# evm_sequencer

evm_sequencer/final_placement.png
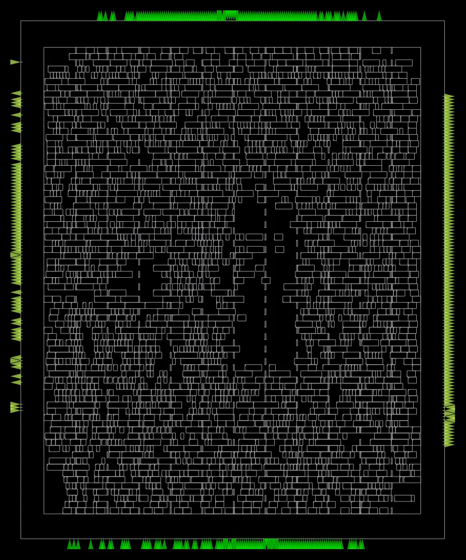

**src/rtl/evm_seq_pkg.sv**
```systemverilog
// Shared types, status codes and opcode helpers
// for the EVM fetch/step sequencer.
package evm_seq_pkg;

  typedef enum logic [2:0] {
    S_IDLE,
    S_FETCH_OP,
    S_WAIT_OP,
    S_FETCH_IMM,
    S_WAIT_IMM,
    S_EXEC,
    S_CHECK,
    S_HALT
  } state_t;

  localparam logic [2:0] ST_NONE  = 3'd0;
  localparam logic [2:0] ST_EXIT  = 3'd1;
  localparam logic [2:0] ST_OOG   = 3'd2;
  localparam logic [2:0] ST_EOC   = 3'd3;
  localparam logic [2:0] ST_ABORT = 3'd4;

  localparam logic [7:0] PUSH1  = 8'h60;
  localparam logic [7:0] PUSH32 = 8'h7F;

  localparam int IMM_W = 256;

  // PUSHn carries n immediate bytes; n = opcode - 0x5F.
  function automatic logic [5:0] push_len(
    input logic [7:0] op
  );
    if (op >= PUSH1 && op <= PUSH32)
      return 6'(op[4:0]) + 6'd1;
    return 6'd0;
  endfunction

endpackage

```
**src/rtl/evm_imm_shifter.sv**
```systemverilog
// PUSH immediate assembly: 256-bit big-endian
// shift register plus remaining-byte counter.
module evm_imm_shifter
  import evm_seq_pkg::*;
(
  input  logic             clk,
  input  logic             rst,
  input  logic             clr,
  input  logic [5:0]       cnt_in,
  input  logic             shift,
  input  logic [7:0]       byte_in,
  output logic [IMM_W-1:0] code_data,
  output logic [5:0]       imm_cnt
);

  always_ff @(posedge clk) begin
    if (rst) begin
      code_data <= '0;
      imm_cnt   <= '0;
    end else if (clr) begin
      code_data <= '0;
      imm_cnt   <= cnt_in;
    end else if (shift && imm_cnt != 6'd0) begin
      code_data <= {code_data[IMM_W-9:0], byte_in};
      imm_cnt   <= imm_cnt - 6'd1;
    end
  end

endmodule

```
**src/rtl/evm_sequencer.sv**
```systemverilog
// Fetch/step controller: reads opcode and PUSH bytes,
// pulses exec_step, then checks gas and exit.
module evm_sequencer
  import evm_seq_pkg::*;
#(
  parameter int CODE_AW = 16,
  parameter int GAS_W   = 32
) (
  input  logic               clk,
  input  logic               rst,
  input  logic               start,
  input  logic               abort,
  input  logic [CODE_AW-1:0] code_len,
  input  logic [GAS_W-1:0]   gas_limit,
  output logic               code_rd_en,
  output logic [CODE_AW-1:0] code_addr,
  input  logic               code_rd_valid,
  input  logic [7:0]         code_rd_data,
  output logic [7:0]         opcode,
  output logic [255:0]       code_data,
  output logic               exec_step,
  input  logic [CODE_AW-1:0] pc_i,
  input  logic [GAS_W-1:0]   gas_i,
  input  logic               exit_i,
  output logic               busy,
  output logic               done,
  output logic [2:0]         status
);

  state_t             state;
  logic [CODE_AW-1:0] len_q;
  logic [GAS_W-1:0]   gas_lim;
  logic               past_end;
  logic [5:0]         imm_cnt;

  logic               sh_clr;
  logic               sh_shift;
  logic [5:0]         sh_cnt;
  logic [7:0]         sh_byte;

  logic [CODE_AW-1:0] nxt_addr;
  logic               op_past;
  logic               nxt_past;
  logic               last_byte;
  logic               kill;

  assign nxt_addr  = code_addr + CODE_AW'(1);
  assign op_past   = (nxt_addr >= len_q) ||
                     (nxt_addr == '0);
  assign nxt_past  = past_end || op_past;
  assign last_byte = (imm_cnt == 6'd1);
  assign kill      = abort && busy;

  always_comb begin
    sh_clr   = 1'b0;
    sh_shift = 1'b0;
    sh_byte  = 8'h00;
    sh_cnt   = push_len(code_rd_data);
    if (!kill) begin
      unique case (state)
        S_WAIT_OP: sh_clr = code_rd_valid;
        S_FETCH_IMM: sh_shift = past_end;
        S_WAIT_IMM: begin
          sh_shift = code_rd_valid;
          sh_byte  = code_rd_data;
        end
        default: ;
      endcase
    end
  end

  evm_imm_shifter u_imm (
    .clk       (clk),
    .rst       (rst),
    .clr       (sh_clr),
    .cnt_in    (sh_cnt),
    .shift     (sh_shift),
    .byte_in   (sh_byte),
    .code_data (code_data),
    .imm_cnt   (imm_cnt)
  );

  // code_rd_en is decided on the way into a fetch
  // state so the request is visible in that state.
  always_ff @(posedge clk) begin
    if (rst) begin
      state      <= S_IDLE;
      code_rd_en <= 1'b0;
      code_addr  <= '0;
      opcode     <= '0;
      exec_step  <= 1'b0;
      busy       <= 1'b0;
      done       <= 1'b0;
      status     <= ST_NONE;
      len_q      <= '0;
      gas_lim    <= '0;
      past_end   <= 1'b0;
    end else begin
      code_rd_en <= 1'b0;
      exec_step  <= 1'b0;
      if (kill) begin
        state  <= S_HALT;
        busy   <= 1'b0;
        done   <= 1'b1;
        status <= ST_ABORT;
      end else begin
        unique case (state)
          S_IDLE, S_HALT: begin
            if (start) begin
              len_q      <= code_len;
              gas_lim    <= gas_limit;
              status     <= ST_NONE;
              done       <= 1'b0;
              busy       <= 1'b1;
              code_addr  <= pc_i;
              code_rd_en <= pc_i < code_len;
              state      <= S_FETCH_OP;
            end
          end
          S_FETCH_OP: begin
            if (code_rd_en) begin
              state <= S_WAIT_OP;
            end else begin
              state  <= S_HALT;
              busy   <= 1'b0;
              done   <= 1'b1;
              status <= ST_EOC;
            end
          end
          S_WAIT_OP: begin
            if (code_rd_valid) begin
              opcode    <= code_rd_data;
              code_addr <= nxt_addr;
              past_end  <= op_past;
              if (sh_cnt != 6'd0) begin
                state      <= S_FETCH_IMM;
                code_rd_en <= !op_past;
              end else begin
                state     <= S_EXEC;
                exec_step <= 1'b1;
              end
            end
          end
          S_FETCH_IMM: begin
            if (!past_end) begin
              state <= S_WAIT_IMM;
            end else begin
              code_addr <= nxt_addr;
              if (last_byte) begin
                state     <= S_EXEC;
                exec_step <= 1'b1;
              end
            end
          end
          S_WAIT_IMM: begin
            if (code_rd_valid) begin
              code_addr <= nxt_addr;
              past_end  <= nxt_past;
              if (last_byte) begin
                state     <= S_EXEC;
                exec_step <= 1'b1;
              end else begin
                state      <= S_FETCH_IMM;
                code_rd_en <= !nxt_past;
              end
            end
          end
          S_EXEC: state <= S_CHECK;
          S_CHECK: begin
            if (gas_i > gas_lim) begin
              state  <= S_HALT;
              busy   <= 1'b0;
              done   <= 1'b1;
              status <= ST_OOG;
            end else if (exit_i) begin
              state  <= S_HALT;
              busy   <= 1'b0;
              done   <= 1'b1;
              status <= ST_EXIT;
            end else begin
              state      <= S_FETCH_OP;
              code_addr  <= pc_i;
              code_rd_en <= pc_i < len_q;
            end
          end
          default: state <= S_IDLE;
        endcase
      end
    end
  end

endmodule

```
**config.mk**
```make
export PLATFORM = sky130hd
export DESIGN_NAME = evm_sequencer
export DESIGN_NICKNAME = d
export VERILOG_FILES = /design/src/rtl/evm_seq_pkg.sv /design/src/rtl/evm_imm_shifter.sv /design/src/rtl/evm_sequencer.sv
export SDC_FILE = /design/constraint.sdc
export NUM_CORES = 1
export LEC_CHECK = 0
export ABC_AREA = 1
export CORE_ASPECT_RATIO = 1.25
export CORE_MARGIN = 10
export CORE_UTILIZATION = 44
export CTS_CLUSTER_DIAMETER = 60
export DETAILED_ROUTE_END_ITERATION = 10
export GPL_TIMING_DRIVEN = 0
export PLACE_DENSITY_LB_ADDON = 0.12
export SLEW_MARGIN = 15
export SYNTH_ARGS = -nofsm -noshare
export SYNTH_HDL_FRONTEND = slang
export SYNTH_SLANG_ARGS = --single-unit
```
**constraint.sdc**
```tcl
create_clock -name clk -period 2.6 [get_ports clk]
set_input_delay 0.78 -clock clk [delete_from_list [all_inputs] [get_ports clk]]
set_output_delay 0.78 -clock clk [all_outputs]
set_load 0.01 [all_outputs]
```
# iq_entry_allocator

[config.mk]
export PLATFORM = sky130hd
export DESIGN_NAME = iq_entry_allocator
export DESIGN_NICKNAME = d
export VERILOG_FILES = /design/src/rtl/iq_entry_allocator_pkg.sv /design/src/rtl/iq_entry_allocator_first_two_set.sv /design/src/rtl/iq_entry_allocator.sv
export SDC_FILE = /design/constraint.sdc
export NUM_CORES = 1
export LEC_CHECK = 0
export ABC_AREA = 1
export CORE_MARGIN = 2
export CORE_UTILIZATION = 45
export CTS_CLUSTER_SIZE = 20
export DETAILED_ROUTE_END_ITERATION = 8
export GPL_TIMING_DRIVEN = 0
export PLACE_DENSITY_LB_ADDON = 0.25
export REMOVE_ABC_BUFFERS = 1
export SLEW_MARGIN = 40
export SYNTH_ARGS = -nofsm -noshare
export SYNTH_HDL_FRONTEND = slang
export SYNTH_SLANG_ARGS = --single-unit
[constraint.sdc]
create_clock -name clk -period 8.8 [get_ports clk]
set_input_delay 1.76 -clock clk [delete_from_list [all_inputs] [get_ports clk]]
set_output_delay 1.76 -clock clk [all_outputs]
set_load 0.1 [all_outputs]
[src/rtl/iq_entry_allocator_pkg.sv]
// Shared constants and age-compare helper for the issue-queue entry allocator.
// The ROB and LSQ flush logic reuse isyounger() so every block agrees on what
// "younger than the mispredicted branch" means.
// No ports (package).
package iq_entry_allocator_pkg;

  localparam int unsigned ENT_NUM = 16;  // number of IQ entries
  localparam int unsigned ENT_SEL = 4;   // log2(ENT_NUM)
  localparam int unsigned ROB_SEL = 6;   // ROB index width

  // A tag is younger when it sits after the reference in ROB order. The sorting
  // bit flips on every ROB wrap, so when the bits differ the order of the raw
  // indices is inverted.
  function automatic logic isyounger(input logic [ROB_SEL-1:0] rob,
                                     input logic               sb,
                                     input logic [ROB_SEL-1:0] prob,
                                     input logic               psb);
    return ((sb == psb) && (rob > prob)) || ((sb != psb) && (rob < prob));
  endfunction

  function automatic logic [ENT_SEL:0] popcount(input logic [ENT_NUM-1:0] vec);
    logic [ENT_SEL:0] cnt;
    cnt = '0;
    for (int i = 0; i < ENT_NUM; i++) begin
      cnt = cnt + {{ENT_SEL{1'b0}}, vec[i]};
    end
    return cnt;
  endfunction

endpackage

[src/rtl/iq_entry_allocator_first_two_set.sv]
// first_two_set priority encoder: returns the indices of the lowest and the
// second-lowest set bits of vec, each with a valid flag.
// Ports:
//   vec     in   Width  input bit vector
//   idx1    out  SelW   index of lowest set bit (0 when valid1 = 0)
//   idx2    out  SelW   index of next set bit above idx1 (0 when valid2 = 0)
//   valid1  out  1      at least one bit set
//   valid2  out  1      at least two bits set
module iq_entry_allocator_first_two_set #(
  parameter int unsigned Width = 16,
  parameter int unsigned SelW  = 4
) (
  input  logic [Width-1:0] vec,
  output logic [SelW-1:0]  idx1,
  output logic [SelW-1:0]  idx2,
  output logic             valid1,
  output logic             valid2
);

  always_comb begin
    idx1   = '0;
    idx2   = '0;
    valid1 = 1'b0;
    valid2 = 1'b0;
    for (int i = 0; i < Width; i++) begin
      if (vec[i]) begin
        if (!valid1) begin
          valid1 = 1'b1;
          idx1   = SelW'(i);
        end else if (!valid2) begin
          valid2 = 1'b1;
          idx2   = SelW'(i);
        end
      end
    end
  end

endmodule

[src/rtl/iq_entry_allocator.sv]
// Issue-queue entry allocator. Hands the two lowest free IQ entry indices to
// dispatch each cycle, reclaims entries as the select logic issues them, and on
// a branch mispredict bulk-frees every entry whose ROB tag is younger than the
// mispredicted branch.
//
// Optional build macro IQ_ALLOC_CHECK_EN: adds simulation-only protocol/state
// checks and exposes the free-entry counter on free_count. Functional
// behaviour is identical with or without it.
//
// Ports:
//   clk, reset                 clock, synchronous active-high reset
//   invalid1/2                 dispatch slot carries no instruction
//   stall_DP                   dispatch stalled, no allocation
//   rob_num_1/2, rob_sorting_bit_1/2   ROB tag of each dispatch slot
//   issue_valid_1/2, issue_entry_1/2   entries released by select
//   prmiss, prmiss_rob_num, prmiss_rob_sorting_bit   mispredict recovery
//   iq_entry_num_1/2           lowest / second-lowest free entry
//   allocatable                at least two entries free
//   free_count                 (IQ_ALLOC_CHECK_EN only) free entry count
module iq_entry_allocator
  import iq_entry_allocator_pkg::*;
(
  input  logic               clk,
  input  logic               reset,
  input  logic               invalid1,
  input  logic               invalid2,
  input  logic               stall_DP,
  input  logic [ROB_SEL-1:0] rob_num_1,
  input  logic [ROB_SEL-1:0] rob_num_2,
  input  logic               rob_sorting_bit_1,
  input  logic               rob_sorting_bit_2,
  input  logic               issue_valid_1,
  input  logic               issue_valid_2,
  input  logic [ENT_SEL-1:0] issue_entry_1,
  input  logic [ENT_SEL-1:0] issue_entry_2,
  input  logic               prmiss,
  input  logic [ROB_SEL-1:0] prmiss_rob_num,
  input  logic               prmiss_rob_sorting_bit,
  output logic [ENT_SEL-1:0] iq_entry_num_1,
  output logic [ENT_SEL-1:0] iq_entry_num_2,
  output logic               allocatable
`ifdef IQ_ALLOC_CHECK_EN
  ,
  output logic [ENT_SEL:0]   free_count
`endif
);

  logic [ENT_NUM-1:0] free_q, free_d;
  logic [ENT_SEL:0]   free_cnt_q, free_cnt_d;
  logic [ROB_SEL-1:0] tag_rob_q [ENT_NUM];
  logic               tag_sb_q  [ENT_NUM];

  logic               sel_valid1, sel_valid2;
  logic               alloc_ok, alloc1, alloc2;
  logic [ENT_NUM-1:0] alloc_mask, issue_mask, release_mask, flush_mask;

  iq_entry_allocator_first_two_set #(
    .Width(ENT_NUM),
    .SelW (ENT_SEL)
  ) u_first_two_set (
    .vec   (free_q),
    .idx1  (iq_entry_num_1),
    .idx2  (iq_entry_num_2),
    .valid1(sel_valid1),
    .valid2(sel_valid2)
  );

  assign allocatable = (free_cnt_q >= (ENT_SEL+1)'(2));

  // Mispredict recovery outranks allocation; an allocation while not
  // allocatable is a protocol error and is dropped.
  assign alloc_ok = !prmiss && !stall_DP && allocatable;
  assign alloc1   = alloc_ok && !invalid1 && sel_valid1;
  assign alloc2   = alloc_ok && !invalid2 && sel_valid2;

  always_comb begin
    alloc_mask = '0;
    if (alloc1) alloc_mask[iq_entry_num_1] = 1'b1;
    if (alloc2) alloc_mask[iq_entry_num_2] = 1'b1;

    issue_mask = '0;
    if (issue_valid_1) issue_mask[issue_entry_1] = 1'b1;
    if (issue_valid_2) issue_mask[issue_entry_2] = 1'b1;
    // Only real 0->1 transitions count; duplicate or stale issues drop out here.
    release_mask = issue_mask & ~free_q;

    flush_mask = '0;
    if (prmiss) begin
      for (int i = 0; i < ENT_NUM; i++) begin
        if (!free_q[i] && isyounger(tag_rob_q[i], tag_sb_q[i],
                                    prmiss_rob_num, prmiss_rob_sorting_bit)) begin
          flush_mask[i] = 1'b1;
        end
      end
    end

    free_d     = (free_q & ~alloc_mask) | release_mask | flush_mask;
    free_cnt_d = popcount(free_d);
  end

  always_ff @(posedge clk) begin
    if (reset) begin
      free_q     <= '1;
      free_cnt_q <= (ENT_SEL+1)'(ENT_NUM);
      for (int i = 0; i < ENT_NUM; i++) begin
        tag_rob_q[i] <= '0;
        tag_sb_q[i]  <= 1'b0;
      end
    end else begin
      free_q     <= free_d;
      free_cnt_q <= free_cnt_d;
      if (alloc1) begin
        tag_rob_q[iq_entry_num_1] <= rob_num_1;
        tag_sb_q[iq_entry_num_1]  <= rob_sorting_bit_1;
      end
      if (alloc2) begin
        tag_rob_q[iq_entry_num_2] <= rob_num_2;
        tag_sb_q[iq_entry_num_2]  <= rob_sorting_bit_2;
      end
    end
  end

`ifdef IQ_ALLOC_CHECK_EN
  assign free_count = free_cnt_q;

  always_ff @(posedge clk) begin
    if (!reset) begin
      if (!prmiss && !stall_DP && !allocatable && (!invalid1 || !invalid2)) begin
        $error("iq_entry_allocator: allocation attempted while not allocatable");
      end
      if (issue_valid_1 && free_q[issue_entry_1]) begin
        $error("iq_entry_allocator: issue port 1 names free entry %0d", issue_entry_1);
      end
      if (issue_valid_2 && free_q[issue_entry_2]) begin
        $error("iq_entry_allocator: issue port 2 names free entry %0d", issue_entry_2);
      end
      if (free_cnt_q != popcount(free_q)) begin
        $error("iq_entry_allocator: free_cnt %0d disagrees with free vector", free_cnt_q);
      end
    end
  end
`endif

endmodule

iq_entry_allocator/pins.png
Pins as bars across the die edge, other pins in grey.
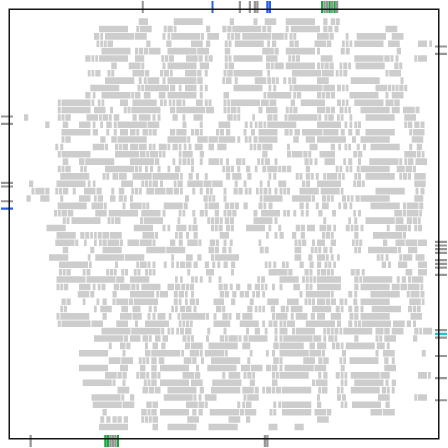
| colour | port | pins | direction | edge |
|---|---|---|---|---|
| blue | iq_entry_num_1 | 4 | output | 3 north, 1 west |
| green | rob_num_2 | 6 | input | 3 south, 3 north |
| cyan | prmiss_rob_sorting_bit | 1 | input | east |
all pins by edge: 16 east, 15 north, 9 south, 6 west
Die Ht: 158 um
IO buf count: 45

==> run_results.csv, iq_entry_allocator <==
group,metric,value,unit
global_routing,grt_pass1_wl,50600,um
detailed_routing,first_iter_violations,871,
yosys,ys_sh_xor,1.31,%
final_timing,post-route-period-util,79.2,%
setup_path,rr_worst_depth,33,
setup_path,critPathBufInv,9,
setup_path,crit_end,"free_cnt_q[4]",
layout,dominant_cells,"logic gates",
final_timing,setup_slack,1.83,ns
yosys,simple_gate_share,30.7,%
final_timing,period_needed,6.97,ns
setup_path,worst_setup_path_start_kind,"primary input",
setup_path,cp.depth,26,
yosys,synth_dominant_cell_count,"nand2_1",
yosys,synth_flop_count,132,
clock_tree,postCtsHoldBufs,0,
detailed_routing,drt-pass1-iter-count,5,
detailed_routing,ant_nets,0,
setup_path,cp_common_cell,"inv_1",
setup_path,rrSetupSlack,2.18,ns
setup_path,crit_start,"prmiss_rob_num[5]",
global_routing,antenna_found_initial,0,
final_timing,hold_ws,0.655,ns
global_routing,use_met1,36.4,%
detailed_routing,route.met3.wl,2510,um
detailed_routing,wl_met1,14500,um
floorplanning,tap_cells,319,
power_and_ir_drop,p_per_area,156,mW/mm2
yosys,yosys.area.top_type,"edfxtp_1",
clock_tree,cts_max_path_buffers,2,
setup_path,crit_path_max_fanout,16,
final_timing,tightest_slew,0.797,ns
power_and_ir_drop,p_clk_share,41.5,%
global_routing,grt_util_met3,4.24,%
yosys,avgSynthCellArea,7.84,um2
yosys,yosys-top-cells-count,"nand2_1, inv_1, nand3_1, edfxtp_1, ha_1",
yosys,ys_seq_share,35.3,%
layout,seq_share,31.5,%
clock_tree,cts_tree,"done",
run_status,status,"finished clean",
yosys,area_leaders,"edfxtp_1, ha_1, nand2_1, inv_1, nand3_1",
final_timing,clock.fmax,0.143,GHz
detailed_routing,wl_per_cell,19.5,um
final_timing,slew_headroom,46.6,%
run,max-cap-violations,0,
power_and_ir_drop,top_power_group,"the clock network",
layout,final_layout_size_suffix_gt1_share,10.8,%
clock_tree,cts_root_buf,"clkbuf_16",
layout,seq_area,0.00376,mm2
clock_tree,cts_max_level,4,
layout,ff_count,132,
power_and_ir_drop,internal-power,1.29,mW
yosys,mux_share,0.399,%
setup_path,reg2reg_to,"free_cnt_q[4]",
clock_tree,cts.sink_count,132,
setup_path,cpLargestDelayFamily,"adder cells",
yosys,edf_count,112,
layout,mostFrequentLayoutCells,"nand2_1, inv_1, nand3_1, edfxtp_1, ha_1",
yosys,top_logic_kind,"simple AND/OR/NAND/NOR gates",
layout,layout_top_cell,"nand2_1",
global_routing,grt-ovfl-total,0,
yosys,aoi_share,9.73,%
layout,nNonClkBuffers,46,
clock_tree,cts_resized,0,
min_path,hold_end,"free_q[10]",
power_and_ir_drop,leakagePower,5.83,nW
layout,clock_area_share,5.27,%
evm_sequencer/port_nets.png
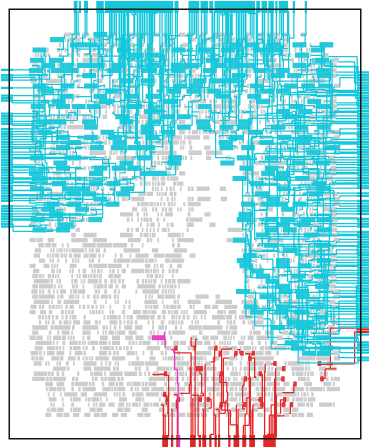
| colour | port | direction | edge | end cells | wire |
|---|---|---|---|---|---|
| cyan | code_data | output | 104 east, 101 north, 51 west | 256 | 15,000 um |
| red | gas_limit | input | 30 south, 2 east | 32 | 1,170 um |
| magenta | code_rd_en | output | south | 1 | 59.0 um |
IO buf count: 395
# IOs: 397

evm_sequencer/pins.png
Pins as bars across the die edge, other pins in grey.
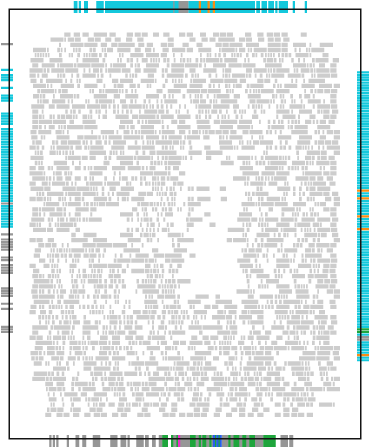
| colour | port | pins | direction | edge |
|---|---|---|---|---|
| magenta | code_rd_en | 1 | output | south |
| orange | opcode | 8 | output | 5 east, 3 north |
| blue | status | 3 | output | south |
| green | gas_limit | 32 | input | 30 south, 2 east |
| cyan | code_data | 256 | output | 104 east, 101 north, 51 west |
all pins by edge: 113 east, 111 north, 99 south, 74 west

Notes on evm_sequencer/final_placement.png above:
Row Count: 75
Layout Utilization: 62.5%

==> run_results.csv, evm_sequencer <==
group,metric,value,unit
run,tool_warnings,30,
detailed_routing,drc,0,
yosys,yosys_cells,2031,
layout,final_layout_size_suffix_gt1_share,6.96,%
yosys,yosys_area,0.0150,mm2
clock_tree,cts_tree,"done",
setup_path,crit_start,"abort",
setup_path,rr_worst_depth,16,
global_routing,gr-usage-met2,40.6,%
power_and_ir_drop,power.switching,5.72,mW
layout,seq_share,33.0,%
clock_tree,clk_latency,0.54,ns
final_timing,fin_tns_setup,0,ns
floorplanning,core-area,0.0336,mm2
detailed_routing,route.met3.wl,3820,um
min_path,hold_end,"gas_lim[23]",
layout,largest_reg_flops,256,
setup_path,cp_data_required_time,3.08,ns
yosys,top_logic_kind,"simple AND/OR/NAND/NOR gates",
final_timing,hold_ws,0.458,ns
run_status,status,"finished clean",
layout,nNonClkBuffers,515,
clock_tree,cts_max_path_buffers,3,
yosys,synth.distinct_cells,41,
setup_path,cp_cell_sequence,"clkdlybuf4s50_1, nand2_2, inv_1, buf_4, nor3_4, nor2_4, buf_2, clkbuf_1, o21ai_0, nor2_1",
power_and_ir_drop,pg_seq,6.29,mW
detailed_routing,wl_met1,19400,um
layout,seq_area,0.00694,mm2
setup_path,crit_slowest_cell,"clkdlybuf4s50_1",
detailed_routing,drt-pass1-iter-count,5,
power_and_ir_drop,clock_power,5.44,mW
power_and_ir_drop,ir_drop,0.000751,V
final_timing,post-route-period-util,95.2,%
clock_tree,cts_resized,10,
setup_path,crit_path_max_fanout,10,
yosys,top_cell_area_share,46.0,%
power_and_ir_drop,top_power_group,"registers",
floorplanning,fp_util,44.7,%
layout,dominant_cells,"logic gates",
power_and_ir_drop,powerComb,5.18,mW
layout,layout_top_cell,"nor2_1",
clock_tree,numCtsBuffers,38,
yosys,ys_seq_share,46.0,%
layout,fillers,3042,
floorplanning,die_h,227,um
setup_path,cp_slowest_stage_delay,0.48,ns
floorplanning,chipWidth,185,um
final_timing,tightest_slew,0.609,ns
yosys,adder_share,7.00,%
clock_tree,clk_pin_slew,0.06,ns
yosys,simple_gate_share,22.2,%
power_and_ir_drop,p_per_area,805,mW/mm2
yosys,area_leaders,"dfxtp_1, nor2_1, o21ai_0, ha_1, a21oi_1",
global_routing,grtUsageTotal,22.5,%
final_timing,maxSlewViolCount,0,
layout,logic_gate_count,1428,
power_and_ir_drop,p_clk_share,32.2,%
floorplanning,tap_cells,423,
final_timing,clock.fmax,0.404,GHz
layout,area_growth,39.9,%
layout,fin_nets,2670,
global_routing,use_met1,24.2,%
global_routing,grt_max_degree,15,
global_routing,antenna_found_initial,3,

## Gallery

Signal wires by layer.
Scale bar: 50 um.
panel A
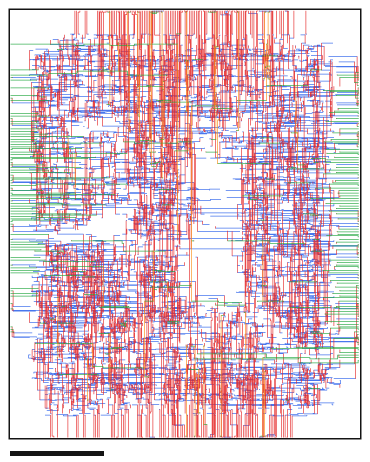
panel B
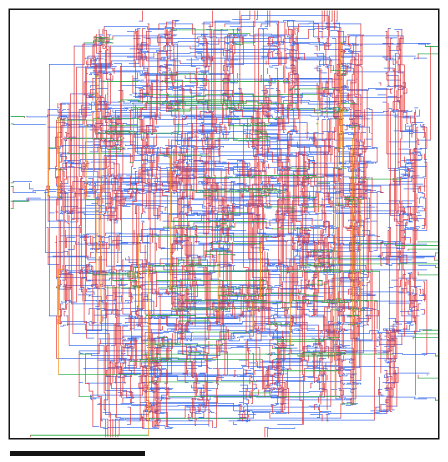
iq_entry_allocator -> panel B
evm_sequencer -> panel A
The one with the most wire is panel A.
The one with the largest die is panel A.


# data_memory_param

data_memory_param/clock_map.png
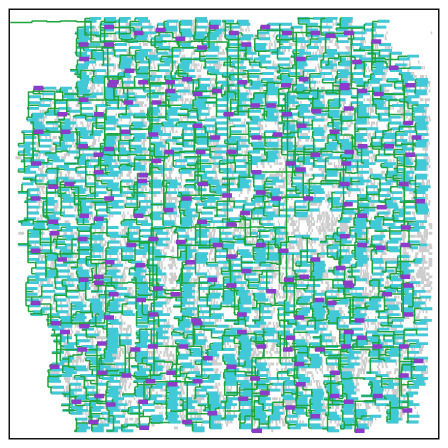

$ cat src/rtl/data_memory_param.sv
// Parametrised single-port data memory with valid/ready request port,
// one-cycle registered response, clear-on-reset sweep and range checking.
module data_memory_param #(
    parameter int unsigned DATA_W         = 8,
    parameter int unsigned ADDR_W         = 8,
    parameter int unsigned DEPTH          = 256,
    parameter int unsigned CLEAR_ON_RESET = 1
) (
    input  logic              clk,
    input  logic              rst,
    input  logic              req_valid,
    output logic              req_ready,
    input  logic              req_write,
    input  logic [ADDR_W-1:0] req_addr,
    input  logic [DATA_W-1:0] req_wdata,
    output logic              rsp_valid,
    output logic [DATA_W-1:0] rsp_rdata,
    output logic              rsp_err,
    output logic              init_busy
);

    // Storage index width (at least one bit) and sweep pointer width.
    localparam int unsigned IDX_W = (DEPTH > 1) ? $clog2(DEPTH) : 1;
    localparam int unsigned PTR_W = $clog2(DEPTH) + 1;

    typedef enum logic {
        ST_INIT = 1'b0,
        ST_RUN  = 1'b1
    } state_t;

    state_t              r_state;
    logic [PTR_W-1:0]    r_clr_ptr;
    logic                r_req_ready;
    logic                r_init_busy;
    logic                r_rsp_valid;
    logic [DATA_W-1:0]   r_rsp_rdata;
    logic                r_rsp_err;
    logic [DATA_W-1:0]   r_mem [DEPTH];

    logic                w_accept;
    logic                w_in_range;
    logic                w_clr_last;
    logic [IDX_W-1:0]    w_idx;
    logic [IDX_W-1:0]    w_clr_idx;

    // Request decode: accept handshake, range check without address wrap.
    assign w_accept   = req_valid & r_req_ready;
    assign w_in_range = (32'(req_addr) < DEPTH);
    assign w_idx      = IDX_W'(req_addr);
    assign w_clr_idx  = IDX_W'(r_clr_ptr);
    assign w_clr_last = (r_clr_ptr == PTR_W'(DEPTH - 1));

    // Init/run state machine with registered ready/busy flags.
    always_ff @(posedge clk) begin
        if (rst) begin
            r_clr_ptr <= '0;
            if (CLEAR_ON_RESET != 0) begin
                r_state     <= ST_INIT;
                r_req_ready <= 1'b0;
                r_init_busy <= 1'b1;
            end else begin
                r_state     <= ST_RUN;
                r_req_ready <= 1'b1;
                r_init_busy <= 1'b0;
            end
        end else begin
            case (r_state)
                ST_INIT: begin
                    r_clr_ptr <= r_clr_ptr + PTR_W'(1);
                    if (w_clr_last) begin
                        r_state     <= ST_RUN;
                        r_req_ready <= 1'b1;
                        r_init_busy <= 1'b0;
                    end
                end
                ST_RUN: begin
                    r_state     <= ST_RUN;
                    r_req_ready <= 1'b1;
                    r_init_busy <= 1'b0;
                end
                default: begin
                    r_state     <= ST_RUN;
                    r_req_ready <= 1'b1;
                    r_init_busy <= 1'b0;
                end
            endcase
        end
    end

    // Storage update: sweep zeros during init, in-range writes during run; nothing under reset.
    always_ff @(posedge clk) begin
        if (!rst) begin
            if (r_state == ST_INIT) begin
                r_mem[w_clr_idx] <= '0;
            end else if (w_accept && req_write && w_in_range) begin
                r_mem[w_idx] <= req_wdata;
            end
        end
    end

    // Response register: read-first data, zero data with error flag when out of range.
    always_ff @(posedge clk) begin
        if (rst) begin
            r_rsp_valid <= 1'b0;
            r_rsp_rdata <= '0;
            r_rsp_err   <= 1'b0;
        end else begin
            r_rsp_valid <= w_accept;
            if (w_accept) begin
                if (w_in_range) begin
                    r_rsp_rdata <= r_mem[w_idx];
                    r_rsp_err   <= 1'b0;
                end else begin
                    r_rsp_rdata <= '0;
                    r_rsp_err   <= 1'b1;
                end
            end
        end
    end

    assign req_ready = r_req_ready;
    assign init_busy = r_init_busy;
    assign rsp_valid = r_rsp_valid;
    assign rsp_rdata = r_rsp_rdata;
    assign rsp_err   = r_rsp_err;

endmodule

$ cat config.mk
export PLATFORM = sky130hd
export DESIGN_NAME = data_memory_param
export DESIGN_NICKNAME = d
export VERILOG_FILES = /design/src/rtl/data_memory_param.sv
export SDC_FILE = /design/constraint.sdc
export NUM_CORES = 2
export LEC_CHECK = 0
export ABC_AREA = 1
export CAP_MARGIN = 20
export CORE_MARGIN = 5
export CORE_UTILIZATION = 55
export CTS_CLUSTER_DIAMETER = 120
export DETAILED_ROUTE_END_ITERATION = 10
export MAX_ROUTING_LAYER = met4
export PLACE_DENSITY_LB_ADDON = 0.12
export SLEW_MARGIN = 5
export SYNTH_ARGS = -nofsm -noshare
export SYNTH_HDL_FRONTEND = slang
export SYNTH_SLANG_ARGS = --single-unit
export TNS_END_PERCENT = 10
$ cat constraint.sdc
create_clock -name clk -period 12 [get_ports clk]
set_clock_uncertainty 0.1 [all_clocks]
set_input_delay 1.2 -clock clk [delete_from_list [all_inputs] [get_ports clk]]
set_output_delay 1.2 -clock clk [all_outputs]
set_load 0.05 [all_outputs]
# fetch_pc_controller_flat

### config.mk
export PLATFORM = sky130hd
export DESIGN_NAME = fetch_pc_controller_flat
export DESIGN_NICKNAME = d
export VERILOG_FILES = /design/src/rtl/fetch_pc_controller_if.sv /design/src/rtl/fetch_pc_controller.sv /design/src/flat_wrapper.sv
export SDC_FILE = /design/constraint.sdc
export NUM_CORES = 1
export LEC_CHECK = 0
export ABC_AREA = 1
export CORE_MARGIN = 8
export CORE_UTILIZATION = 40
export DETAILED_ROUTE_END_ITERATION = 10
export GPL_TIMING_DRIVEN = 0
export PLACE_DENSITY = 0.68
export SLEW_MARGIN = 10
export SYNTH_ARGS = -nofsm -noshare
export SYNTH_HDL_FRONTEND = slang
export SYNTH_SLANG_ARGS = --single-unit
### constraint.sdc
create_clock -name clk -period 1.9 [get_ports clk]
set_input_delay 0.57 -clock clk [delete_from_list [all_inputs] [get_ports clk]]
set_output_delay 0.57 -clock clk [all_outputs]
set_load 0.1 [all_outputs]
### src/rtl/fetch_pc_controller_if.sv
`default_nettype none
// ============================================================================
// Module   : fetch_pc_controller_if
// Purpose  : Fetch-control bundle between the pipeline (EX branch resolution,
//            ID interlock, halt) and the fetch PC controller outputs.
//            Optional perf counters appear when FETCH_PERF_EN is defined.
// Revision : 1.0 - initial release
// ============================================================================
interface fetch_pc_controller_if #(
  parameter int ADDR_W = 32
);
  logic              start;
  logic              is_Branch_Taken;
  logic [ADDR_W-1:0] branchPC;
  logic              isDataInterLock;
  logic              halt_req;
  logic [ADDR_W-1:0] pc_out;
  logic              fetch_valid;
  logic              flush_IF_ID;
  logic              fault;
  logic [2:0]        state;
`ifdef FETCH_PERF_EN
  logic [31:0]       perf_stall_cnt;
  logic [31:0]       perf_flush_cnt;
`endif

  // Pipeline side: issues requests, observes fetch controls
  modport master (
    output start, is_Branch_Taken, branchPC, isDataInterLock, halt_req,
`ifdef FETCH_PERF_EN
    input  perf_stall_cnt, perf_flush_cnt,
`endif
    input  pc_out, fetch_valid, flush_IF_ID, fault, state
  );

  // Controller side
  modport slave (
    input  start, is_Branch_Taken, branchPC, isDataInterLock, halt_req,
`ifdef FETCH_PERF_EN
    output perf_stall_cnt, perf_flush_cnt,
`endif
    output pc_out, fetch_valid, flush_IF_ID, fault, state
  );
endinterface
`default_nettype wire

### src/rtl/fetch_pc_controller.sv
`default_nettype none
// ============================================================================
// Module   : fetch_pc_controller
// Purpose  : Owns the fetch PC; each cycle increments, holds (interlock),
//            redirects (branch + IF_ID flush bubbles) or halts. Illegal fetch
//            targets (misaligned, beyond IMEM, sequential overrun) trap into
//            HALT with a sticky fault.
// Config   : FETCH_PERF_EN adds saturating stall / redirect counters.
// Revision : 1.0 - initial release
// ============================================================================
module fetch_pc_controller #(
  parameter int                ADDR_W       = 32,
  parameter logic [ADDR_W-1:0] RESET_PC     = '0,
  parameter int                IMEM_WORDS   = 1024,
  parameter int                FLUSH_CYCLES = 1
) (
  input  logic                 clk,
  input  logic                 reset,
  fetch_pc_controller_if.slave bus
);

  localparam logic [2:0] c_ST_IDLE  = 3'd0;
  localparam logic [2:0] c_ST_RUN   = 3'd1;
  localparam logic [2:0] c_ST_STALL = 3'd2;
  localparam logic [2:0] c_ST_FLUSH = 3'd3;
  localparam logic [2:0] c_ST_HALT  = 3'd4;

  // First byte address past the instruction memory, and the last legal PC
  localparam logic [ADDR_W-1:0] c_PC_LIMIT   = ADDR_W'(IMEM_WORDS * 4);
  localparam logic [ADDR_W-1:0] c_LAST_PC    = ADDR_W'(IMEM_WORDS * 4 - 4);
  localparam logic [2:0]        c_FLUSH_LOAD = 3'(FLUSH_CYCLES);

  logic [2:0]        r_state;
  logic [ADDR_W-1:0] r_pc;
  logic              r_fetch_valid;
  logic              r_flush;
  logic              r_fault;
  logic [2:0]        r_flush_left;

  logic [2:0]        w_state;
  logic [ADDR_W-1:0] w_pc;
  logic              w_fetch_valid;
  logic              w_flush;
  logic              w_fault;
  logic [2:0]        w_flush_left;
  logic              w_redirect;
  logic              w_branch_legal;
  logic              w_seq_legal;
  logic [ADDR_W-1:0] w_pc_inc;

  // Target legality and the sequential adder (carry discarded; the range
  // check traps before the adder could ever overflow)
  always_comb begin
    w_branch_legal = (bus.branchPC[1:0] == 2'b00) && (bus.branchPC < c_PC_LIMIT);
    w_seq_legal    = (r_pc < c_LAST_PC);
    w_pc_inc       = r_pc + ADDR_W'(4);
  end

  // Next-state decision: halt > branch > interlock > increment
  always_comb begin
    w_state       = r_state;
    w_pc          = r_pc;
    w_fetch_valid = 1'b0;
    w_flush       = 1'b0;
    w_fault       = r_fault;
    w_flush_left  = r_flush_left;
    w_redirect    = 1'b0;
    case (r_state)
      c_ST_IDLE: begin
        if (bus.start) begin
          w_state       = c_ST_RUN;
          w_fetch_valid = 1'b1;
        end
      end
      c_ST_RUN, c_ST_STALL, c_ST_FLUSH: begin
        if (bus.halt_req) begin
          w_state = c_ST_HALT;
        end else if (bus.is_Branch_Taken) begin
          if (w_branch_legal) begin
            // Redirect: new target appears now, bubbles keep IF_ID clear
            w_pc         = bus.branchPC;
            w_state      = c_ST_FLUSH;
            w_flush      = 1'b1;
            w_flush_left = c_FLUSH_LOAD;
            w_redirect   = 1'b1;
          end else begin
            w_fault = 1'b1;
            w_state = c_ST_HALT;
          end
        end else if (r_state == c_ST_FLUSH) begin
          // Interlock is irrelevant while the pipe front is being bubbled
          if (r_flush_left <= 3'd1) begin
            w_state       = c_ST_RUN;
            w_fetch_valid = 1'b1;
          end else begin
            w_flush_left = r_flush_left - 3'd1;
            w_flush      = 1'b1;
          end
        end else if (bus.isDataInterLock) begin
          w_state       = c_ST_STALL;
          w_fetch_valid = 1'b1;
        end else if (w_seq_legal) begin
          w_pc          = w_pc_inc;
          w_state       = c_ST_RUN;
          w_fetch_valid = 1'b1;
        end else begin
          // Falling off the end of IMEM is a trap, never a wrap to 0
          w_fault = 1'b1;
          w_state = c_ST_HALT;
        end
      end
      c_ST_HALT: begin
        w_state = c_ST_HALT;
      end
      default: begin
        w_state = c_ST_HALT;
        w_fault = 1'b1;
      end
    endcase
  end

  // Output and state registers; reset wins in every state
  always_ff @(posedge clk) begin
    if (reset) begin
      r_state       <= c_ST_IDLE;
      r_pc          <= RESET_PC;
      r_fetch_valid <= 1'b0;
      r_flush       <= 1'b0;
      r_fault       <= 1'b0;
      r_flush_left  <= 3'd0;
    end else begin
      r_state       <= w_state;
      r_pc          <= w_pc;
      r_fetch_valid <= w_fetch_valid;
      r_flush       <= w_flush;
      r_fault       <= w_fault;
      r_flush_left  <= w_flush_left;
    end
  end

  assign bus.pc_out      = r_pc;
  assign bus.fetch_valid = r_fetch_valid;
  assign bus.flush_IF_ID = r_flush;
  assign bus.fault       = r_fault;
  assign bus.state       = r_state;

`ifdef FETCH_PERF_EN
  logic [31:0] r_perf_stall_cnt;
  logic [31:0] r_perf_flush_cnt;

  // Saturating counters: cycles spent in STALL, accepted redirects
  always_ff @(posedge clk) begin
    if (reset) begin
      r_perf_stall_cnt <= 32'd0;
      r_perf_flush_cnt <= 32'd0;
    end else begin
      if ((r_state == c_ST_STALL) && (r_perf_stall_cnt != 32'hFFFF_FFFF))
        r_perf_stall_cnt <= r_perf_stall_cnt + 32'd1;
      if (w_redirect && (r_perf_flush_cnt != 32'hFFFF_FFFF))
        r_perf_flush_cnt <= r_perf_flush_cnt + 32'd1;
    end
  end

  assign bus.perf_stall_cnt = r_perf_stall_cnt;
  assign bus.perf_flush_cnt = r_perf_flush_cnt;
`endif

endmodule
`default_nettype wire
### src/flat_wrapper.sv
// flat-port wrapper written by rule: the top's interface ports become plain ports
module fetch_pc_controller_flat 
#(
  parameter int                ADDR_W       = 32,
  parameter logic [ADDR_W-1:0] RESET_PC     = '0,
  parameter int                IMEM_WORDS   = 1024,
  parameter int                FLUSH_CYCLES = 1
)
  (clk, reset, bus_start, bus_is_Branch_Taken, bus_branchPC, bus_isDataInterLock, bus_halt_req, bus_pc_out, bus_fetch_valid, bus_flush_IF_ID, bus_fault, bus_state);
  fetch_pc_controller_if #(.ADDR_W(ADDR_W)) bus_i ();
  input  logic clk;
  input  logic reset;
  input wire logic [$bits(bus_i.start)-1:0] bus_start;
  input wire logic [$bits(bus_i.is_Branch_Taken)-1:0] bus_is_Branch_Taken;
  input wire logic [$bits(bus_i.branchPC)-1:0] bus_branchPC;
  input wire logic [$bits(bus_i.isDataInterLock)-1:0] bus_isDataInterLock;
  input wire logic [$bits(bus_i.halt_req)-1:0] bus_halt_req;
  output wire logic [$bits(bus_i.pc_out)-1:0] bus_pc_out;
  output wire logic [$bits(bus_i.fetch_valid)-1:0] bus_fetch_valid;
  output wire logic [$bits(bus_i.flush_IF_ID)-1:0] bus_flush_IF_ID;
  output wire logic [$bits(bus_i.fault)-1:0] bus_fault;
  output wire logic [$bits(bus_i.state)-1:0] bus_state;
  assign bus_i.start = bus_start;
  assign bus_i.is_Branch_Taken = bus_is_Branch_Taken;
  assign bus_i.branchPC = bus_branchPC;
  assign bus_i.isDataInterLock = bus_isDataInterLock;
  assign bus_i.halt_req = bus_halt_req;
  assign bus_pc_out = bus_i.pc_out;
  assign bus_fetch_valid = bus_i.fetch_valid;
  assign bus_flush_IF_ID = bus_i.flush_IF_ID;
  assign bus_fault = bus_i.fault;
  assign bus_state = bus_i.state;
  fetch_pc_controller #(.ADDR_W(ADDR_W), .RESET_PC(RESET_PC), .IMEM_WORDS(IMEM_WORDS), .FLUSH_CYCLES(FLUSH_CYCLES)) u_core (.clk(clk), .reset(reset), .bus(bus_i));
endmodule
fetch_pc_controller_flat/port_nets.png
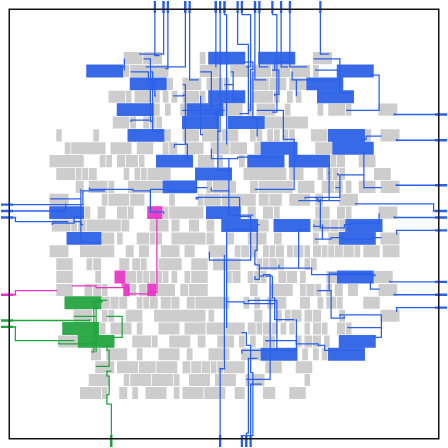
| colour | port | direction | edge | end cells | wire |
|---|---|---|---|---|---|
| green | bus_state | output | 2 west, 1 south | 3 | 105 um |
| blue | bus_pc_out | output | 16 north, 9 east, 4 south, 3 west | 32 | 1,240 um |
| magenta | bus_halt_req | input | west | 4 | 49.2 um |
# IOs: 76
IO buf count: 73

==> run_results.csv, fetch_pc_controller_flat <==
group,metric,value,unit
layout,mostFrequentLayoutCells,"nand2_1, clkdlybuf4s15_2, nor2_1, inv_1, nand3_1",
min_path,hold_end,"u_core.bus.pc_out[28]",
power_and_ir_drop,swShare,31.3,%
layout,logic_gate_count,209,
detailed_routing,highest_layer,"met4",
clock_tree,cts_tree,"done",
yosys,ys_async_sr_fraction,0,%
setup_path,rrSetupSlack,0.12,ns
placement,placed_cell_area,0.00308,mm2
global_routing,grtUsageTotal,15.4,%
detailed_routing,wl_per_cell,14.1,um
setup_path,cp_cell_sequence,"clkdlybuf4s15_2",
detailed_routing,avgViaCountPerCell,4.84,
clock_tree,post_cts_buffers,0,
layout,sh_comb_area,35.0,%
layout,final_util,62.4,%
clock_tree,clk_pin_slew,0.08,ns
layout,area_growth,53.2,%
yosys,top_logic_kind,"simple AND/OR/NAND/NOR gates",
setup_path,worst_setup_path_start_kind,"flip-flop",
final_timing,hold_viol_final,0,
layout,stdcell_count,464,
layout,seq_area,865,um2
yosys,simple_gate_share,40.7,%
setup_path,crit_slowest_cell,"clkdlybuf4s15_2",
setup_path,endpoint_kind,"output pin",
setup_path,crit_path_max_fanout,3,
setup_path,critPathKind,"reg2out",
power_and_ir_drop,comb_power_share,22.4,%
setup_path,cpLargestDelayFamily,"buffers and inverters",
layout,layout.area.comb,0.00119,mm2
power_and_ir_drop,clock_power,714,uW
global_routing,antenna_found_initial,0,
yosys,mux_share,0.452,%
setup_path,cp_data_required_time,1.33,ns
placement,dp_hpwl,4800,um
setup_path,crit_start,"u_core.bus.pc_out[12]",
power_and_ir_drop,power,2.08,mW
final_timing,fin_tns_setup,0,ns
global_routing,grt_max_degree,14,
detailed_routing,wl_met2,3350,um
setup_path,critPathBufInv,1,
floorplanning,fp_util,40.7,%
power_and_ir_drop,top_power_group,"registers",
layout,largest_reg_flops,32,
floorplanning,chipWidth,90.4,um
clock_tree,cts_max_path_buffers,2,
layout,dominant_cells,"logic gates",
final_timing,setup_viol,0,
layout,clock_area_share,3.24,%
final_timing,tightest_slew,0.691,ns
yosys,synth_flop_count,41,
detailed_routing,drt-pass1-iter-count,4,
global_routing,grt-busiest-layer,"met2",
yosys,edf_count,0,
detailed_routing,ant_nets,0,
run_status,status,"finished clean",
power_and_ir_drop,powerComb,465,uW
clock_tree,cts_max_level,2,
layout,nonClkBufAreaFrac,28.3,%
setup_path,cp.depth,1,
power_and_ir_drop,ir_drop,0.000431,V
power_and_ir_drop,pg_seq,900,uW
yosys,ys_sh_xor,0.791,%
detailed_routing,route.vias.total,2244,
run,max-cap-violations,0,
data_memory_param/final_placement.png
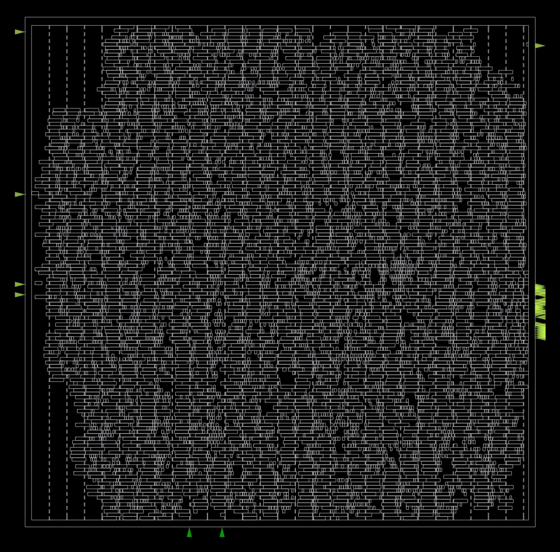
Layout fillers: 11,895
Tapcells: 2,030
Layout Utilization: 60.8%
Non-Filler Instances: 9,186
Seq Cell Count: 2,069

data_memory_param/pins.png
Pins as bars across the die edge, other pins in grey.
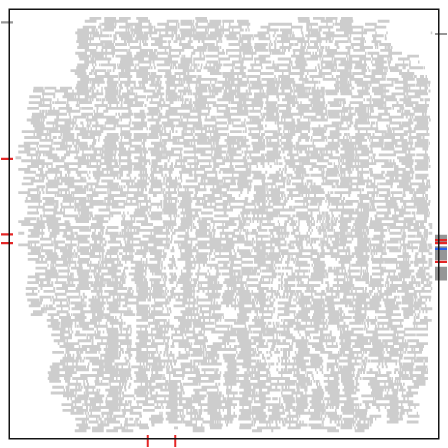
| colour | port | pins | direction | edge |
|---|---|---|---|---|
| blue | rsp_valid | 1 | output | east |
| red | req_addr | 8 | input | 3 west, 3 east, 2 south |

## Picture notes: data_memory_param/clock_map.png
[cyan] flip-flops | count: 2,069
[green] clock wires | length: 22.4 mm
[purple] cells driving clock nets | count: 206
flops lie: widely spread
routed clock nets: 207
clock share of power: 42.3%
insertion delay at the late pin of the worst-skew pair: 0.83 ns
P_clk: 6.30 mW

==> run_results.csv, data_memory_param <==
group,metric,value,unit
run_status,status,"finished clean",
clock_tree,numCtsBuffers,206,
floorplanning,die_h,401,um
placement,dp_cells,8793,
setup_path,critPathBufInv,3,
setup_path,cp_cell_sequence,"clkdlybuf4s50_1, clkinv_1, o21ai_2, inv_2, nor2_2, nand2_1, nor2_1",
setup_path,rr_worst_depth,4,
layout,nonClkBufAreaFrac,1.29,%
yosys,synth_flop_count,2069,
final_timing,hold_ws,0.360,ns
setup_path,cp.depth,7,
yosys,yosys.area.top_type,"edfxtp_1",
power_and_ir_drop,ir_drop,0.000150,V
layout,top_register,"r_mem",
layout,mostFrequentLayoutCells,"nand2_1, edfxtp_1, nand3_1, nor2_1, clkbuf_16",
yosys,edf_count,2048,
placement,dp_hpwl,121000,um
detailed_routing,wl_met2,103000,um
yosys,yosys_warnings,0,
clock_tree,cts_root_buf,"clkbuf_16",
global_routing,grt_pass1_wl,333000,um
layout,seq_share,67.1,%
run,tool_warnings,75,
layout,clkbuf_count,259,
yosys,ys_sh_xor,0,%
yosys,aoi_share,0.170,%
power_and_ir_drop,pg_seq,7.83,mW
setup_path,cp_slowest_stage_delay,1.11,ns
clock_tree,cts_max_level,4,
power_and_ir_drop,powerComb,779,uW
final_timing,rsz0062_at_grt,"no",
power_and_ir_drop,comb_power_share,5.2,%
floorplanning,fp_util,55.3,%
yosys,ys_seq_share,73.7,%
global_routing,grt_util_met3,5.17,%
detailed_routing,first_iter_violations,6200,
yosys,synth.distinct_cells,31,
floorplanning,dieArea,0.161,mm2
yosys,top_logic_kind,"simple AND/OR/NAND/NOR gates",
setup_path,crit_slowest_cell,"clkdlybuf4s50_1",
power_and_ir_drop,power,14.9,mW
global_routing,gr-usage-met2,42.2,%
clock_tree,cts.sink_count,2069,
yosys,synth_dominant_cell_count,"nand2_1",
final_timing,period_needed,5.30,ns

# key_debounce

key_debounce/port_nets.png
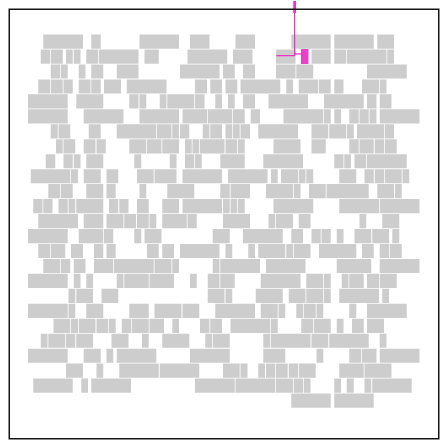

<file path="src/rtl/key_debounce_pkg.sv">
// Shared definitions for the DE2 pushbutton conditioning stages: repeat FSM
// encodings and the board-level 50 MHz timing defaults.
package key_debounce_pkg;

  typedef enum logic [1:0] {
    RELEASED    = 2'd0,
    HOLD_DELAY  = 2'd1,
    HOLD_REPEAT = 2'd2
  } repeat_state_e;

  localparam int BOARD_CLK_HZ        = 50_000_000;
  localparam int DEF_DEBOUNCE_CYCLES = 1_000_000;   // 20 ms
  localparam int DEF_REPEAT_DELAY    = 25_000_000;  // 500 ms
  localparam int DEF_REPEAT_PERIOD   = 10_000_000;  // 200 ms

  // Counter width is sized to the longest default interval so the default build is legal.
  localparam int DEF_CNT_W = $clog2(DEF_REPEAT_DELAY + 1);

  function automatic bit fitsCnt(input int cycles, input int width);
    return (cycles >= 1) && (longint'(cycles) < (longint'(1) << width));
  endfunction

endpackage

</file>
<file path="src/rtl/sync_2ff.sv">
// Generic two-flop synchronizer for asynchronous board inputs (KEY/SW),
// with synchronous active-high reset to a selectable value.
module sync_2ff #(
  parameter int                WIDTH     = 1,
  parameter logic [WIDTH-1:0]  RESET_VAL = '0
) (
  input  logic             clock,
  input  logic             reset,
  input  logic [WIDTH-1:0] d_i,
  output logic [WIDTH-1:0] q_o
);

  logic [WIDTH-1:0] meta_q;
  logic [WIDTH-1:0] sync_q;

  always_ff @(posedge clock) begin
    if (reset) begin
      meta_q <= RESET_VAL;
      sync_q <= RESET_VAL;
    end else begin
      meta_q <= d_i;
      sync_q <= meta_q;
    end
  end

  assign q_o = sync_q;

endmodule

</file>
<file path="src/rtl/key_debounce.sv">
// Debounces an active-low pushbutton into a clean level, press/release pulses
// and an auto-repeating tick used as the downstream counter's clock enable.
module key_debounce
  import key_debounce_pkg::*;
#(
  parameter int CNT_W           = DEF_CNT_W,
  parameter int DEBOUNCE_CYCLES = DEF_DEBOUNCE_CYCLES,
  parameter int REPEAT_EN       = 1,
  parameter int REPEAT_DELAY    = DEF_REPEAT_DELAY,
  parameter int REPEAT_PERIOD   = DEF_REPEAT_PERIOD
) (
  input  logic clock,
  input  logic reset,
  input  logic key_n,
  output logic pressed,
  output logic press_pulse,
  output logic release_pulse,
  output logic tick
);

  if (!fitsCnt(DEBOUNCE_CYCLES, CNT_W)) begin : g_badDebounce
    $error("key_debounce: DEBOUNCE_CYCLES must be >= 1 and fit in CNT_W bits");
  end
  if (!fitsCnt(REPEAT_DELAY, CNT_W)) begin : g_badDelay
    $error("key_debounce: REPEAT_DELAY must be >= 1 and fit in CNT_W bits");
  end
  if (!fitsCnt(REPEAT_PERIOD, CNT_W)) begin : g_badPeriod
    $error("key_debounce: REPEAT_PERIOD must be >= 1 and fit in CNT_W bits");
  end

  localparam logic [CNT_W-1:0] DB_LAST    = CNT_W'(DEBOUNCE_CYCLES - 1);
  localparam logic [CNT_W-1:0] DELAY_LAST = CNT_W'(REPEAT_DELAY - 1);
  localparam logic [CNT_W-1:0] PERIOD_LAST = CNT_W'(REPEAT_PERIOD - 1);

  logic             keyS;
  logic             stable_q, stable_d;
  logic [CNT_W-1:0] dbCnt_q, dbCnt_d;
  repeat_state_e    state_q, state_d;
  logic [CNT_W-1:0] repCnt_q, repCnt_d;
  logic             pressed_q, pressPulse_q, releasePulse_q, tick_q;
  logic             rise, fall, repPulse;

  sync_2ff #(
    .WIDTH     (1),
    .RESET_VAL (1'b0)
  ) u_sync (
    .clock (clock),
    .reset (reset),
    .d_i   (~key_n),
    .q_o   (keyS)
  );

  always_ff @(posedge clock) begin
    if (reset) begin
      stable_q <= 1'b0;
      dbCnt_q  <= '0;
    end else begin
      stable_q <= stable_d;
      dbCnt_q  <= dbCnt_d;
    end
  end

  // Any return to the stable level restarts the count, so only an unbroken run flips it.
  always_comb begin
    stable_d = stable_q;
    dbCnt_d  = '0;
    if (keyS != stable_q) begin
      if (dbCnt_q == DB_LAST) begin
        stable_d = keyS;
      end else begin
        dbCnt_d = dbCnt_q + 1'b1;
      end
    end
  end

  // pressed_q lags stable_q by one cycle, so these are the pulses about to be registered.
  assign rise = stable_q & ~pressed_q;
  assign fall = ~stable_q & pressed_q;

  always_ff @(posedge clock) begin
    if (reset) begin
      state_q  <= RELEASED;
      repCnt_q <= '0;
    end else begin
      state_q  <= state_d;
      repCnt_q <= repCnt_d;
    end
  end

  always_comb begin
    state_d  = state_q;
    repCnt_d = repCnt_q;
    if (REPEAT_EN == 0 || fall) begin
      state_d  = RELEASED;
      repCnt_d = '0;
    end else begin
      case (state_q)
        RELEASED: begin
          if (rise) begin
            state_d  = HOLD_DELAY;
            repCnt_d = '0;
          end
        end
        HOLD_DELAY: begin
          if (repCnt_q == DELAY_LAST) begin
            state_d  = HOLD_REPEAT;
            repCnt_d = '0;
          end else begin
            repCnt_d = repCnt_q + 1'b1;
          end
        end
        HOLD_REPEAT: begin
          if (repCnt_q == PERIOD_LAST) begin
            repCnt_d = '0;
          end else begin
            repCnt_d = repCnt_q + 1'b1;
          end
        end
        default: begin
          state_d  = RELEASED;
          repCnt_d = '0;
        end
      endcase
    end
  end

  // A release arriving in the same cycle as a due repeat wins.
  always_comb begin
    repPulse = 1'b0;
    if (REPEAT_EN != 0 && !fall) begin
      case (state_q)
        HOLD_DELAY:  repPulse = (repCnt_q == DELAY_LAST);
        HOLD_REPEAT: repPulse = (repCnt_q == PERIOD_LAST);
        default:     repPulse = 1'b0;
      endcase
    end
  end

  always_ff @(posedge clock) begin
    if (reset) begin
      pressed_q      <= 1'b0;
      pressPulse_q   <= 1'b0;
      releasePulse_q <= 1'b0;
      tick_q         <= 1'b0;
    end else begin
      pressed_q      <= stable_q;
      pressPulse_q   <= rise;
      releasePulse_q <= fall;
      tick_q         <= rise | repPulse;
    end
  end

  assign pressed       = pressed_q;
  assign press_pulse   = pressPulse_q;
  assign release_pulse = releasePulse_q;
  assign tick          = tick_q;

endmodule
</file>
<file path="config.mk">
export PLATFORM = sky130hd
export DESIGN_NAME = key_debounce
export DESIGN_NICKNAME = d
export VERILOG_FILES = /design/src/rtl/key_debounce_pkg.sv /design/src/rtl/sync_2ff.sv /design/src/rtl/key_debounce.sv
export SDC_FILE = /design/constraint.sdc
export NUM_CORES = 1
export LEC_CHECK = 0
export CORE_MARGIN = 3
export CORE_UTILIZATION = 55
export DETAILED_ROUTE_END_ITERATION = 6
export GPL_TIMING_DRIVEN = 0
export MAX_ROUTING_LAYER = met4
export PLACE_DENSITY_LB_ADDON = 0.05
export SLEW_MARGIN = 10
export SYNTH_ARGS = -nofsm -noshare
export SYNTH_HDL_FRONTEND = slang
export SYNTH_SLANG_ARGS = --single-unit
</file>
<file path="constraint.sdc">
create_clock -name clock -period 3.4 [get_ports clock]
set_input_delay 0.68 -clock clock [delete_from_list [all_inputs] [get_ports clock]]
set_output_delay 0.68 -clock clock [all_outputs]
set_load 0.005 [all_outputs]
</file>
# seletor_mapa_ciclico_flat

--- config.mk ---
export PLATFORM = sky130hd
export DESIGN_NAME = seletor_mapa_ciclico_flat
export DESIGN_NICKNAME = d
export VERILOG_FILES = /design/src/rtl/seletor_mapa_ciclico_if.sv /design/src/rtl/seletor_mapa_ciclico.sv /design/src/flat_wrapper.sv
export SDC_FILE = /design/constraint.sdc
export NUM_CORES = 1
export LEC_CHECK = 0
export ABC_AREA = 1
export CAP_MARGIN = 5
export CORE_MARGIN = 10
export CORE_UTILIZATION = 37
export DETAILED_ROUTE_END_ITERATION = 8
export GPL_ROUTABILITY_DRIVEN = 1
export PLACE_DENSITY = 0.84
export SYNTH_ARGS = -nofsm -noshare
export SYNTH_HDL_FRONTEND = slang
export SYNTH_SLANG_ARGS = --single-unit
--- constraint.sdc ---
create_clock -name clk -period 2.42 [get_ports clk]
set_clock_uncertainty 0.05 [all_clocks]
set_input_delay 0.242 -clock clk [delete_from_list [all_inputs] [get_ports clk]]
set_output_delay 0.242 -clock clk [all_outputs]
set_load 0.03 [all_outputs]
--- src/rtl/seletor_mapa_ciclico_if.sv ---
// Bus grouping for seletor_mapa_ciclico.
//   master : the side that supplies maps and controls (testbench, game logic)
//   slave  : the selector itself
// Signals:
//   mapas    flattened maps, map k at [k*LARGURA +: LARGURA], map 0 in the LSBs
//   sel      index loaded when carregar=1
//   carregar load pulse for sel (honoured in both modes)
//   modo     0 = manual, 1 = auto-rotate
//   pausa    freezes the period counter in auto mode
//   out      registered selected map
//   indice   registered current index
//   virou    one-cycle pulse after an auto advance wraps NUM_MAPAS-1 -> 0
//   estado   debug view of the mode register (0 = MANUAL, 1 = AUTO)
// There is no valid/ready handshake on this bus: every control input is
// sampled on each rising clock edge and every output is a plain register.
interface seletor_mapa_ciclico_if #(
    parameter int LARGURA   = 7,
    parameter int NUM_MAPAS = 8,
    parameter int SEL_W     = 3
);
    logic [NUM_MAPAS*LARGURA-1:0] mapas;
    logic [SEL_W-1:0]             sel;
    logic                         carregar;
    logic                         modo;
    logic                         pausa;
    logic [LARGURA-1:0]           out;
    logic [SEL_W-1:0]             indice;
    logic                         virou;
    logic                         estado;

    modport master (
        output mapas, sel, carregar, modo, pausa,
        input  out, indice, virou, estado
    );

    modport slave (
        input  mapas, sel, carregar, modo, pausa,
        output out, indice, virou, estado
    );
endinterface

--- src/rtl/seletor_mapa_ciclico.sv ---
// Registered map selector with manual and auto-rotate modes.
// Ports:
//   clk    system clock, all state changes on the rising edge
//   reset  synchronous, active-high reset (priority over everything)
//   bus    seletor_mapa_ciclico_if slave modport (maps, controls, outputs)
// Behaviour summary:
//   - A load (carregar) with an in-range sel moves the index there; an
//     out-of-range sel is ignored but still restarts the period counter.
//   - In AUTO, the index advances once every PERIODO unpaused cycles,
//     wrapping NUM_MAPAS-1 -> 0 and pulsing virou for one cycle.
//   - out is always the map selected by the index registered with it.
module seletor_mapa_ciclico #(
    parameter int LARGURA   = 7,
    parameter int NUM_MAPAS = 8,
    parameter int SEL_W     = 3,
    parameter int PERIODO   = 4
) (
    input  logic                   clk,
    input  logic                   reset,
    seletor_mapa_ciclico_if.slave  bus
);

    localparam int CNT_W = (PERIODO > 1) ? $clog2(PERIODO) : 1;
    localparam logic [CNT_W-1:0] CNT_FIM = CNT_W'(PERIODO - 1);
    // One extra bit so NUM_MAPAS == 2**SEL_W is still representable.
    localparam logic [SEL_W:0]   LIMITE  = (SEL_W + 1)'(NUM_MAPAS);
    localparam logic [SEL_W-1:0] ULTIMO  = SEL_W'(NUM_MAPAS - 1);

    typedef enum logic {
        MANUAL = 1'b0,
        AUTO   = 1'b1
    } estado_t;

    estado_t            estado;
    logic [CNT_W-1:0]   cnt;
    logic [CNT_W-1:0]   cnt_next;
    logic [SEL_W-1:0]   indice_r;
    logic [SEL_W-1:0]   indice_next;
    logic [LARGURA-1:0] out_r;
    logic [LARGURA-1:0] out_next;
    logic               virou_r;
    logic               virou_next;
    logic               carga_valida;
    logic               avanca;
    logic               troca_modo;

    always_comb begin
        carga_valida = bus.carregar && ({1'b0, bus.sel} < LIMITE);
        // A load in the same cycle suppresses the advance: the load wins.
        avanca       = !bus.carregar && (estado == AUTO) && !bus.pausa &&
                       (cnt == CNT_FIM);
        troca_modo   = bus.modo != (estado == AUTO);

        indice_next = indice_r;
        virou_next  = 1'b0;
        if (carga_valida) begin
            indice_next = bus.sel;
        end else if (avanca) begin
            if (indice_r == ULTIMO) begin
                indice_next = '0;
                virou_next  = 1'b1;
            end else begin
                indice_next = indice_r + SEL_W'(1);
            end
        end

        cnt_next = cnt;
        if (bus.carregar || troca_modo || (estado == MANUAL) || avanca) begin
            cnt_next = '0;
        end else if (!bus.pausa) begin
            cnt_next = cnt + CNT_W'(1);
        end

        // Select from the next index so out and indice always agree.
        out_next = '0;
        for (int k = 0; k < NUM_MAPAS; k++) begin
            if (indice_next == SEL_W'(k)) begin
                out_next = bus.mapas[k*LARGURA +: LARGURA];
            end
        end
    end

    always_ff @(posedge clk) begin
        if (reset) begin
            estado   <= MANUAL;
            cnt      <= '0;
            indice_r <= '0;
            out_r    <= '0;
            virou_r  <= 1'b0;
        end else begin
            estado   <= bus.modo ? AUTO : MANUAL;
            cnt      <= cnt_next;
            indice_r <= indice_next;
            out_r    <= out_next;
            virou_r  <= virou_next;
        end
    end

    assign bus.out    = out_r;
    assign bus.indice = indice_r;
    assign bus.virou  = virou_r;
    assign bus.estado = estado;

endmodule

--- src/flat_wrapper.sv ---
// flat-port wrapper written by rule: the top's interface ports become plain ports
module seletor_mapa_ciclico_flat 
#(
    parameter int LARGURA   = 7,
    parameter int NUM_MAPAS = 8,
    parameter int SEL_W     = 3,
    parameter int PERIODO   = 4
)
  (clk, reset, bus_mapas, bus_sel, bus_carregar, bus_modo, bus_pausa, bus_out, bus_indice, bus_virou, bus_estado);
  seletor_mapa_ciclico_if #(.LARGURA(LARGURA), .NUM_MAPAS(NUM_MAPAS), .SEL_W(SEL_W)) bus_i ();
  input  logic clk;
  input  logic reset;
  input wire logic [$bits(bus_i.mapas)-1:0] bus_mapas;
  input wire logic [$bits(bus_i.sel)-1:0] bus_sel;
  input wire logic [$bits(bus_i.carregar)-1:0] bus_carregar;
  input wire logic [$bits(bus_i.modo)-1:0] bus_modo;
  input wire logic [$bits(bus_i.pausa)-1:0] bus_pausa;
  output wire logic [$bits(bus_i.out)-1:0] bus_out;
  output wire logic [$bits(bus_i.indice)-1:0] bus_indice;
  output wire logic [$bits(bus_i.virou)-1:0] bus_virou;
  output wire logic [$bits(bus_i.estado)-1:0] bus_estado;
  assign bus_i.mapas = bus_mapas;
  assign bus_i.sel = bus_sel;
  assign bus_i.carregar = bus_carregar;
  assign bus_i.modo = bus_modo;
  assign bus_i.pausa = bus_pausa;
  assign bus_out = bus_i.out;
  assign bus_indice = bus_i.indice;
  assign bus_virou = bus_i.virou;
  assign bus_estado = bus_i.estado;
  seletor_mapa_ciclico #(.LARGURA(LARGURA), .NUM_MAPAS(NUM_MAPAS), .SEL_W(SEL_W), .PERIODO(PERIODO)) u_core (.clk(clk), .reset(reset), .bus(bus_i));
endmodule
# time_report_sched_flat

File: config.mk
export PLATFORM = sky130hd
export DESIGN_NAME = time_report_sched_flat
export DESIGN_NICKNAME = d
export VERILOG_FILES = /design/src/rtl/clock_pkg.sv /design/src/rtl/time_report_sched_if.sv /design/src/rtl/report_byte_mux.sv /design/src/rtl/time_report_sched.sv /design/src/flat_wrapper.sv
export SDC_FILE = /design/constraint.sdc
export NUM_CORES = 1
export LEC_CHECK = 0
export CELL_PAD_IN_SITES_DETAIL_PLACEMENT = 2
export CELL_PAD_IN_SITES_GLOBAL_PLACEMENT = 2
export CORE_MARGIN = 2
export CORE_UTILIZATION = 35
export CTS_BUF_LIST = sky130_fd_sc_hd__clkbuf_16
export CTS_CLUSTER_SIZE = 10
export DETAILED_ROUTE_END_ITERATION = 10
export PLACE_DENSITY_LB_ADDON = 0.12
export SKIP_CTS_REPAIR_TIMING = 1
export SLEW_MARGIN = 20
export SYNTH_ARGS = -nofsm -noshare
export SYNTH_HDL_FRONTEND = slang
export SYNTH_SLANG_ARGS = --single-unit
export TNS_END_PERCENT = 100
File: constraint.sdc
create_clock -name clk -period 3.4 [get_ports clk]
set_clock_uncertainty 0.15 [all_clocks]
set_input_delay 0.85 -clock clk [delete_from_list [all_inputs] [get_ports clk]]
set_output_delay 0.85 -clock clk [all_outputs]
set_load 0.02 [all_outputs]
File: src/rtl/clock_pkg.sv
// Shared FSM encoding, ASCII constants and frame lengths for the report scheduler.
// Frame lengths grow by two checksum characters when REPORT_CKSUM_EN is defined.
package clock_pkg;

    typedef enum logic [2:0] {
        ST_IDLE,
        ST_SNAP,
        ST_REQ,
        ST_ACK,
        ST_DRAIN,
        ST_DONE
    } state_e;

    typedef enum logic {
        SEL_TIME,
        SEL_ALARM
    } frame_sel_e;

    localparam logic [7:0] ASCII_0 = 8'h30;
    localparam logic [7:0] COLON   = 8'h3A;
    localparam logic [7:0] QMARK   = 8'h3F;
    localparam logic [7:0] CR      = 8'h0D;
    localparam logic [7:0] LF      = 8'h0A;

`ifdef REPORT_CKSUM_EN
    localparam int unsigned TIME_LEN = 12;
    localparam int unsigned ALM_LEN  = 9;
`else
    localparam int unsigned TIME_LEN = 10;
    localparam int unsigned ALM_LEN  = 7;
`endif

    localparam int unsigned TIME_PAYLOAD = 8;
    localparam int unsigned ALM_PAYLOAD  = 5;

    localparam logic [3:0] TIME_LAST   = 4'(TIME_LEN - 1);
    localparam logic [3:0] ALM_LAST    = 4'(ALM_LEN - 1);
    localparam logic [3:0] TIME_CR_IDX = 4'(TIME_LEN - 2);
    localparam logic [3:0] ALM_CR_IDX  = 4'(ALM_LEN - 2);

endpackage

File: src/rtl/time_report_sched_if.sv
// UART TX byte handshake between the report scheduler (master) and the transmitter (slave).
interface time_report_sched_if;
    logic       tx_start;
    logic [7:0] tx_data;
    logic       tx_busy;

    modport master (output tx_start, output tx_data, input tx_busy);
    modport slave  (input tx_start, input tx_data, output tx_busy);
endinterface

File: src/rtl/report_byte_mux.sv
// Combinational frame byte selector: (frame, index, snapshot, checksum) -> ASCII byte.
// The checksum input and hex characters exist only when REPORT_CKSUM_EN is defined.
module report_byte_mux
    import clock_pkg::*;
(
    input  frame_sel_e  frame_sel,
    input  logic [3:0]  idx,
    input  logic [7:0]  snap_hour,
    input  logic [7:0]  snap_min,
    input  logic [7:0]  snap_sec,
`ifdef REPORT_CKSUM_EN
    input  logic [7:0]  cksum,
`endif
    output logic [7:0]  byte_out
);

    // Non-decimal nibbles print as '?' so corrupt BCD is visible on the terminal.
    function automatic logic [7:0] bcd_ascii(input logic [3:0] nib);
        return (nib > 4'd9) ? QMARK : (ASCII_0 + {4'h0, nib});
    endfunction

`ifdef REPORT_CKSUM_EN
    function automatic logic [7:0] hex_ascii(input logic [3:0] nib);
        return (nib > 4'd9) ? (8'h37 + {4'h0, nib}) : (ASCII_0 + {4'h0, nib});
    endfunction
`endif

    always_comb begin
        byte_out = '0;
        if (frame_sel == SEL_ALARM) begin
            case (idx)
                4'd0:       byte_out = 8'h41;  // "ALARM"
                4'd1:       byte_out = 8'h4C;
                4'd2:       byte_out = 8'h41;
                4'd3:       byte_out = 8'h52;
                4'd4:       byte_out = 8'h4D;
`ifdef REPORT_CKSUM_EN
                4'd5:       byte_out = hex_ascii(cksum[7:4]);
                4'd6:       byte_out = hex_ascii(cksum[3:0]);
`endif
                ALM_CR_IDX: byte_out = CR;
                ALM_LAST:   byte_out = LF;
                default:    byte_out = '0;
            endcase
        end else begin
            case (idx)
                4'd0:        byte_out = bcd_ascii(snap_hour[7:4]);
                4'd1:        byte_out = bcd_ascii(snap_hour[3:0]);
                4'd2:        byte_out = COLON;
                4'd3:        byte_out = bcd_ascii(snap_min[7:4]);
                4'd4:        byte_out = bcd_ascii(snap_min[3:0]);
                4'd5:        byte_out = COLON;
                4'd6:        byte_out = bcd_ascii(snap_sec[7:4]);
                4'd7:        byte_out = bcd_ascii(snap_sec[3:0]);
`ifdef REPORT_CKSUM_EN
                4'd8:        byte_out = hex_ascii(cksum[7:4]);
                4'd9:        byte_out = hex_ascii(cksum[3:0]);
`endif
                TIME_CR_IDX: byte_out = CR;
                TIME_LAST:   byte_out = LF;
                default:     byte_out = '0;
            endcase
        end
    end

endmodule

File: src/rtl/time_report_sched.sv
// Sequences periodic time and alarm ASCII report frames into the UART TX byte engine.
// Optional REPORT_CKSUM_EN appends an XOR checksum (two hex chars) before CR LF.
module time_report_sched
    import clock_pkg::*;
#(
    parameter int unsigned PERIOD_S = 1
) (
    input  logic                       clk,
    input  logic                       reset,
    input  logic                       en,
    input  logic [7:0]                 dhour,
    input  logic [7:0]                 dmin,
    input  logic [7:0]                 dsec,
    input  logic                       alarm_evt,
    time_report_sched_if.master        tx,
    output logic                       frame_active,
    output logic [7:0]                 frames_sent
);

    state_e     state_q, state_d;
    frame_sel_e sel_q, sel_d;
    logic [3:0] idx_q, idx_d;
    logic [7:0] prev_sec_q, prev_sec_d;
    logic [5:0] per_cnt_q, per_cnt_d;
    logic       pend_time_q, pend_time_d;
    logic       pend_alm_q, pend_alm_d;
    logic [7:0] snap_hour_q, snap_hour_d;
    logic [7:0] snap_min_q, snap_min_d;
    logic [7:0] snap_sec_q, snap_sec_d;
    logic [7:0] frames_sent_q, frames_sent_d;
    logic [7:0] mux_byte;
    logic [3:0] frame_last;
`ifdef REPORT_CKSUM_EN
    logic [7:0] cksum_q, cksum_d;
    logic [3:0] payload_len;
`endif

    report_byte_mux u_mux (
        .frame_sel (sel_q),
        .idx       (idx_q),
        .snap_hour (snap_hour_q),
        .snap_min  (snap_min_q),
        .snap_sec  (snap_sec_q),
`ifdef REPORT_CKSUM_EN
        .cksum     (cksum_q),
`endif
        .byte_out  (mux_byte)
    );

    assign frame_last = (sel_q == SEL_ALARM) ? ALM_LAST : TIME_LAST;
`ifdef REPORT_CKSUM_EN
    assign payload_len = (sel_q == SEL_ALARM) ? 4'(ALM_PAYLOAD) : 4'(TIME_PAYLOAD);
`endif

    always_comb begin
        state_d       = state_q;
        sel_d         = sel_q;
        idx_d         = idx_q;
        prev_sec_d    = dsec;
        per_cnt_d     = per_cnt_q;
        pend_time_d   = pend_time_q;
        pend_alm_d    = pend_alm_q;
        snap_hour_d   = snap_hour_q;
        snap_min_d    = snap_min_q;
        snap_sec_d    = snap_sec_q;
        frames_sent_d = frames_sent_q;
`ifdef REPORT_CKSUM_EN
        cksum_d       = cksum_q;
`endif

        case (state_q)
            ST_IDLE: begin
                if (pend_alm_q) begin
                    sel_d   = SEL_ALARM;
                    state_d = ST_SNAP;
                end else if (pend_time_q) begin
                    sel_d   = SEL_TIME;
                    state_d = ST_SNAP;
                end
            end
            ST_SNAP: begin
                snap_hour_d = dhour;
                snap_min_d  = dmin;
                snap_sec_d  = dsec;
                idx_d       = '0;
                if (sel_q == SEL_ALARM) pend_alm_d = 1'b0;
                else                    pend_time_d = 1'b0;
`ifdef REPORT_CKSUM_EN
                cksum_d     = '0;
`endif
                state_d     = ST_REQ;
            end
            ST_REQ: begin
                if (tx.tx_busy) state_d = ST_ACK;
            end
            ST_ACK: begin
                if (!tx.tx_busy) state_d = ST_DRAIN;
            end
            ST_DRAIN: begin
`ifdef REPORT_CKSUM_EN
                if (idx_q < payload_len) cksum_d = cksum_q ^ mux_byte;
`endif
                if (idx_q == frame_last) begin
                    state_d = ST_DONE;
                end else begin
                    idx_d   = idx_q + 4'd1;
                    state_d = ST_REQ;
                end
            end
            ST_DONE: begin
                frames_sent_d = frames_sent_q + 8'd1;
                state_d       = ST_IDLE;
            end
            default: state_d = ST_IDLE;
        endcase

        // New requests are applied after the SNAP clear so a request arriving
        // in the snapshot cycle is kept for the next frame.
        if (!en) begin
            pend_time_d = 1'b0;
            pend_alm_d  = 1'b0;
            per_cnt_d   = '0;
        end else begin
            if (dsec != prev_sec_q) begin
                if (per_cnt_q == 6'(PERIOD_S - 1)) begin
                    per_cnt_d   = '0;
                    pend_time_d = 1'b1;
                end else begin
                    per_cnt_d   = per_cnt_q + 6'd1;
                end
            end
            if (alarm_evt) pend_alm_d = 1'b1;
        end
    end

    always_ff @(posedge clk or negedge reset) begin
        if (!reset) begin
            state_q       <= ST_IDLE;
            sel_q         <= SEL_TIME;
            idx_q         <= '0;
            prev_sec_q    <= 8'h00;
            per_cnt_q     <= '0;
            pend_time_q   <= 1'b0;
            pend_alm_q    <= 1'b0;
            snap_hour_q   <= '0;
            snap_min_q    <= '0;
            snap_sec_q    <= '0;
            frames_sent_q <= '0;
`ifdef REPORT_CKSUM_EN
            cksum_q       <= '0;
`endif
        end else begin
            state_q       <= state_d;
            sel_q         <= sel_d;
            idx_q         <= idx_d;
            prev_sec_q    <= prev_sec_d;
            per_cnt_q     <= per_cnt_d;
            pend_time_q   <= pend_time_d;
            pend_alm_q    <= pend_alm_d;
            snap_hour_q   <= snap_hour_d;
            snap_min_q    <= snap_min_d;
            snap_sec_q    <= snap_sec_d;
            frames_sent_q <= frames_sent_d;
`ifdef REPORT_CKSUM_EN
            cksum_q       <= cksum_d;
`endif
        end
    end

    // Outputs decode the state register so an async reset drops tx_start at once.
    assign tx.tx_start  = (state_q == ST_REQ);
    assign tx.tx_data   = (state_q == ST_REQ) ? mux_byte : '0;
    assign frame_active = (state_q == ST_SNAP) || (state_q == ST_REQ) ||
                          (state_q == ST_ACK)  || (state_q == ST_DRAIN);
    assign frames_sent  = frames_sent_q;

endmodule

File: src/flat_wrapper.sv
// flat-port wrapper written by rule: the top's interface ports become plain ports
module time_report_sched_flat import clock_pkg::*;
#(
    parameter int unsigned PERIOD_S = 1
)
  (clk, reset, en, dhour, dmin, dsec, alarm_evt, frame_active, frames_sent, tx_tx_start, tx_tx_data, tx_tx_busy);
  time_report_sched_if tx_i ();
  input  logic clk;
  input  logic reset;
  input  logic en;
  input  logic [7:0] dhour;
  input  logic [7:0] dmin;
  input  logic [7:0] dsec;
  input  logic alarm_evt;
  output logic frame_active;
  output logic [7:0] frames_sent;
  output wire logic [$bits(tx_i.tx_start)-1:0] tx_tx_start;
  output wire logic [$bits(tx_i.tx_data)-1:0] tx_tx_data;
  input wire logic [$bits(tx_i.tx_busy)-1:0] tx_tx_busy;
  assign tx_tx_start = tx_i.tx_start;
  assign tx_tx_data = tx_i.tx_data;
  assign tx_i.tx_busy = tx_tx_busy;
  time_report_sched #(.PERIOD_S(PERIOD_S)) u_core (.clk(clk), .reset(reset), .en(en), .dhour(dhour), .dmin(dmin), .dsec(dsec), .alarm_evt(alarm_evt), .tx(tx_i), .frame_active(frame_active), .frames_sent(frames_sent));
endmodule
# elevator_call_dispatcher

## src/rtl/elevator_call_dispatcher.sv

```systemverilog
// ----------------------------------------------------------------------------
// elevator_call_dispatcher
//
// Purpose:
//   This is the request side of the elevator controller. It latches the floor
//   call buttons and picks the next target floor for the controller. Floors
//   are served in SCAN order: the car keeps its direction while calls remain
//   ahead of it, then reverses. A call is cleared when the car stands at that
//   floor with its door open.
//
// Ports:
//   clk_i             rising-edge clock
//   reset_i           synchronous, active-high reset
//   call_btn_i        call button per floor, level sensitive
//   current_floor_i   car position reported by the controller
//   moving_up_i       controller reports that the car is moving up
//   moving_down_i     controller reports that the car is moving down
//   door_open_i       controller reports that the door is open
//   requested_floor_o target floor for the controller (registered)
//   pending_calls_o   latched outstanding calls (registered)
//   busy_o            high while any call is pending
//   served_pulse_o    one-cycle pulse for each pending call that is cleared
//   dir_up_o          current SCAN direction (1 = up)
// ----------------------------------------------------------------------------
module elevator_call_dispatcher #(
    parameter int NUM_FLOORS = 4,
    parameter int FLOOR_W    = 2
) (
    input  logic                  clk_i,
    input  logic                  reset_i,
    input  logic [NUM_FLOORS-1:0] call_btn_i,
    input  logic [FLOOR_W-1:0]    current_floor_i,
    input  logic                  moving_up_i,
    input  logic                  moving_down_i,
    input  logic                  door_open_i,
    output logic [FLOOR_W-1:0]    requested_floor_o,
    output logic [NUM_FLOORS-1:0] pending_calls_o,
    output logic                  busy_o,
    output logic                  served_pulse_o,
    output logic                  dir_up_o
);

    typedef enum logic [1:0] {
        ST_PARK = 2'd0,
        ST_UP   = 2'd1,
        ST_DOWN = 2'd2
    } state_e;

    state_e                state_q, state_d;
    logic [NUM_FLOORS-1:0] pending_q, pending_d;
    logic [FLOOR_W-1:0]    req_q, req_d;
    logic                  dir_up_q, dir_up_d;
    logic                  served_q, served_d;

    logic                  stopped;
    logic [NUM_FLOORS-1:0] clr;
    logic                  above_vld, below_vld;
    logic [FLOOR_W-1:0]    above_flr, below_flr;
    logic [FLOOR_W-1:0]    up_dist, dn_dist;
    logic                  take_up, take_down;

    // The target is only allowed to change while the car stands with its door
    // open. This keeps the target fixed while the controller compares against it.
    assign stopped = door_open_i & ~moving_up_i & ~moving_down_i;

    // Nearest pending call strictly above and strictly below the car.
    // NOTE: every signal written in always_comb gets a default first, so no
    // path leaves it unassigned and no latch is inferred.
    always_comb begin
        above_vld = 1'b0;
        above_flr = '0;
        below_vld = 1'b0;
        below_flr = '0;
        // Scan downwards so the last hit is the lowest floor above the car.
        for (int i = NUM_FLOORS - 1; i >= 0; i--) begin
            if (pending_q[i] && (i > int'(current_floor_i))) begin
                above_vld = 1'b1;
                above_flr = FLOOR_W'(i);
            end
        end
        // Scan upwards so the last hit is the highest floor below the car.
        for (int i = 0; i < NUM_FLOORS; i++) begin
            if (pending_q[i] && (i < int'(current_floor_i))) begin
                below_vld = 1'b1;
                below_flr = FLOOR_W'(i);
            end
        end
    end

    assign up_dist = above_flr - current_floor_i;
    assign dn_dist = current_floor_i - below_flr;

    // Going up wins when the car is already heading up, when nothing lies
    // below, or when parked and the call above is no farther than the one
    // below (a tie goes up). In every other case a call below is taken.
    assign take_up   = above_vld & ((state_q == ST_UP) | ~below_vld |
                                    ((state_q == ST_PARK) & (up_dist <= dn_dist)));
    assign take_down = below_vld & ~take_up;

    // Pending calls: a stop at a floor clears that floor's call. The clear has
    // priority over a button press on the same floor, so that press is
    // absorbed and never latched.
    always_comb begin
        clr = '0;
        for (int i = 0; i < NUM_FLOORS; i++) begin
            clr[i] = stopped & (int'(current_floor_i) == i);
        end
        pending_d = (pending_q | call_btn_i) & ~clr;
        served_d  = |(pending_q & clr);
    end

    // SCAN state machine. It is evaluated only while the car is stopped.
    always_comb begin
        state_d  = state_q;
        req_d    = req_q;
        dir_up_d = dir_up_q;
        if (stopped) begin
            if (take_up) begin
                state_d  = ST_UP;
                req_d    = above_flr;
                dir_up_d = 1'b1;
            end else if (take_down) begin
                state_d  = ST_DOWN;
                req_d    = below_flr;
                dir_up_d = 1'b0;
            end else begin
                state_d  = ST_PARK;
                req_d    = current_floor_i;
            end
        end
    end

    // NOTE: sequential state uses non-blocking assignments only. All registers
    // update together at the clock edge, with no ordering races between blocks.
    always_ff @(posedge clk_i) begin
        if (reset_i) begin
            state_q   <= ST_PARK;
            pending_q <= '0;
            req_q     <= '0;
            dir_up_q  <= 1'b1;
            served_q  <= 1'b0;
        end else begin
            state_q   <= state_d;
            pending_q <= pending_d;
            req_q     <= req_d;
            dir_up_q  <= dir_up_d;
            served_q  <= served_d;
        end
    end

    assign requested_floor_o = req_q;
    assign pending_calls_o   = pending_q;
    assign busy_o            = |pending_q;
    assign served_pulse_o    = served_q;
    assign dir_up_o          = dir_up_q;

endmodule
```

## config.mk

```make
export PLATFORM = sky130hd
export DESIGN_NAME = elevator_call_dispatcher
export DESIGN_NICKNAME = d
export VERILOG_FILES = /design/src/rtl/elevator_call_dispatcher.sv
export SDC_FILE = /design/constraint.sdc
export NUM_CORES = 1
export LEC_CHECK = 0
export CAP_MARGIN = 15
export CORE_ASPECT_RATIO = 0.75
export CORE_UTILIZATION = 35
export DETAILED_ROUTE_END_ITERATION = 7
export RECOVER_POWER = 25
export SYNTH_ARGS = -nofsm -noshare
export SYNTH_HDL_FRONTEND = slang
export SYNTH_SLANG_ARGS = --single-unit
```

## constraint.sdc

```tcl
create_clock -name clk_i -period 4.3 [get_ports clk_i]
set_clock_uncertainty 0.05 [all_clocks]
set_input_delay 1.29 -clock clk_i [delete_from_list [all_inputs] [get_ports clk_i]]
set_output_delay 1.29 -clock clk_i [all_outputs]
set_load 0.02 [all_outputs]
```


==> gallery <==
Pin map.
Pins as bars across the die edge, other pins in grey.
picture 1
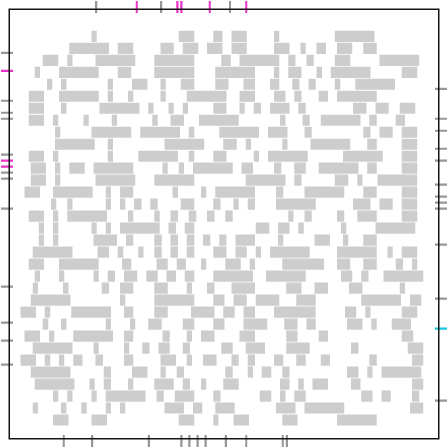
picture 2
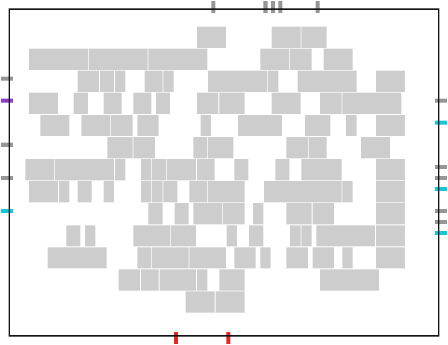
picture 3
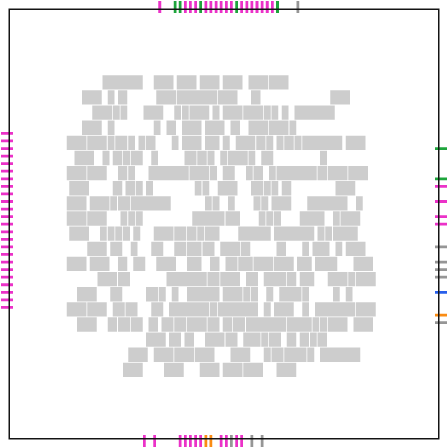
picture 2 -> elevator_call_dispatcher
picture 3 -> seletor_mapa_ciclico_flat
picture 1 -> time_report_sched_flat
- most pins: picture 3
- fewest pins: picture 2

Key to picture 1:
| colour | port | pins | direction | edge |
|---|---|---|---|---|
| magenta | dsec | 8 | input | 5 north, 3 west |
| cyan | frame_active | 1 | output | east |
all pins by edge: 15 west, 13 east, 11 south, 8 north

time_report_sched_flat/clock_map.png
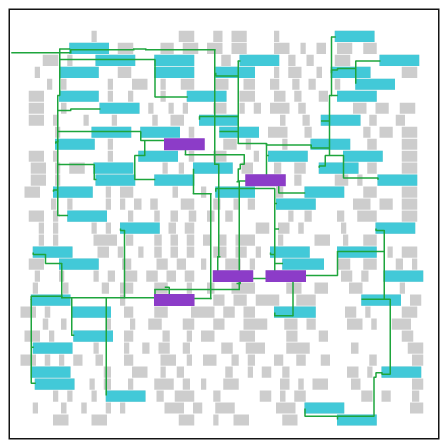
[purple] cells driving clock nets | count: 5
[cyan] flip-flops | count: 56
[green] clock wires | length: 800 um
flops lie: widely spread
routed clock nets: 6

==> run_results.csv, time_report_sched_flat <==
group,metric,value,unit
run_status,status,"finished clean",
setup_path,worst_setup_path_start_kind,"flip-flop",
final_timing,period_needed,3.25,ns
power_and_ir_drop,comb_power_share,42.0,%
layout,nNonClkBuffers,57,
yosys,aoi_share,13.8,%
power_and_ir_drop,clock_power,520,uW
layout,final_layout_size_suffix_gt1_share,8.88,%
power_and_ir_drop,powerComb,1.18,mW
floorplanning,fp_util,36.5,%
power_and_ir_drop,power_frac_seq,39.5,%
power_and_ir_drop,p_clk_share,18.5,%
setup_path,crit_end,"tx_tx_data[0]",
layout,nonClkBufAreaFrac,14.5,%
layout,stdcell_count,488,
setup_path,endpoint_kind,"output pin",
layout,mostFrequentLayoutCells,"nand2_1, dfrtp_1, clkdlybuf4s50_1, a21oi_1, o21ai_0",
min_path,worstHoldPathCells,2,
yosys,simple_gate_share,23.8,%
global_routing,grt_pass1_wl,14800,um
power_and_ir_drop,power,2.82,mW
clock_tree,clk_latency,0.29,ns
floorplanning,core-area,0.00830,mm2
layout,diodes,0,
floorplanning,tap_cells,105,
yosys,adder_share,2.89,%
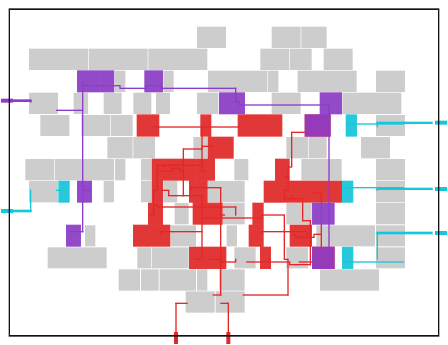
elevator_call_dispatcher/port_nets.png
| colour | port | direction | edge | end cells | wire |
|---|---|---|---|---|---|
| purple | reset_i | input | west | 10 | 79.8 um |
| red | current_floor_i | input | south | 22 | 188 um |
| cyan | call_btn_i | input | 3 east, 1 west | 4 | 51.6 um |
IO buf count: 19
# IOs: 20

==> run_results.csv, elevator_call_dispatcher <==
group,metric,value,unit
global_routing,grt_max_degree,12,
power_and_ir_drop,comb_power_share,30.0,%
power_and_ir_drop,internal-power,192,uW
final_timing,period_needed,3.85,ns
detailed_routing,wl_met2,659,um
final_timing,maxSlewViolCount,0,
power_and_ir_drop,ir_drop,0.000205,V
layout,final_area,930,um2
setup_path,critPathBufInv,2,
power_and_ir_drop,swShare,29.4,%
power_and_ir_drop,power.switching,80.0,uW
yosys,netlist_area,677,um2
setup_path,reg2reg_to,"requested_floor_o[0]",
setup_path,cp_data_required_time,4.43,ns
min_path,min_path_type,"reg2reg",
final_timing,slew_headroom,74.3,%
floorplanning,dieArea,0.00212,mm2
power_and_ir_drop,powerComb,81.6,uW
detailed_routing,drt-total-wl,1490,um
layout,nonClkBufAreaFrac,22.9,%
detailed_routing,drt-pass1-iter-count,4,
placement,dp_cells,121,
layout,area_growth,37.3,%
setup_path,cp_slowest_stage_delay,0.75,ns
detailed_routing,route.met3.wl,88,um
run_status,status,"finished clean",
clock_tree,cts_resized,0,
yosys,synth.distinct_cells,36,
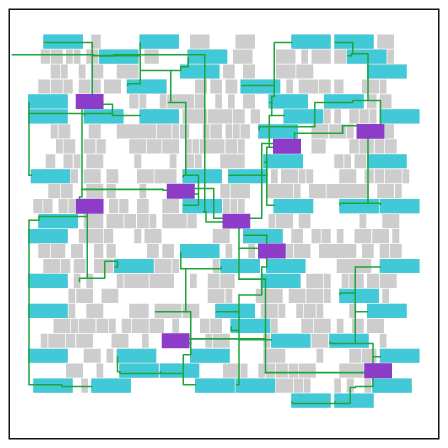
key_debounce/clock_map.png
[purple] cells driving clock nets | count: 9
[green] clock wires | length: 746 um
[cyan] flip-flops | count: 59
flops lie: widely spread

About key_debounce/port_nets.png:
| colour | port | direction | edge | end cells | wire |
|---|---|---|---|---|---|
| magenta | key_n | input | north | 1 | 13.3 um |

==> run_results.csv, key_debounce <==
group,metric,value,unit
power_and_ir_drop,leakagePower,1.11,nW
detailed_routing,drc,0,
final_timing,maxSlewViolCount,0,
global_routing,grt_util_met3,6.50,%
layout,final_area,0.00317,mm2
yosys,edf_count,0,
placement,place.gp.congestion,0.872,
power_and_ir_drop,p_per_area,423,mW/mm2
setup_path,crit_slowest_cell,"clkdlybuf4s50_1",
layout,nNonClkInverters,8,
final_timing,rsz0062_at_grt,"no",
yosys,simple_gate_share,33.5,%
min_path,worstHoldPathCells,1,
floorplanning,chipWidth,77.8,um
setup_path,cp_common_cell,"nand2_1",
yosys,synthFlopType,"dfxtp_1",
run_status,status,"finished clean",
clock_tree,clk_latency,0.33,ns
yosys,area_leaders,"dfxtp_1, xor2_1, nor2_1, nand3_1, xnor2_1",
setup_path,rr_worst_depth,8,
floorplanning,tap_cells,67,
yosys,synth_nets,330,
setup_path,crit_path_max_fanout,10,
floorplanning,core-area,0.00485,mm2
yosys,top_cell_area_share,41.6,%
floorplanning,dieArea,0.00606,mm2
detailed_routing,wl_met2,2600,um
detailed_routing,avgViaCountPerCell,5.43,
setup_path,reg2reg_to,"repCnt_q[14]",
yosys,avgSynthCellArea,8.84,um2
detailed_routing,ant_nets,0,
min_path,hold_end,"u_sync.q_o",
yosys,top_logic_kind,"simple AND/OR/NAND/NOR gates",
final_timing,period_needed,2.18,ns
power_and_ir_drop,p_clk_share,44.3,%
final_timing,setup_slack,1.22,ns
detailed_routing,route.vias.total,2228,
detailed_routing,highest_layer,"met4",
global_routing,antenna_found_initial,0,
detailed_routing,drt-pass1-iter-count,4,
layout,fin_nets,347,
final_timing,skew,0.00652,ns
power_and_ir_drop,clock_power,594,uW
global_routing,grt_pass1_wl,9700,um
setup_path,cp_data_required_time,3.65,ns
placement,place_ws,0.883,ns
yosys,yosys_warnings,0,
clock_tree,cts_tree,"done",
final_timing,slew_headroom,60.8,%
clock_tree,post_cts_buffers,0,
clock_tree,cts_root_buf,"clkbuf_8",
power_and_ir_drop,top_power_group,"registers",
setup_path,critPathBufInv,2,
final_timing,hold_ws,0.429,ns
seletor_mapa_ciclico_flat/clock_map.png
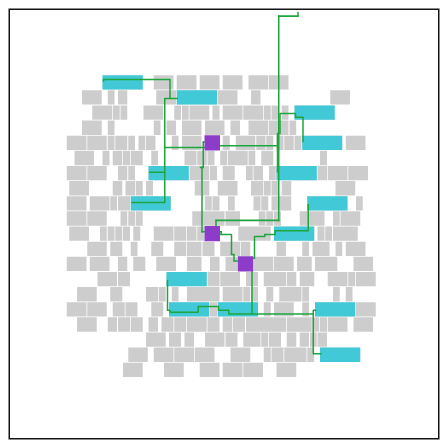
[cyan] flip-flops | count: 14
[purple] cells driving clock nets | count: 3
[green] clock wires | length: 245 um
routed clock nets: 4
insertion delay at the late pin of the worst-skew pair: 0.28 ns
clock share of power: 18.9%
P_clk: 138 uW

seletor_mapa_ciclico_flat/port_nets.png
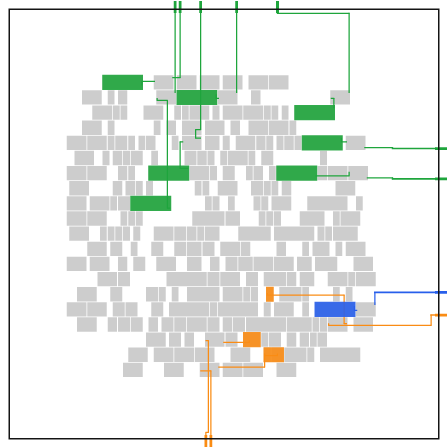
| colour | port | direction | edge | end cells | wire |
|---|---|---|---|---|---|
| green | bus_out | output | 5 north, 2 east | 7 | 162 um |
| blue | bus_virou | output | east | 1 | 14.3 um |
| orange | bus_sel | input | 2 south, 1 east | 4 | 91.4 um |
IO buf count: 75
# IOs: 76

==> run_results.csv, seletor_mapa_ciclico_flat <==
group,metric,value,unit
run_status,status,"finished clean",
yosys,yosys_cells,180,
global_routing,grt_max_degree,28,
setup_path,critPathKind,"reg2reg",
layout,largest_reg_flops,7,
final_timing,clock.fmax,0.460,GHz
floorplanning,dieArea,0.00592,mm2
final_timing,slew_headroom,64.7,%
floorplanning,die_h,76.9,um
final_timing,period_needed,2.17,ns
min_path,hp-start,"u_core.cnt[1]",
layout,final_area,0.00200,mm2
placement,placed_cell_area,0.00197,mm2
setup_path,cp_slowest_stage_delay,0.44,ns
layout,seq_area,280,um2
yosys,synth_nets,247,
layout,dominant_cells,"buffers",
yosys,yosys_area,0.00120,mm2
final_timing,setup_slack,0.248,ns
setup_path,regToRegStartpoint,"u_core.bus.indice[0]",
layout,layout_top_cell,"clkdlybuf4s50_1",
power_and_ir_drop,comb_power_share,45.9,%
layout,final_util,64.8,%
detailed_routing,wl_per_cell,14.2,um
clock_tree,cts_max_level,1,
final_timing,tightest_slew,0.528,ns
final_timing,hold_viol_final,0,
detailed_routing,route.vias.total,1449,
power_and_ir_drop,swShare,34.7,%
final_timing,maxSlewViolCount,0,
yosys,adder_share,3.13,%
setup_path,cpLargestDelayFamily,"simple AND/OR/NAND/NOR gates",
power_and_ir_drop,ir_drop,0.000145,V
min_path,worstHoldPathCells,2,
yosys,simple_gate_share,52.3,%
global_routing,grt-ovfl-total,0,
clock_tree,clk_pin_slew,0.09,ns
yosys,netlist_area,0.00120,mm2
yosys,synth_flop_count,14,
floorplanning,chipWidth,76.9,um
layout,final_layout_size_suffix_gt1_share,9.06,%
detailed_routing,first_iter_violations,66,
clock_tree,cts.sink_count,14,
detailed_routing,drt-total-wl,4230,um
min_path,min_path_type,"reg2reg",
setup_path,rrSetupSlack,0.25,ns
global_routing,gr-usage-met2,24.2,%
floorplanning,tap_cells,44,
layout,nNonClkInverters,31,
yosys,yosys_warnings,0,
power_and_ir_drop,p_per_area,367,mW/mm2
yosys,top_logic_kind,"simple AND/OR/NAND/NOR gates",
setup_path,crit_start,"u_core.bus.indice[0]",
yosys,mux_share,0,%
yosys,synth_dominant_cell_count,"inv_1",
setup_path,crit_end,"u_core.bus.out[5]",
layout,area_growth,66.5,%
layout,nNonClkBuffers,78,
power_and_ir_drop,power.switching,254,uW
detailed_routing,ant_nets,0,

# sum_accumulator

===== config.mk =====
export PLATFORM = sky130hd
export DESIGN_NAME = sum_accumulator
export DESIGN_NICKNAME = d
export VERILOG_FILES = /design/src/rtl/sum_accumulator.sv
export SDC_FILE = /design/constraint.sdc
export NUM_CORES = 1
export LEC_CHECK = 0
export CAP_MARGIN = 10
export CORE_ASPECT_RATIO = 1.4
export CORE_MARGIN = 1.5
export CORE_UTILIZATION = 30
export DETAILED_ROUTE_END_ITERATION = 10
export GPL_TIMING_DRIVEN = 0
export PLACE_DENSITY = 0.61
export SETUP_SLACK_MARGIN = 0.5
export SYNTH_ARGS = -nofsm -noshare
export SYNTH_HDL_FRONTEND = slang
export SYNTH_SLANG_ARGS = --single-unit
export TNS_END_PERCENT = 30

===== constraint.sdc =====
create_clock -name clk -period 4.7 [get_ports clk]
set_clock_uncertainty 0.15 [all_clocks]
set_input_delay 0.94 -clock clk [delete_from_list [all_inputs] [get_ports clk]]
set_output_delay 0.94 -clock clk [all_outputs]
set_load 0.05 [all_outputs]

===== src/rtl/sum_accumulator.sv =====
// Signed column-sum accumulator: adds acc_len beats into one element,
// optional ReLU on the result, one-deep output register with handshake.
// Ports:
//   clk, reset        rising-edge clock, synchronous active-high reset
//   in_valid/in_ready input beat handshake, in_data signed column sum
//   acc_len, relu_en  beats per element (first beat), ReLU (last beat)
//   flush             drops the partial element
//   out_valid/ready   output handshake, out_data signed result
//   busy, elem_cnt    partial element held, elements produced
module sum_accumulator #(
   parameter int bw      = 8,
   parameter int bw_psum = 2*bw+4,
   parameter int in_w    = bw_psum+4,
   parameter int acc_w   = in_w+4
) (
   input  logic             clk,
   input  logic             reset,
   input  logic             in_valid,
   input  logic [in_w-1:0]  in_data,
   output logic             in_ready,
   input  logic [4:0]       acc_len,
   input  logic             relu_en,
   input  logic             flush,
   output logic             out_valid,
   output logic [acc_w-1:0] out_data,
   input  logic             out_ready,
   output logic             busy,
   output logic [15:0]      elem_cnt
);

   typedef enum logic {IDLE, ACC} state_t;

   state_t                  state, state_nx;
   logic [4:0]              len_q;
   logic [4:0]              count;
   logic signed [acc_w-1:0] acc;

   logic [4:0]              eff_len;
   logic [4:0]              cur_len;
   logic [4:0]              next_count;
   logic signed [acc_w-1:0] in_ext;
   logic signed [acc_w-1:0] sum;
   logic                    accept;
   logic                    last;

   assign in_ready = !(out_valid && !out_ready);
   assign accept   = in_valid && in_ready;

   // 0 means a single beat; anything above 16 clamps to 16
   always_comb begin
      eff_len = acc_len;
      if (acc_len == 5'd0)
         eff_len = 5'd1;
      else if (acc_len > 5'd16)
         eff_len = 5'd16;
   end

   assign in_ext     = acc_w'($signed(in_data));
   assign cur_len    = (state == IDLE) ? eff_len : len_q;
   assign next_count = (state == IDLE) ? 5'd1 : count + 5'd1;
   assign sum        = (state == IDLE) ? in_ext : acc + in_ext;
   // a beat landing with flush is dropped, so it can never finish
   assign last       = accept && !flush && (next_count == cur_len);

   always_ff @(posedge clk) begin
      if (reset)
         state <= IDLE;
      else
         state <= state_nx;
   end

   always_comb begin
      state_nx = state;
      if (flush)
         state_nx = IDLE;
      else if (accept)
         state_nx = last ? IDLE : ACC;
   end

   always_comb begin
      busy = (state == ACC);
   end

   always_ff @(posedge clk) begin
      if (reset) begin
         acc   <= '0;
         count <= '0;
         len_q <= '0;
      end else if (flush) begin
         acc   <= '0;
         count <= '0;
      end else if (accept) begin
         if (state == IDLE)
            len_q <= eff_len;
         if (last) begin
            acc   <= '0;
            count <= '0;
         end else begin
            acc   <= sum;
            count <= next_count;
         end
      end
   end

   // in_ready blocks new beats while a result is stalled, so a last
   // beat only arrives when the register is empty or being drained
   always_ff @(posedge clk) begin
      if (reset) begin
         out_valid <= 1'b0;
         out_data  <= '0;
         elem_cnt  <= '0;
      end else if (last) begin
         out_valid <= 1'b1;
         out_data  <= (relu_en && sum[acc_w-1]) ? '0 : sum;
         elem_cnt  <= elem_cnt + 16'd1;
      end else if (out_valid && out_ready) begin
         out_valid <= 1'b0;
      end
   end

endmodule


# sequence_ctrl

**src/rtl/sequence_ctrl_pkg.sv**
```systemverilog
// Shared types and constants for the Simon sequence store: state enum,
// sizing constants and the colour-to-lamp one-hot decode.
package sequence_ctrl_pkg;

  localparam int MAX_ROUNDS  = 32;
  localparam int COLOUR_W    = 2;
  localparam int NUM_COLOURS = 4;
  localparam int LEN_W       = 6;
  localparam int PTR_W       = 5;

  localparam logic [LEN_W-1:0] MAX_LEN = LEN_W'(MAX_ROUNDS);

  typedef enum logic [1:0] {
    EMPTY,
    BUILD,
    FULL
  } seq_state_t;

  function automatic logic [NUM_COLOURS-1:0] onehot_colour(input logic [COLOUR_W-1:0] colour);
    logic [NUM_COLOURS-1:0] lamp_vec;
    lamp_vec         = '0;
    lamp_vec[colour] = 1'b1;
    return lamp_vec;
  endfunction

endpackage

```
**src/rtl/sequence_ctrl_seq_mem.sv**
```systemverilog
// Colour storage: 32 x 2-bit register file, one synchronous write port and
// one combinational read port. Contents are not reset.
module seq_mem
  import sequence_ctrl_pkg::*;
(
  input  logic                clk,
  input  logic                wr_en,
  input  logic [PTR_W-1:0]    wr_addr,
  input  logic [COLOUR_W-1:0] wr_data,
  input  logic [PTR_W-1:0]    rd_addr,
  output logic [COLOUR_W-1:0] rd_data
);

  logic [COLOUR_W-1:0] mem_q [MAX_ROUNDS];

  always_ff @(posedge clk) begin
    if (wr_en) begin
      mem_q[wr_addr] <= wr_data;
    end
  end

  assign rd_data = mem_q[rd_addr];

endmodule

```
**src/rtl/sequence_ctrl.sv**
```systemverilog
// Simon sequence store: appends colours from the game FSM and serves the
// entry selected by check_round to the lamp driver and the move checker.
module sequence_ctrl
  import sequence_ctrl_pkg::*;
(
  input  logic                   clk,
  input  logic                   reset,
  input  logic                   clear,
  input  logic                   load_colour,
  input  logic [COLOUR_W-1:0]    rng_colour,
  input  logic [LEN_W-1:0]       check_round,
  input  logic                   flash_clk,
  input  logic [NUM_COLOURS-1:0] player_input,
  output logic                   result,
  output logic [NUM_COLOURS-1:0] lamp,
  output logic [LEN_W-1:0]       seq_len,
  output logic                   full,
  output logic                   overflow
);

  seq_state_t             state_q, state_d;
  logic [LEN_W-1:0]       seq_len_q, seq_len_d;
  logic                   overflow_q, overflow_d;
  logic [NUM_COLOURS-1:0] lamp_q, lamp_d;
  logic                   result_q, result_d;

  logic                   wr_en;
  logic [PTR_W-1:0]       rd_addr;
  logic [COLOUR_W-1:0]    rd_colour;
  logic                   sel_valid;
  logic [NUM_COLOURS-1:0] expected;

  seq_mem u_seq_mem (
    .clk     (clk),
    .wr_en   (wr_en && !reset),
    .wr_addr (seq_len_q[PTR_W-1:0]),
    .wr_data (rng_colour),
    .rd_addr (rd_addr),
    .rd_data (rd_colour)
  );

  // check_round counts down from seq_len, so the entry index is the difference
  assign rd_addr   = PTR_W'(seq_len_q - check_round);
  assign sel_valid = (check_round != '0) && (check_round <= seq_len_q);
  assign expected  = sel_valid ? onehot_colour(rd_colour) : '0;

  always_comb begin
    state_d    = state_q;
    seq_len_d  = seq_len_q;
    overflow_d = overflow_q;
    wr_en      = 1'b0;
    lamp_d     = flash_clk ? expected : '0;
    result_d   = sel_valid && (player_input == expected);

    if (clear) begin
      state_d    = EMPTY;
      seq_len_d  = '0;
      overflow_d = 1'b0;
    end else if (load_colour) begin
      unique case (state_q)
        EMPTY: begin
          wr_en     = 1'b1;
          seq_len_d = LEN_W'(1);
          state_d   = BUILD;
        end
        BUILD: begin
          wr_en     = 1'b1;
          seq_len_d = seq_len_q + LEN_W'(1);
          if (seq_len_d == MAX_LEN) begin
            state_d = FULL;
          end
        end
        FULL: begin
          overflow_d = 1'b1;
        end
        default: begin
          state_d = EMPTY;
        end
      endcase
    end
  end

  always_ff @(posedge clk) begin
    if (reset) begin
      state_q    <= EMPTY;
      seq_len_q  <= '0;
      overflow_q <= 1'b0;
      lamp_q     <= '0;
      result_q   <= 1'b0;
    end else begin
      state_q    <= state_d;
      seq_len_q  <= seq_len_d;
      overflow_q <= overflow_d;
      lamp_q     <= lamp_d;
      result_q   <= result_d;
    end
  end

  assign result   = result_q;
  assign lamp     = lamp_q;
  assign seq_len  = seq_len_q;
  assign full     = (seq_len_q == MAX_LEN);
  assign overflow = overflow_q;

endmodule

```
**config.mk**
```make
export PLATFORM = sky130hd
export DESIGN_NAME = sequence_ctrl
export DESIGN_NICKNAME = d
export VERILOG_FILES = /design/src/rtl/sequence_ctrl_pkg.sv /design/src/rtl/sequence_ctrl_seq_mem.sv /design/src/rtl/sequence_ctrl.sv
export SDC_FILE = /design/constraint.sdc
export NUM_CORES = 1
export LEC_CHECK = 0
export CORE_MARGIN = 5
export CORE_UTILIZATION = 40
export DETAILED_ROUTE_END_ITERATION = 8
export DONT_BUFFER_PORTS = 1
export GPL_TIMING_DRIVEN = 0
export PLACE_DENSITY_LB_ADDON = 0.12
export SLEW_MARGIN = 15
export SYNTH_ARGS = -nofsm -noshare
export SYNTH_HDL_FRONTEND = slang
export SYNTH_SLANG_ARGS = --single-unit
export TNS_END_PERCENT = 100
```
**constraint.sdc**
```tcl
create_clock -name clk -period 4.3 [get_ports clk]
set_input_delay 0.86 -clock clk [delete_from_list [all_inputs] [get_ports clk]]
set_output_delay 0.86 -clock clk [all_outputs]
set_load 0.05 [all_outputs]
```
sum_accumulator/metal_stack.png
Scale bar: 20 um.
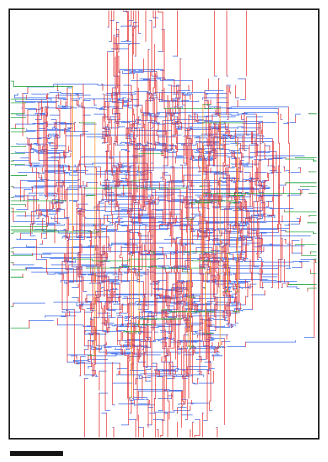
| colour | layer | wire length |
|---|---|---|
| red | met2 | 8,060 um |
| orange | met4 | 558 um |
| blue | met1 | 6,720 um |
| green | met3 | 643 um |

==> run_results.csv, sum_accumulator <==
group,metric,value,unit
run_status,status,"finished clean",
final_timing,tightest_slew,0.778,ns
floorplanning,chipWidth,115,um
global_routing,gr-usage-met2,31.2,%
detailed_routing,highest_layer,"met4",
layout,fin_nets,814,
global_routing,grt_util_met3,2.62,%
global_routing,grt-ovfl-total,0,
floorplanning,rows,57,
detailed_routing,drt-total-wl,16000,um
setup_path,worstPathArrival,3.97,ns
layout,mostFrequentLayoutCells,"dfxtp_1, clkdlybuf4s50_1, nand2_1, a21oi_1, nor2_1",
final_timing,hold_ws,0.298,ns
placement,place.gp.congestion,0.932,
min_path,min_path_type,"reg2reg",
layout,top_regs,"acc x28, out_data x28, elem_cnt x16",
yosys,aoi_share,23.9,%
layout,clkbuf_count,9,
power_and_ir_drop,powerComb,293,uW
placement,place.port_buffers,81,
detailed_routing,avgViaCountPerCell,5.21,
layout,nNonClkBuffers,121,
yosys,ys_sh_xor,5.95,%
layout,ff_count,84,
floorplanning,core-area,0.0173,mm2
final_timing,setup_slack,0.813,ns
placement,dp_cells,974,
final_timing,slew_headroom,47.9,%
layout,layout_top_cell,"dfxtp_1",
floorplanning,die_h,160,um
yosys,top_cell_area_share,31.8,%
clock_tree,post_cts_buffers,0,
layout,final_util,38.6,%
detailed_routing,route.vias.total,5148,
detailed_routing,drc,0,
setup_path,crit_slowest_cell,"o2111ai_4",
yosys,yosys.area.top_type,"dfxtp_1",
clock_tree,cts_root_buf,"clkbuf_16",
power_and_ir_drop,leakagePower,2.49,nW
layout,final_layout_size_suffix_gt1_share,7.04,%
power_and_ir_drop,internal-power,1.20,mW
yosys,area_leaders,"dfxtp_1, ha_1, a21oi_1, nand2_1, xor2_1",
yosys,synth.distinct_cells,67,
sequence_ctrl/port_nets.png
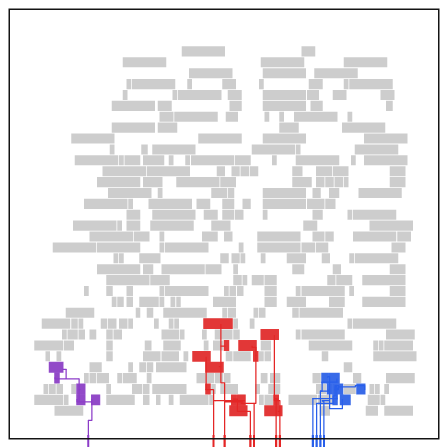
| colour | port | direction | edge | end cells | wire |
|---|---|---|---|---|---|
| red | check_round | input | south | 13 | 143 um |
| blue | player_input | input | south | 8 | 94.3 um |
| purple | load_colour | input | south | 5 | 30.0 um |

==> run_results.csv, sequence_ctrl <==
group,metric,value,unit
setup_path,crit_end,"result",
yosys,yosys_warnings,0,
yosys,yosys_cells,314,
detailed_routing,ant_nets,0,
setup_path,cpLargestDelayFamily,"simple AND/OR/NAND/NOR gates",
power_and_ir_drop,ir_drop,0.000126,V
clock_tree,cts.sink_count,78,
layout,fillers,887,
layout,mostFrequentLayoutCells,"edfxtp_1, nor2_1, mux2i_1, nand2_1",
placement,place.gp.congestion,0.778,
power_and_ir_drop,clock_power,475,uW
layout,seq_area,0.00221,mm2
final_timing,rsz0062_at_grt,"no",
placement,place_ws,-0.188,ns
setup_path,worst_setup_path_start_kind,"flip-flop",
floorplanning,die_h,107,um
global_routing,grt_pass1_wl,13300,um
detailed_routing,first_iter_violations,90,
yosys,aoi_share,7.99,%
placement,place.port_buffers,0,
yosys,netlist_area,0.00376,mm2
clock_tree,post_cts_buffers,0,
power_and_ir_drop,p_clk_share,32.5,%
yosys,ys_sh_xor,1.37,%
layout,seq_share,54.2,%
setup_path,cp_cell_sequence,"inv_1, ha_1, fa_1, xnor2_2, buf_6, buf_2, mux2_1, o22ai_1, nor4_1, or4_1, nor4_1, a211o_1, o211a_1",
run_status,status,"finished clean",
yosys,ys_seq_share,58.6,%
yosys,simple_gate_share,14.1,%
setup_path,cp_data_required_time,4.59,ns
yosys,synth.distinct_cells,47,
layout,nNonClkInverters,14,
power_and_ir_drop,power_frac_seq,56.5,%
floorplanning,rows,35,
yosys,syn_inst,314,
setup_path,cp_slowest_stage_delay,0.62,ns
layout,clock_area_share,4.08,%
clock_tree,clk_latency,0.34,ns
yosys,synth_flop_count,78,
clock_tree,numCtsBuffers,9,
layout,logic_gate_count,210,
layout,layout_top_cell,"edfxtp_1",
clock_tree,clk_pin_slew,0.08,ns
global_routing,grt_util_met3,3.19,%
power_and_ir_drop,power,1.46,mW
detailed_routing,route.met3.wl,208,um
detailed_routing,avgViaCountPerCell,5.54,
setup_path,critPathKind,"reg2reg",
floorplanning,tap_cells,111,
run,max-cap-violations,0,
layout,final_util,44.3,%
global_routing,grt-busiest-layer,"met2",
layout,fin_nets,358,
setup_path,rr_worst_depth,13,
power_and_ir_drop,top_power_group,"registers",
setup_path,critPathBufInv,3,
yosys,adder_share,5.20,%
layout,area_growth,8.46,%
layout,final_layout_size_suffix_gt1_share,10.3,%
run,tool_warnings,33,
min_path,hp-start,"state_q[1]",
setup_path,rrSetupSlack,0.31,ns
clock_tree,postCtsHoldBufs,0,
floorplanning,chipWidth,107,um

# zapper_shot_ctrl

<file path="src/rtl/duck_pkg.sv">
// rtl/duck_pkg.sv - shared shot-protocol types for the light gun and pattern generator
package duck_pkg;

  typedef enum logic [2:0] {
    IDLE,
    ARM,
    BLACK,
    TARGET,
    REPORT,
    COOLDOWN
  } shot_state_t;

  typedef enum logic [1:0] {
    FM_NORMAL = 2'd0,
    FM_BLACK  = 2'd1,
    FM_TARGET = 2'd2
  } flash_mode_t;

  function automatic flash_mode_t state_flash(input shot_state_t s);
    case (s)
      BLACK:   return FM_BLACK;
      TARGET:  return FM_TARGET;
      default: return FM_NORMAL;
    endcase
  endfunction

endpackage

</file>
<file path="src/rtl/debounce.sv">
// rtl/debounce.sv - 2-FF synchronizer plus stable-level counter
// A level change is accepted after STABLE_CYCLES consecutive synchronized samples that disagree with dout.
module debounce #(
  parameter int STABLE_CYCLES = 250000
) (
  input  logic clk,
  input  logic reset,
  input  logic din,
  output logic dout,
  output logic rise
);

  localparam int CW = $clog2(STABLE_CYCLES + 1);

  logic [1:0]    r_sync;
  logic [CW-1:0] r_cnt;
  logic          r_dout;
  logic          r_rise;
  logic          w_accept;

  assign w_accept = (r_sync[1] != r_dout) && (r_cnt == CW'(STABLE_CYCLES - 1));

  always_ff @(posedge clk or negedge reset) begin
    if (!reset) begin
      r_sync <= '0;
      r_cnt  <= '0;
      r_dout <= 1'b0;
      r_rise <= 1'b0;
    end else begin
      r_sync <= {r_sync[0], din};
      r_rise <= w_accept && r_sync[1];
      if (r_sync[1] == r_dout) begin
        r_cnt <= '0;
      end else if (w_accept) begin
        r_cnt  <= '0;
        r_dout <= r_sync[1];
      end else begin
        r_cnt <= r_cnt + 1'b1;
      end
    end
  end

  assign dout = r_dout;
  assign rise = r_rise;

endmodule

</file>
<file path="src/rtl/zapper_shot_ctrl.sv">
// rtl/zapper_shot_ctrl.sv - light-gun shot FSM: black/target flash frames, photodiode sampling, hit/miss report
module zapper_shot_ctrl
  import duck_pkg::*;
#(
  parameter int DEBOUNCE_CYCLES = 250000,
  parameter int BLACK_FRAMES    = 1,
  parameter int TARGET_FRAMES   = 1,
  parameter int COOLDOWN_FRAMES = 15
) (
  input  logic       clk,
  input  logic       reset,
  input  logic       trigger,
  input  logic       detect,
  input  logic       frame_start,
  output logic [1:0] flash_mode,
  output logic       hit,
  output logic       miss,
  output logic       busy
);

  shot_state_t r_state;
  shot_state_t w_next;
  flash_mode_t r_flash_mode;
  flash_mode_t w_flash_mode;
  logic [3:0]  r_frame_cnt;
  logic [1:0]  r_det_sync;
  logic        r_reject;
  logic        r_seen;
  logic        r_hit;
  logic        r_miss;
  logic        r_busy;
  logic        w_hit;
  logic        w_miss;
  logic        w_busy;
  logic        w_trig_level;
  logic        w_trig_rise;
  logic        w_shot;
  logic        w_det;

  debounce #(
    .STABLE_CYCLES(DEBOUNCE_CYCLES)
  ) u_trig_debounce (
    .clk  (clk),
    .reset(reset),
    .din  (trigger),
    .dout (w_trig_level),
    .rise (w_trig_rise)
  );

  assign w_shot = w_trig_rise && w_trig_level && (r_state == IDLE);
  assign w_det  = r_det_sync[1];

  always_ff @(posedge clk or negedge reset) begin
    if (!reset) begin
      r_state      <= IDLE;
      r_frame_cnt  <= '0;
      r_det_sync   <= '0;
      r_reject     <= 1'b0;
      r_seen       <= 1'b0;
      r_flash_mode <= FM_NORMAL;
      r_hit        <= 1'b0;
      r_miss       <= 1'b0;
      r_busy       <= 1'b0;
    end else begin
      r_state      <= w_next;
      r_det_sync   <= {r_det_sync[0], detect};
      r_flash_mode <= w_flash_mode;
      r_hit        <= w_hit;
      r_miss       <= w_miss;
      r_busy       <= w_busy;
      if (w_next != r_state) begin
        r_frame_cnt <= '0;
      end else if (frame_start) begin
        r_frame_cnt <= r_frame_cnt + 4'd1;
      end
      if (r_state == REPORT) begin
        r_reject <= 1'b0;
        r_seen   <= 1'b0;
      end else begin
        if (r_state == BLACK && w_det) r_reject <= 1'b1;
        if (r_state == TARGET && w_det) r_seen <= 1'b1;
      end
    end
  end

  always_comb begin
    w_next = r_state;
    case (r_state)
      IDLE:     if (w_shot) w_next = ARM;
      ARM:      if (frame_start) w_next = BLACK;
      BLACK:    if (frame_start && r_frame_cnt == 4'(BLACK_FRAMES - 1)) w_next = TARGET;
      TARGET:   if (frame_start && r_frame_cnt == 4'(TARGET_FRAMES - 1)) w_next = REPORT;
      REPORT:   w_next = (COOLDOWN_FRAMES == 0) ? IDLE : COOLDOWN;
      COOLDOWN: if (frame_start && r_frame_cnt == 4'(COOLDOWN_FRAMES - 1)) w_next = IDLE;
      default:  w_next = IDLE;
    endcase
  end

  // Outputs are decoded from the next state so the registered copies line up with r_state.
  always_comb begin
    w_flash_mode = state_flash(w_next);
    w_busy       = (w_next != IDLE);
    w_hit        = (r_state == REPORT) && r_seen && !r_reject;
    w_miss       = (r_state == REPORT) && !(r_seen && !r_reject);
  end

  assign flash_mode = r_flash_mode;
  assign hit        = r_hit;
  assign miss       = r_miss;
  assign busy       = r_busy;

endmodule

</file>
<file path="config.mk">
export PLATFORM = sky130hd
export DESIGN_NAME = zapper_shot_ctrl
export DESIGN_NICKNAME = d
export VERILOG_FILES = /design/src/rtl/duck_pkg.sv /design/src/rtl/debounce.sv /design/src/rtl/zapper_shot_ctrl.sv
export SDC_FILE = /design/constraint.sdc
export NUM_CORES = 1
export LEC_CHECK = 0
export ABC_AREA = 1
export ABC_CLOCK_PERIOD_IN_PS = 3400
export CORE_MARGIN = 10
export CORE_UTILIZATION = 60
export CTS_CLUSTER_SIZE = 20
export DETAILED_ROUTE_END_ITERATION = 7
export GPL_TIMING_DRIVEN = 0
export PLACE_DENSITY = 0.91
export REMOVE_ABC_BUFFERS = 1
export SLEW_MARGIN = 20
export SYNTH_ARGS = -nofsm -noshare
export SYNTH_HDL_FRONTEND = slang
export SYNTH_HIERARCHICAL = 1
export SYNTH_SLANG_ARGS = --single-unit
</file>
<file path="constraint.sdc">
create_clock -name clk -period 3.4 [get_ports clk]
set_input_delay 0.51 -clock clk [delete_from_list [all_inputs] [get_ports clk]]
set_output_delay 0.51 -clock clk [all_outputs]
set_load 0.05 [all_outputs]
</file>
==> run_results.csv <==
group,metric,value,unit
run_status,status,"finished clean",
power_and_ir_drop,leakagePower,1.01,nW
floorplanning,rows,20,
placement,place.port_buffers,9,
layout,mostFrequentLayoutCells,"nor2_1, nand2_1, dfrtp_1, inv_1, nand3_1",
final_timing,clock.fmax,0.504,GHz
layout,diodes,0,
setup_path,rrSetupSlack,1.88,ns
layout,top_regs,"u_trig_debounce/r_cnt x18, r_frame_cnt x4, r_state x3",
setup_path,endpoint_kind,"output pin",
yosys,yosys_area,0.00198,mm2
layout,sh_comb_area,41.8,%
setup_path,worst_setup_path_start_kind,"flip-flop",
final_timing,post-route-period-util,58.4,%
run,max-cap-violations,0,
layout,dominant_cells,"registers",
clock_tree,postCtsHoldBufs,0,
setup_path,cp_slowest_stage_delay,0.79,ns
placement,dp_cells,284,
setup_path,worstPathArrival,1.48,ns
setup_path,critPathBufInv,1,
yosys,top_cell_area_share,48.1,%
detailed_routing,avgViaCountPerCell,5.13,
yosys,synth_dominant_cell_count,"nor2_1",
clock_tree,cts.sink_count,38,
global_routing,grt_pass1_vias,1438,
layout,logic_gate_count,166,
setup_path,crit_slowest_cell,"clkdlybuf4s50_1",
floorplanning,chipWidth,77.4,um
clock_tree,cts_max_path_buffers,2,
detailed_routing,first_iter_violations,134,
layout,stdcell_count,292,
global_routing,grt_util_met3,4.49,%
global_routing,use_met1,14.6,%
clock_tree,cts_max_level,2,
global_routing,grt-ovfl-total,0,
layout,final_util,70.7,%
final_timing,period_needed,1.99,ns
yosys,aoi_share,4.43,%
floorplanning,die_h,77.4,um
yosys,netlist_area,0.00198,mm2
yosys,ys_seq_share,48.1,%
yosys,yosys_warnings,6,
power_and_ir_drop,internal-power,756,uW
layout,final_layout_size_suffix_gt1_share,16.5,%
placement,place.gp.congestion,0.899,
yosys,ys_async_sr_fraction,100,%
floorplanning,dieArea,0.00599,mm2
layout,fin_nets,256,
layout,seq_share,43.4,%
zapper_shot_ctrl/port_nets.png
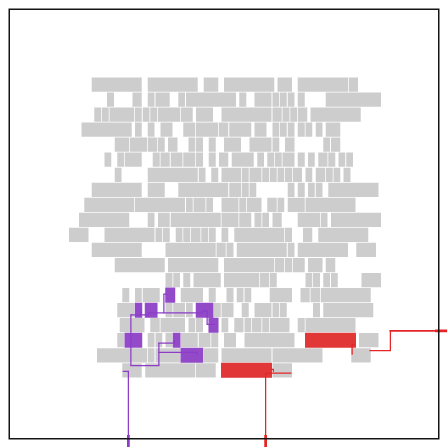
| colour | port | direction | edge | end cells | wire |
|---|---|---|---|---|---|
| red | flash_mode | output | 1 south, 1 east | 2 | 34.2 um |
| purple | frame_start | input | south | 8 | 64.3 um |

zapper_shot_ctrl/metal_stack.png
Scale bar: 20 um.
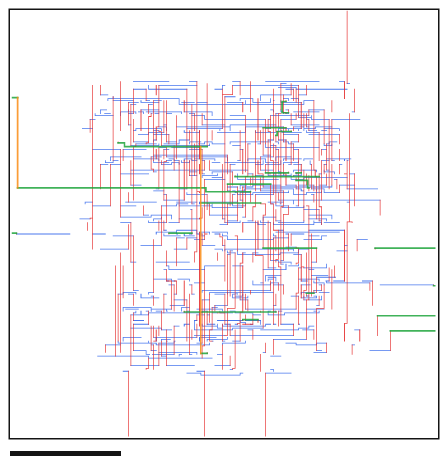
| colour | layer | wire length |
|---|---|---|
| orange | met4 | 53.7 um |
| blue | met1 | 1,520 um |
| red | met2 | 1,590 um |
| green | met3 | 180 um |
WL final: 3340 um
Vias: 1,498



==> layout pictures side by side <==
Signal wires by layer.
Scale bar: 20 um.
(a)
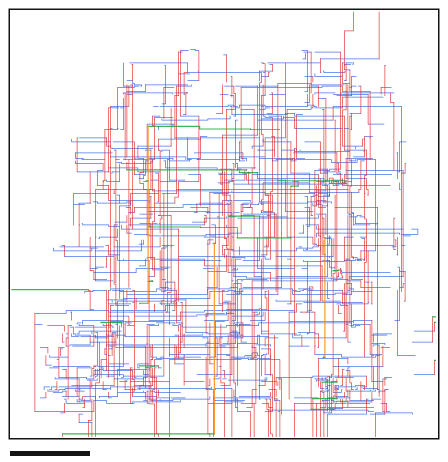
(b)
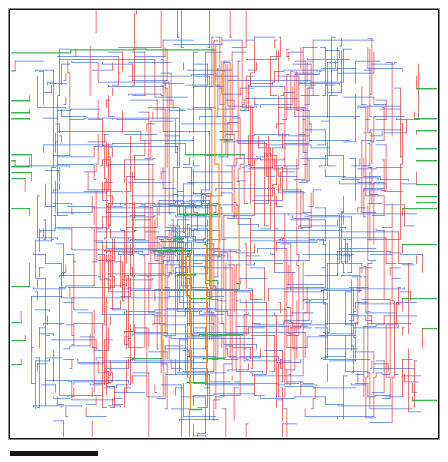
(c)
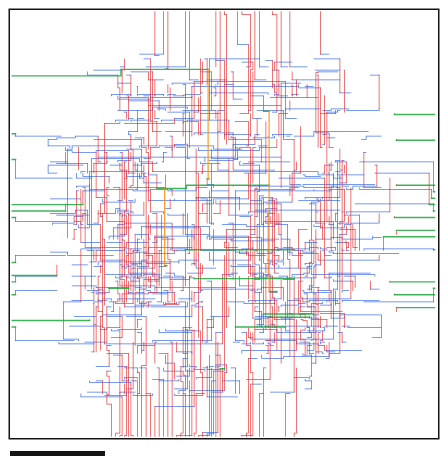
(d)
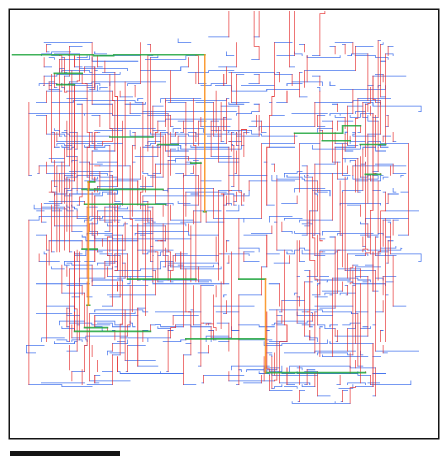
(e)
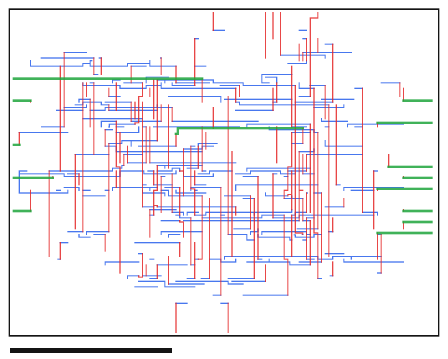
(f)
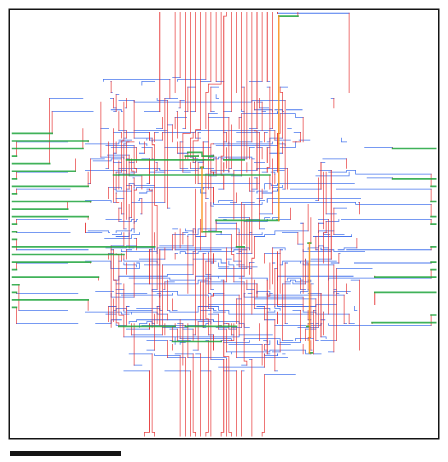
- sequence_ctrl = (a)
- elevator_call_dispatcher = (e)
- fetch_pc_controller_flat = (c)
- seletor_mapa_ciclico_flat = (f)
- time_report_sched_flat = (b)
- key_debounce = (d)
The one with the largest die is (a).
The one with the least wire is (e).


==> layout pictures side by side <==
Cell placement.
Plate I
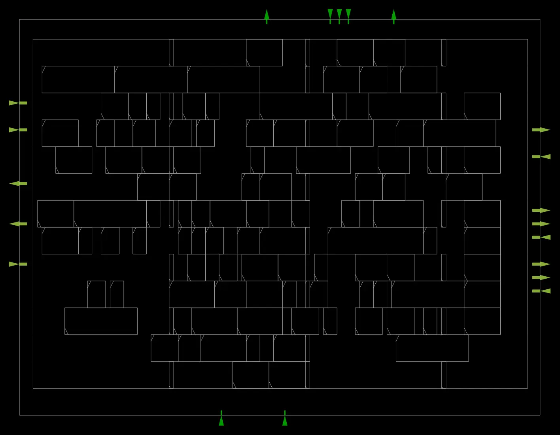
Plate II
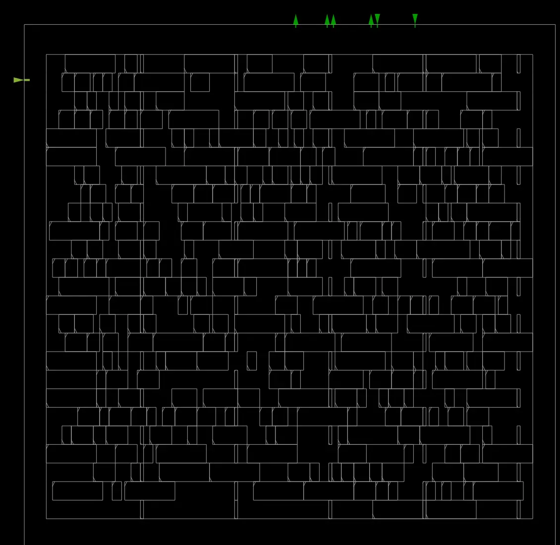
Plate III
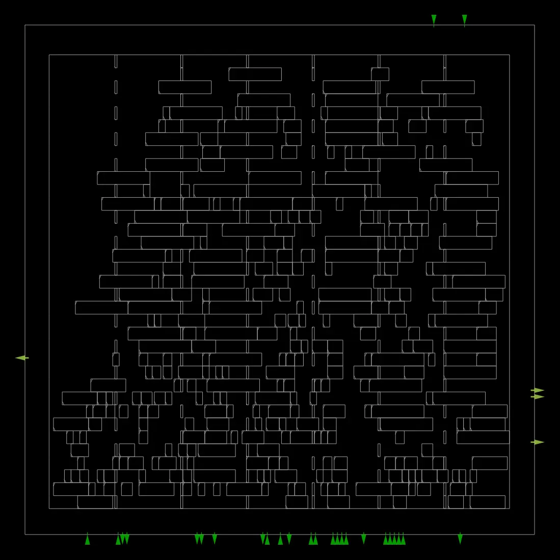
Plate IV
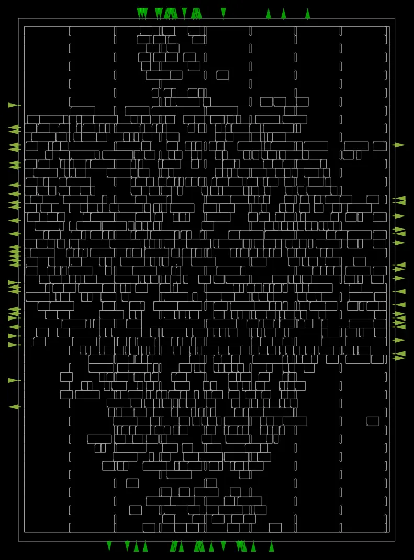
Plate V
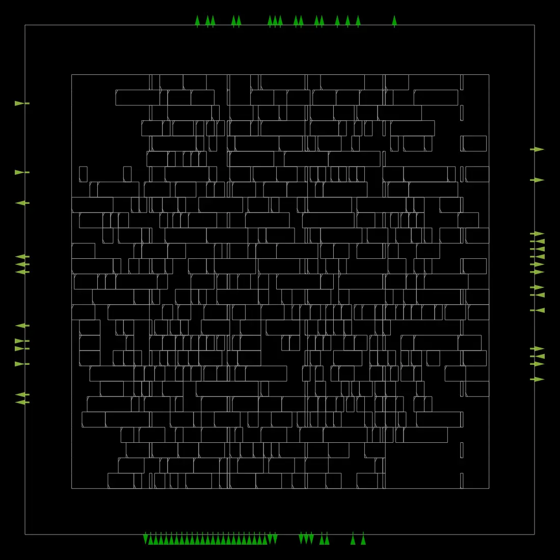
Plate VI
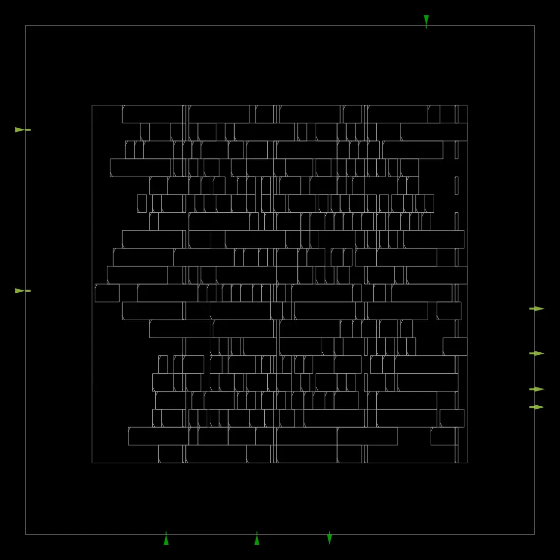
- sequence_ctrl = Plate III
- elevator_call_dispatcher = Plate I
- key_debounce = Plate II
- zapper_shot_ctrl = Plate VI
- fetch_pc_controller_flat = Plate V
- sum_accumulator = Plate IV
Of these, most cells: Plate IV

Power is estimated from default activity; no workload was simulated.
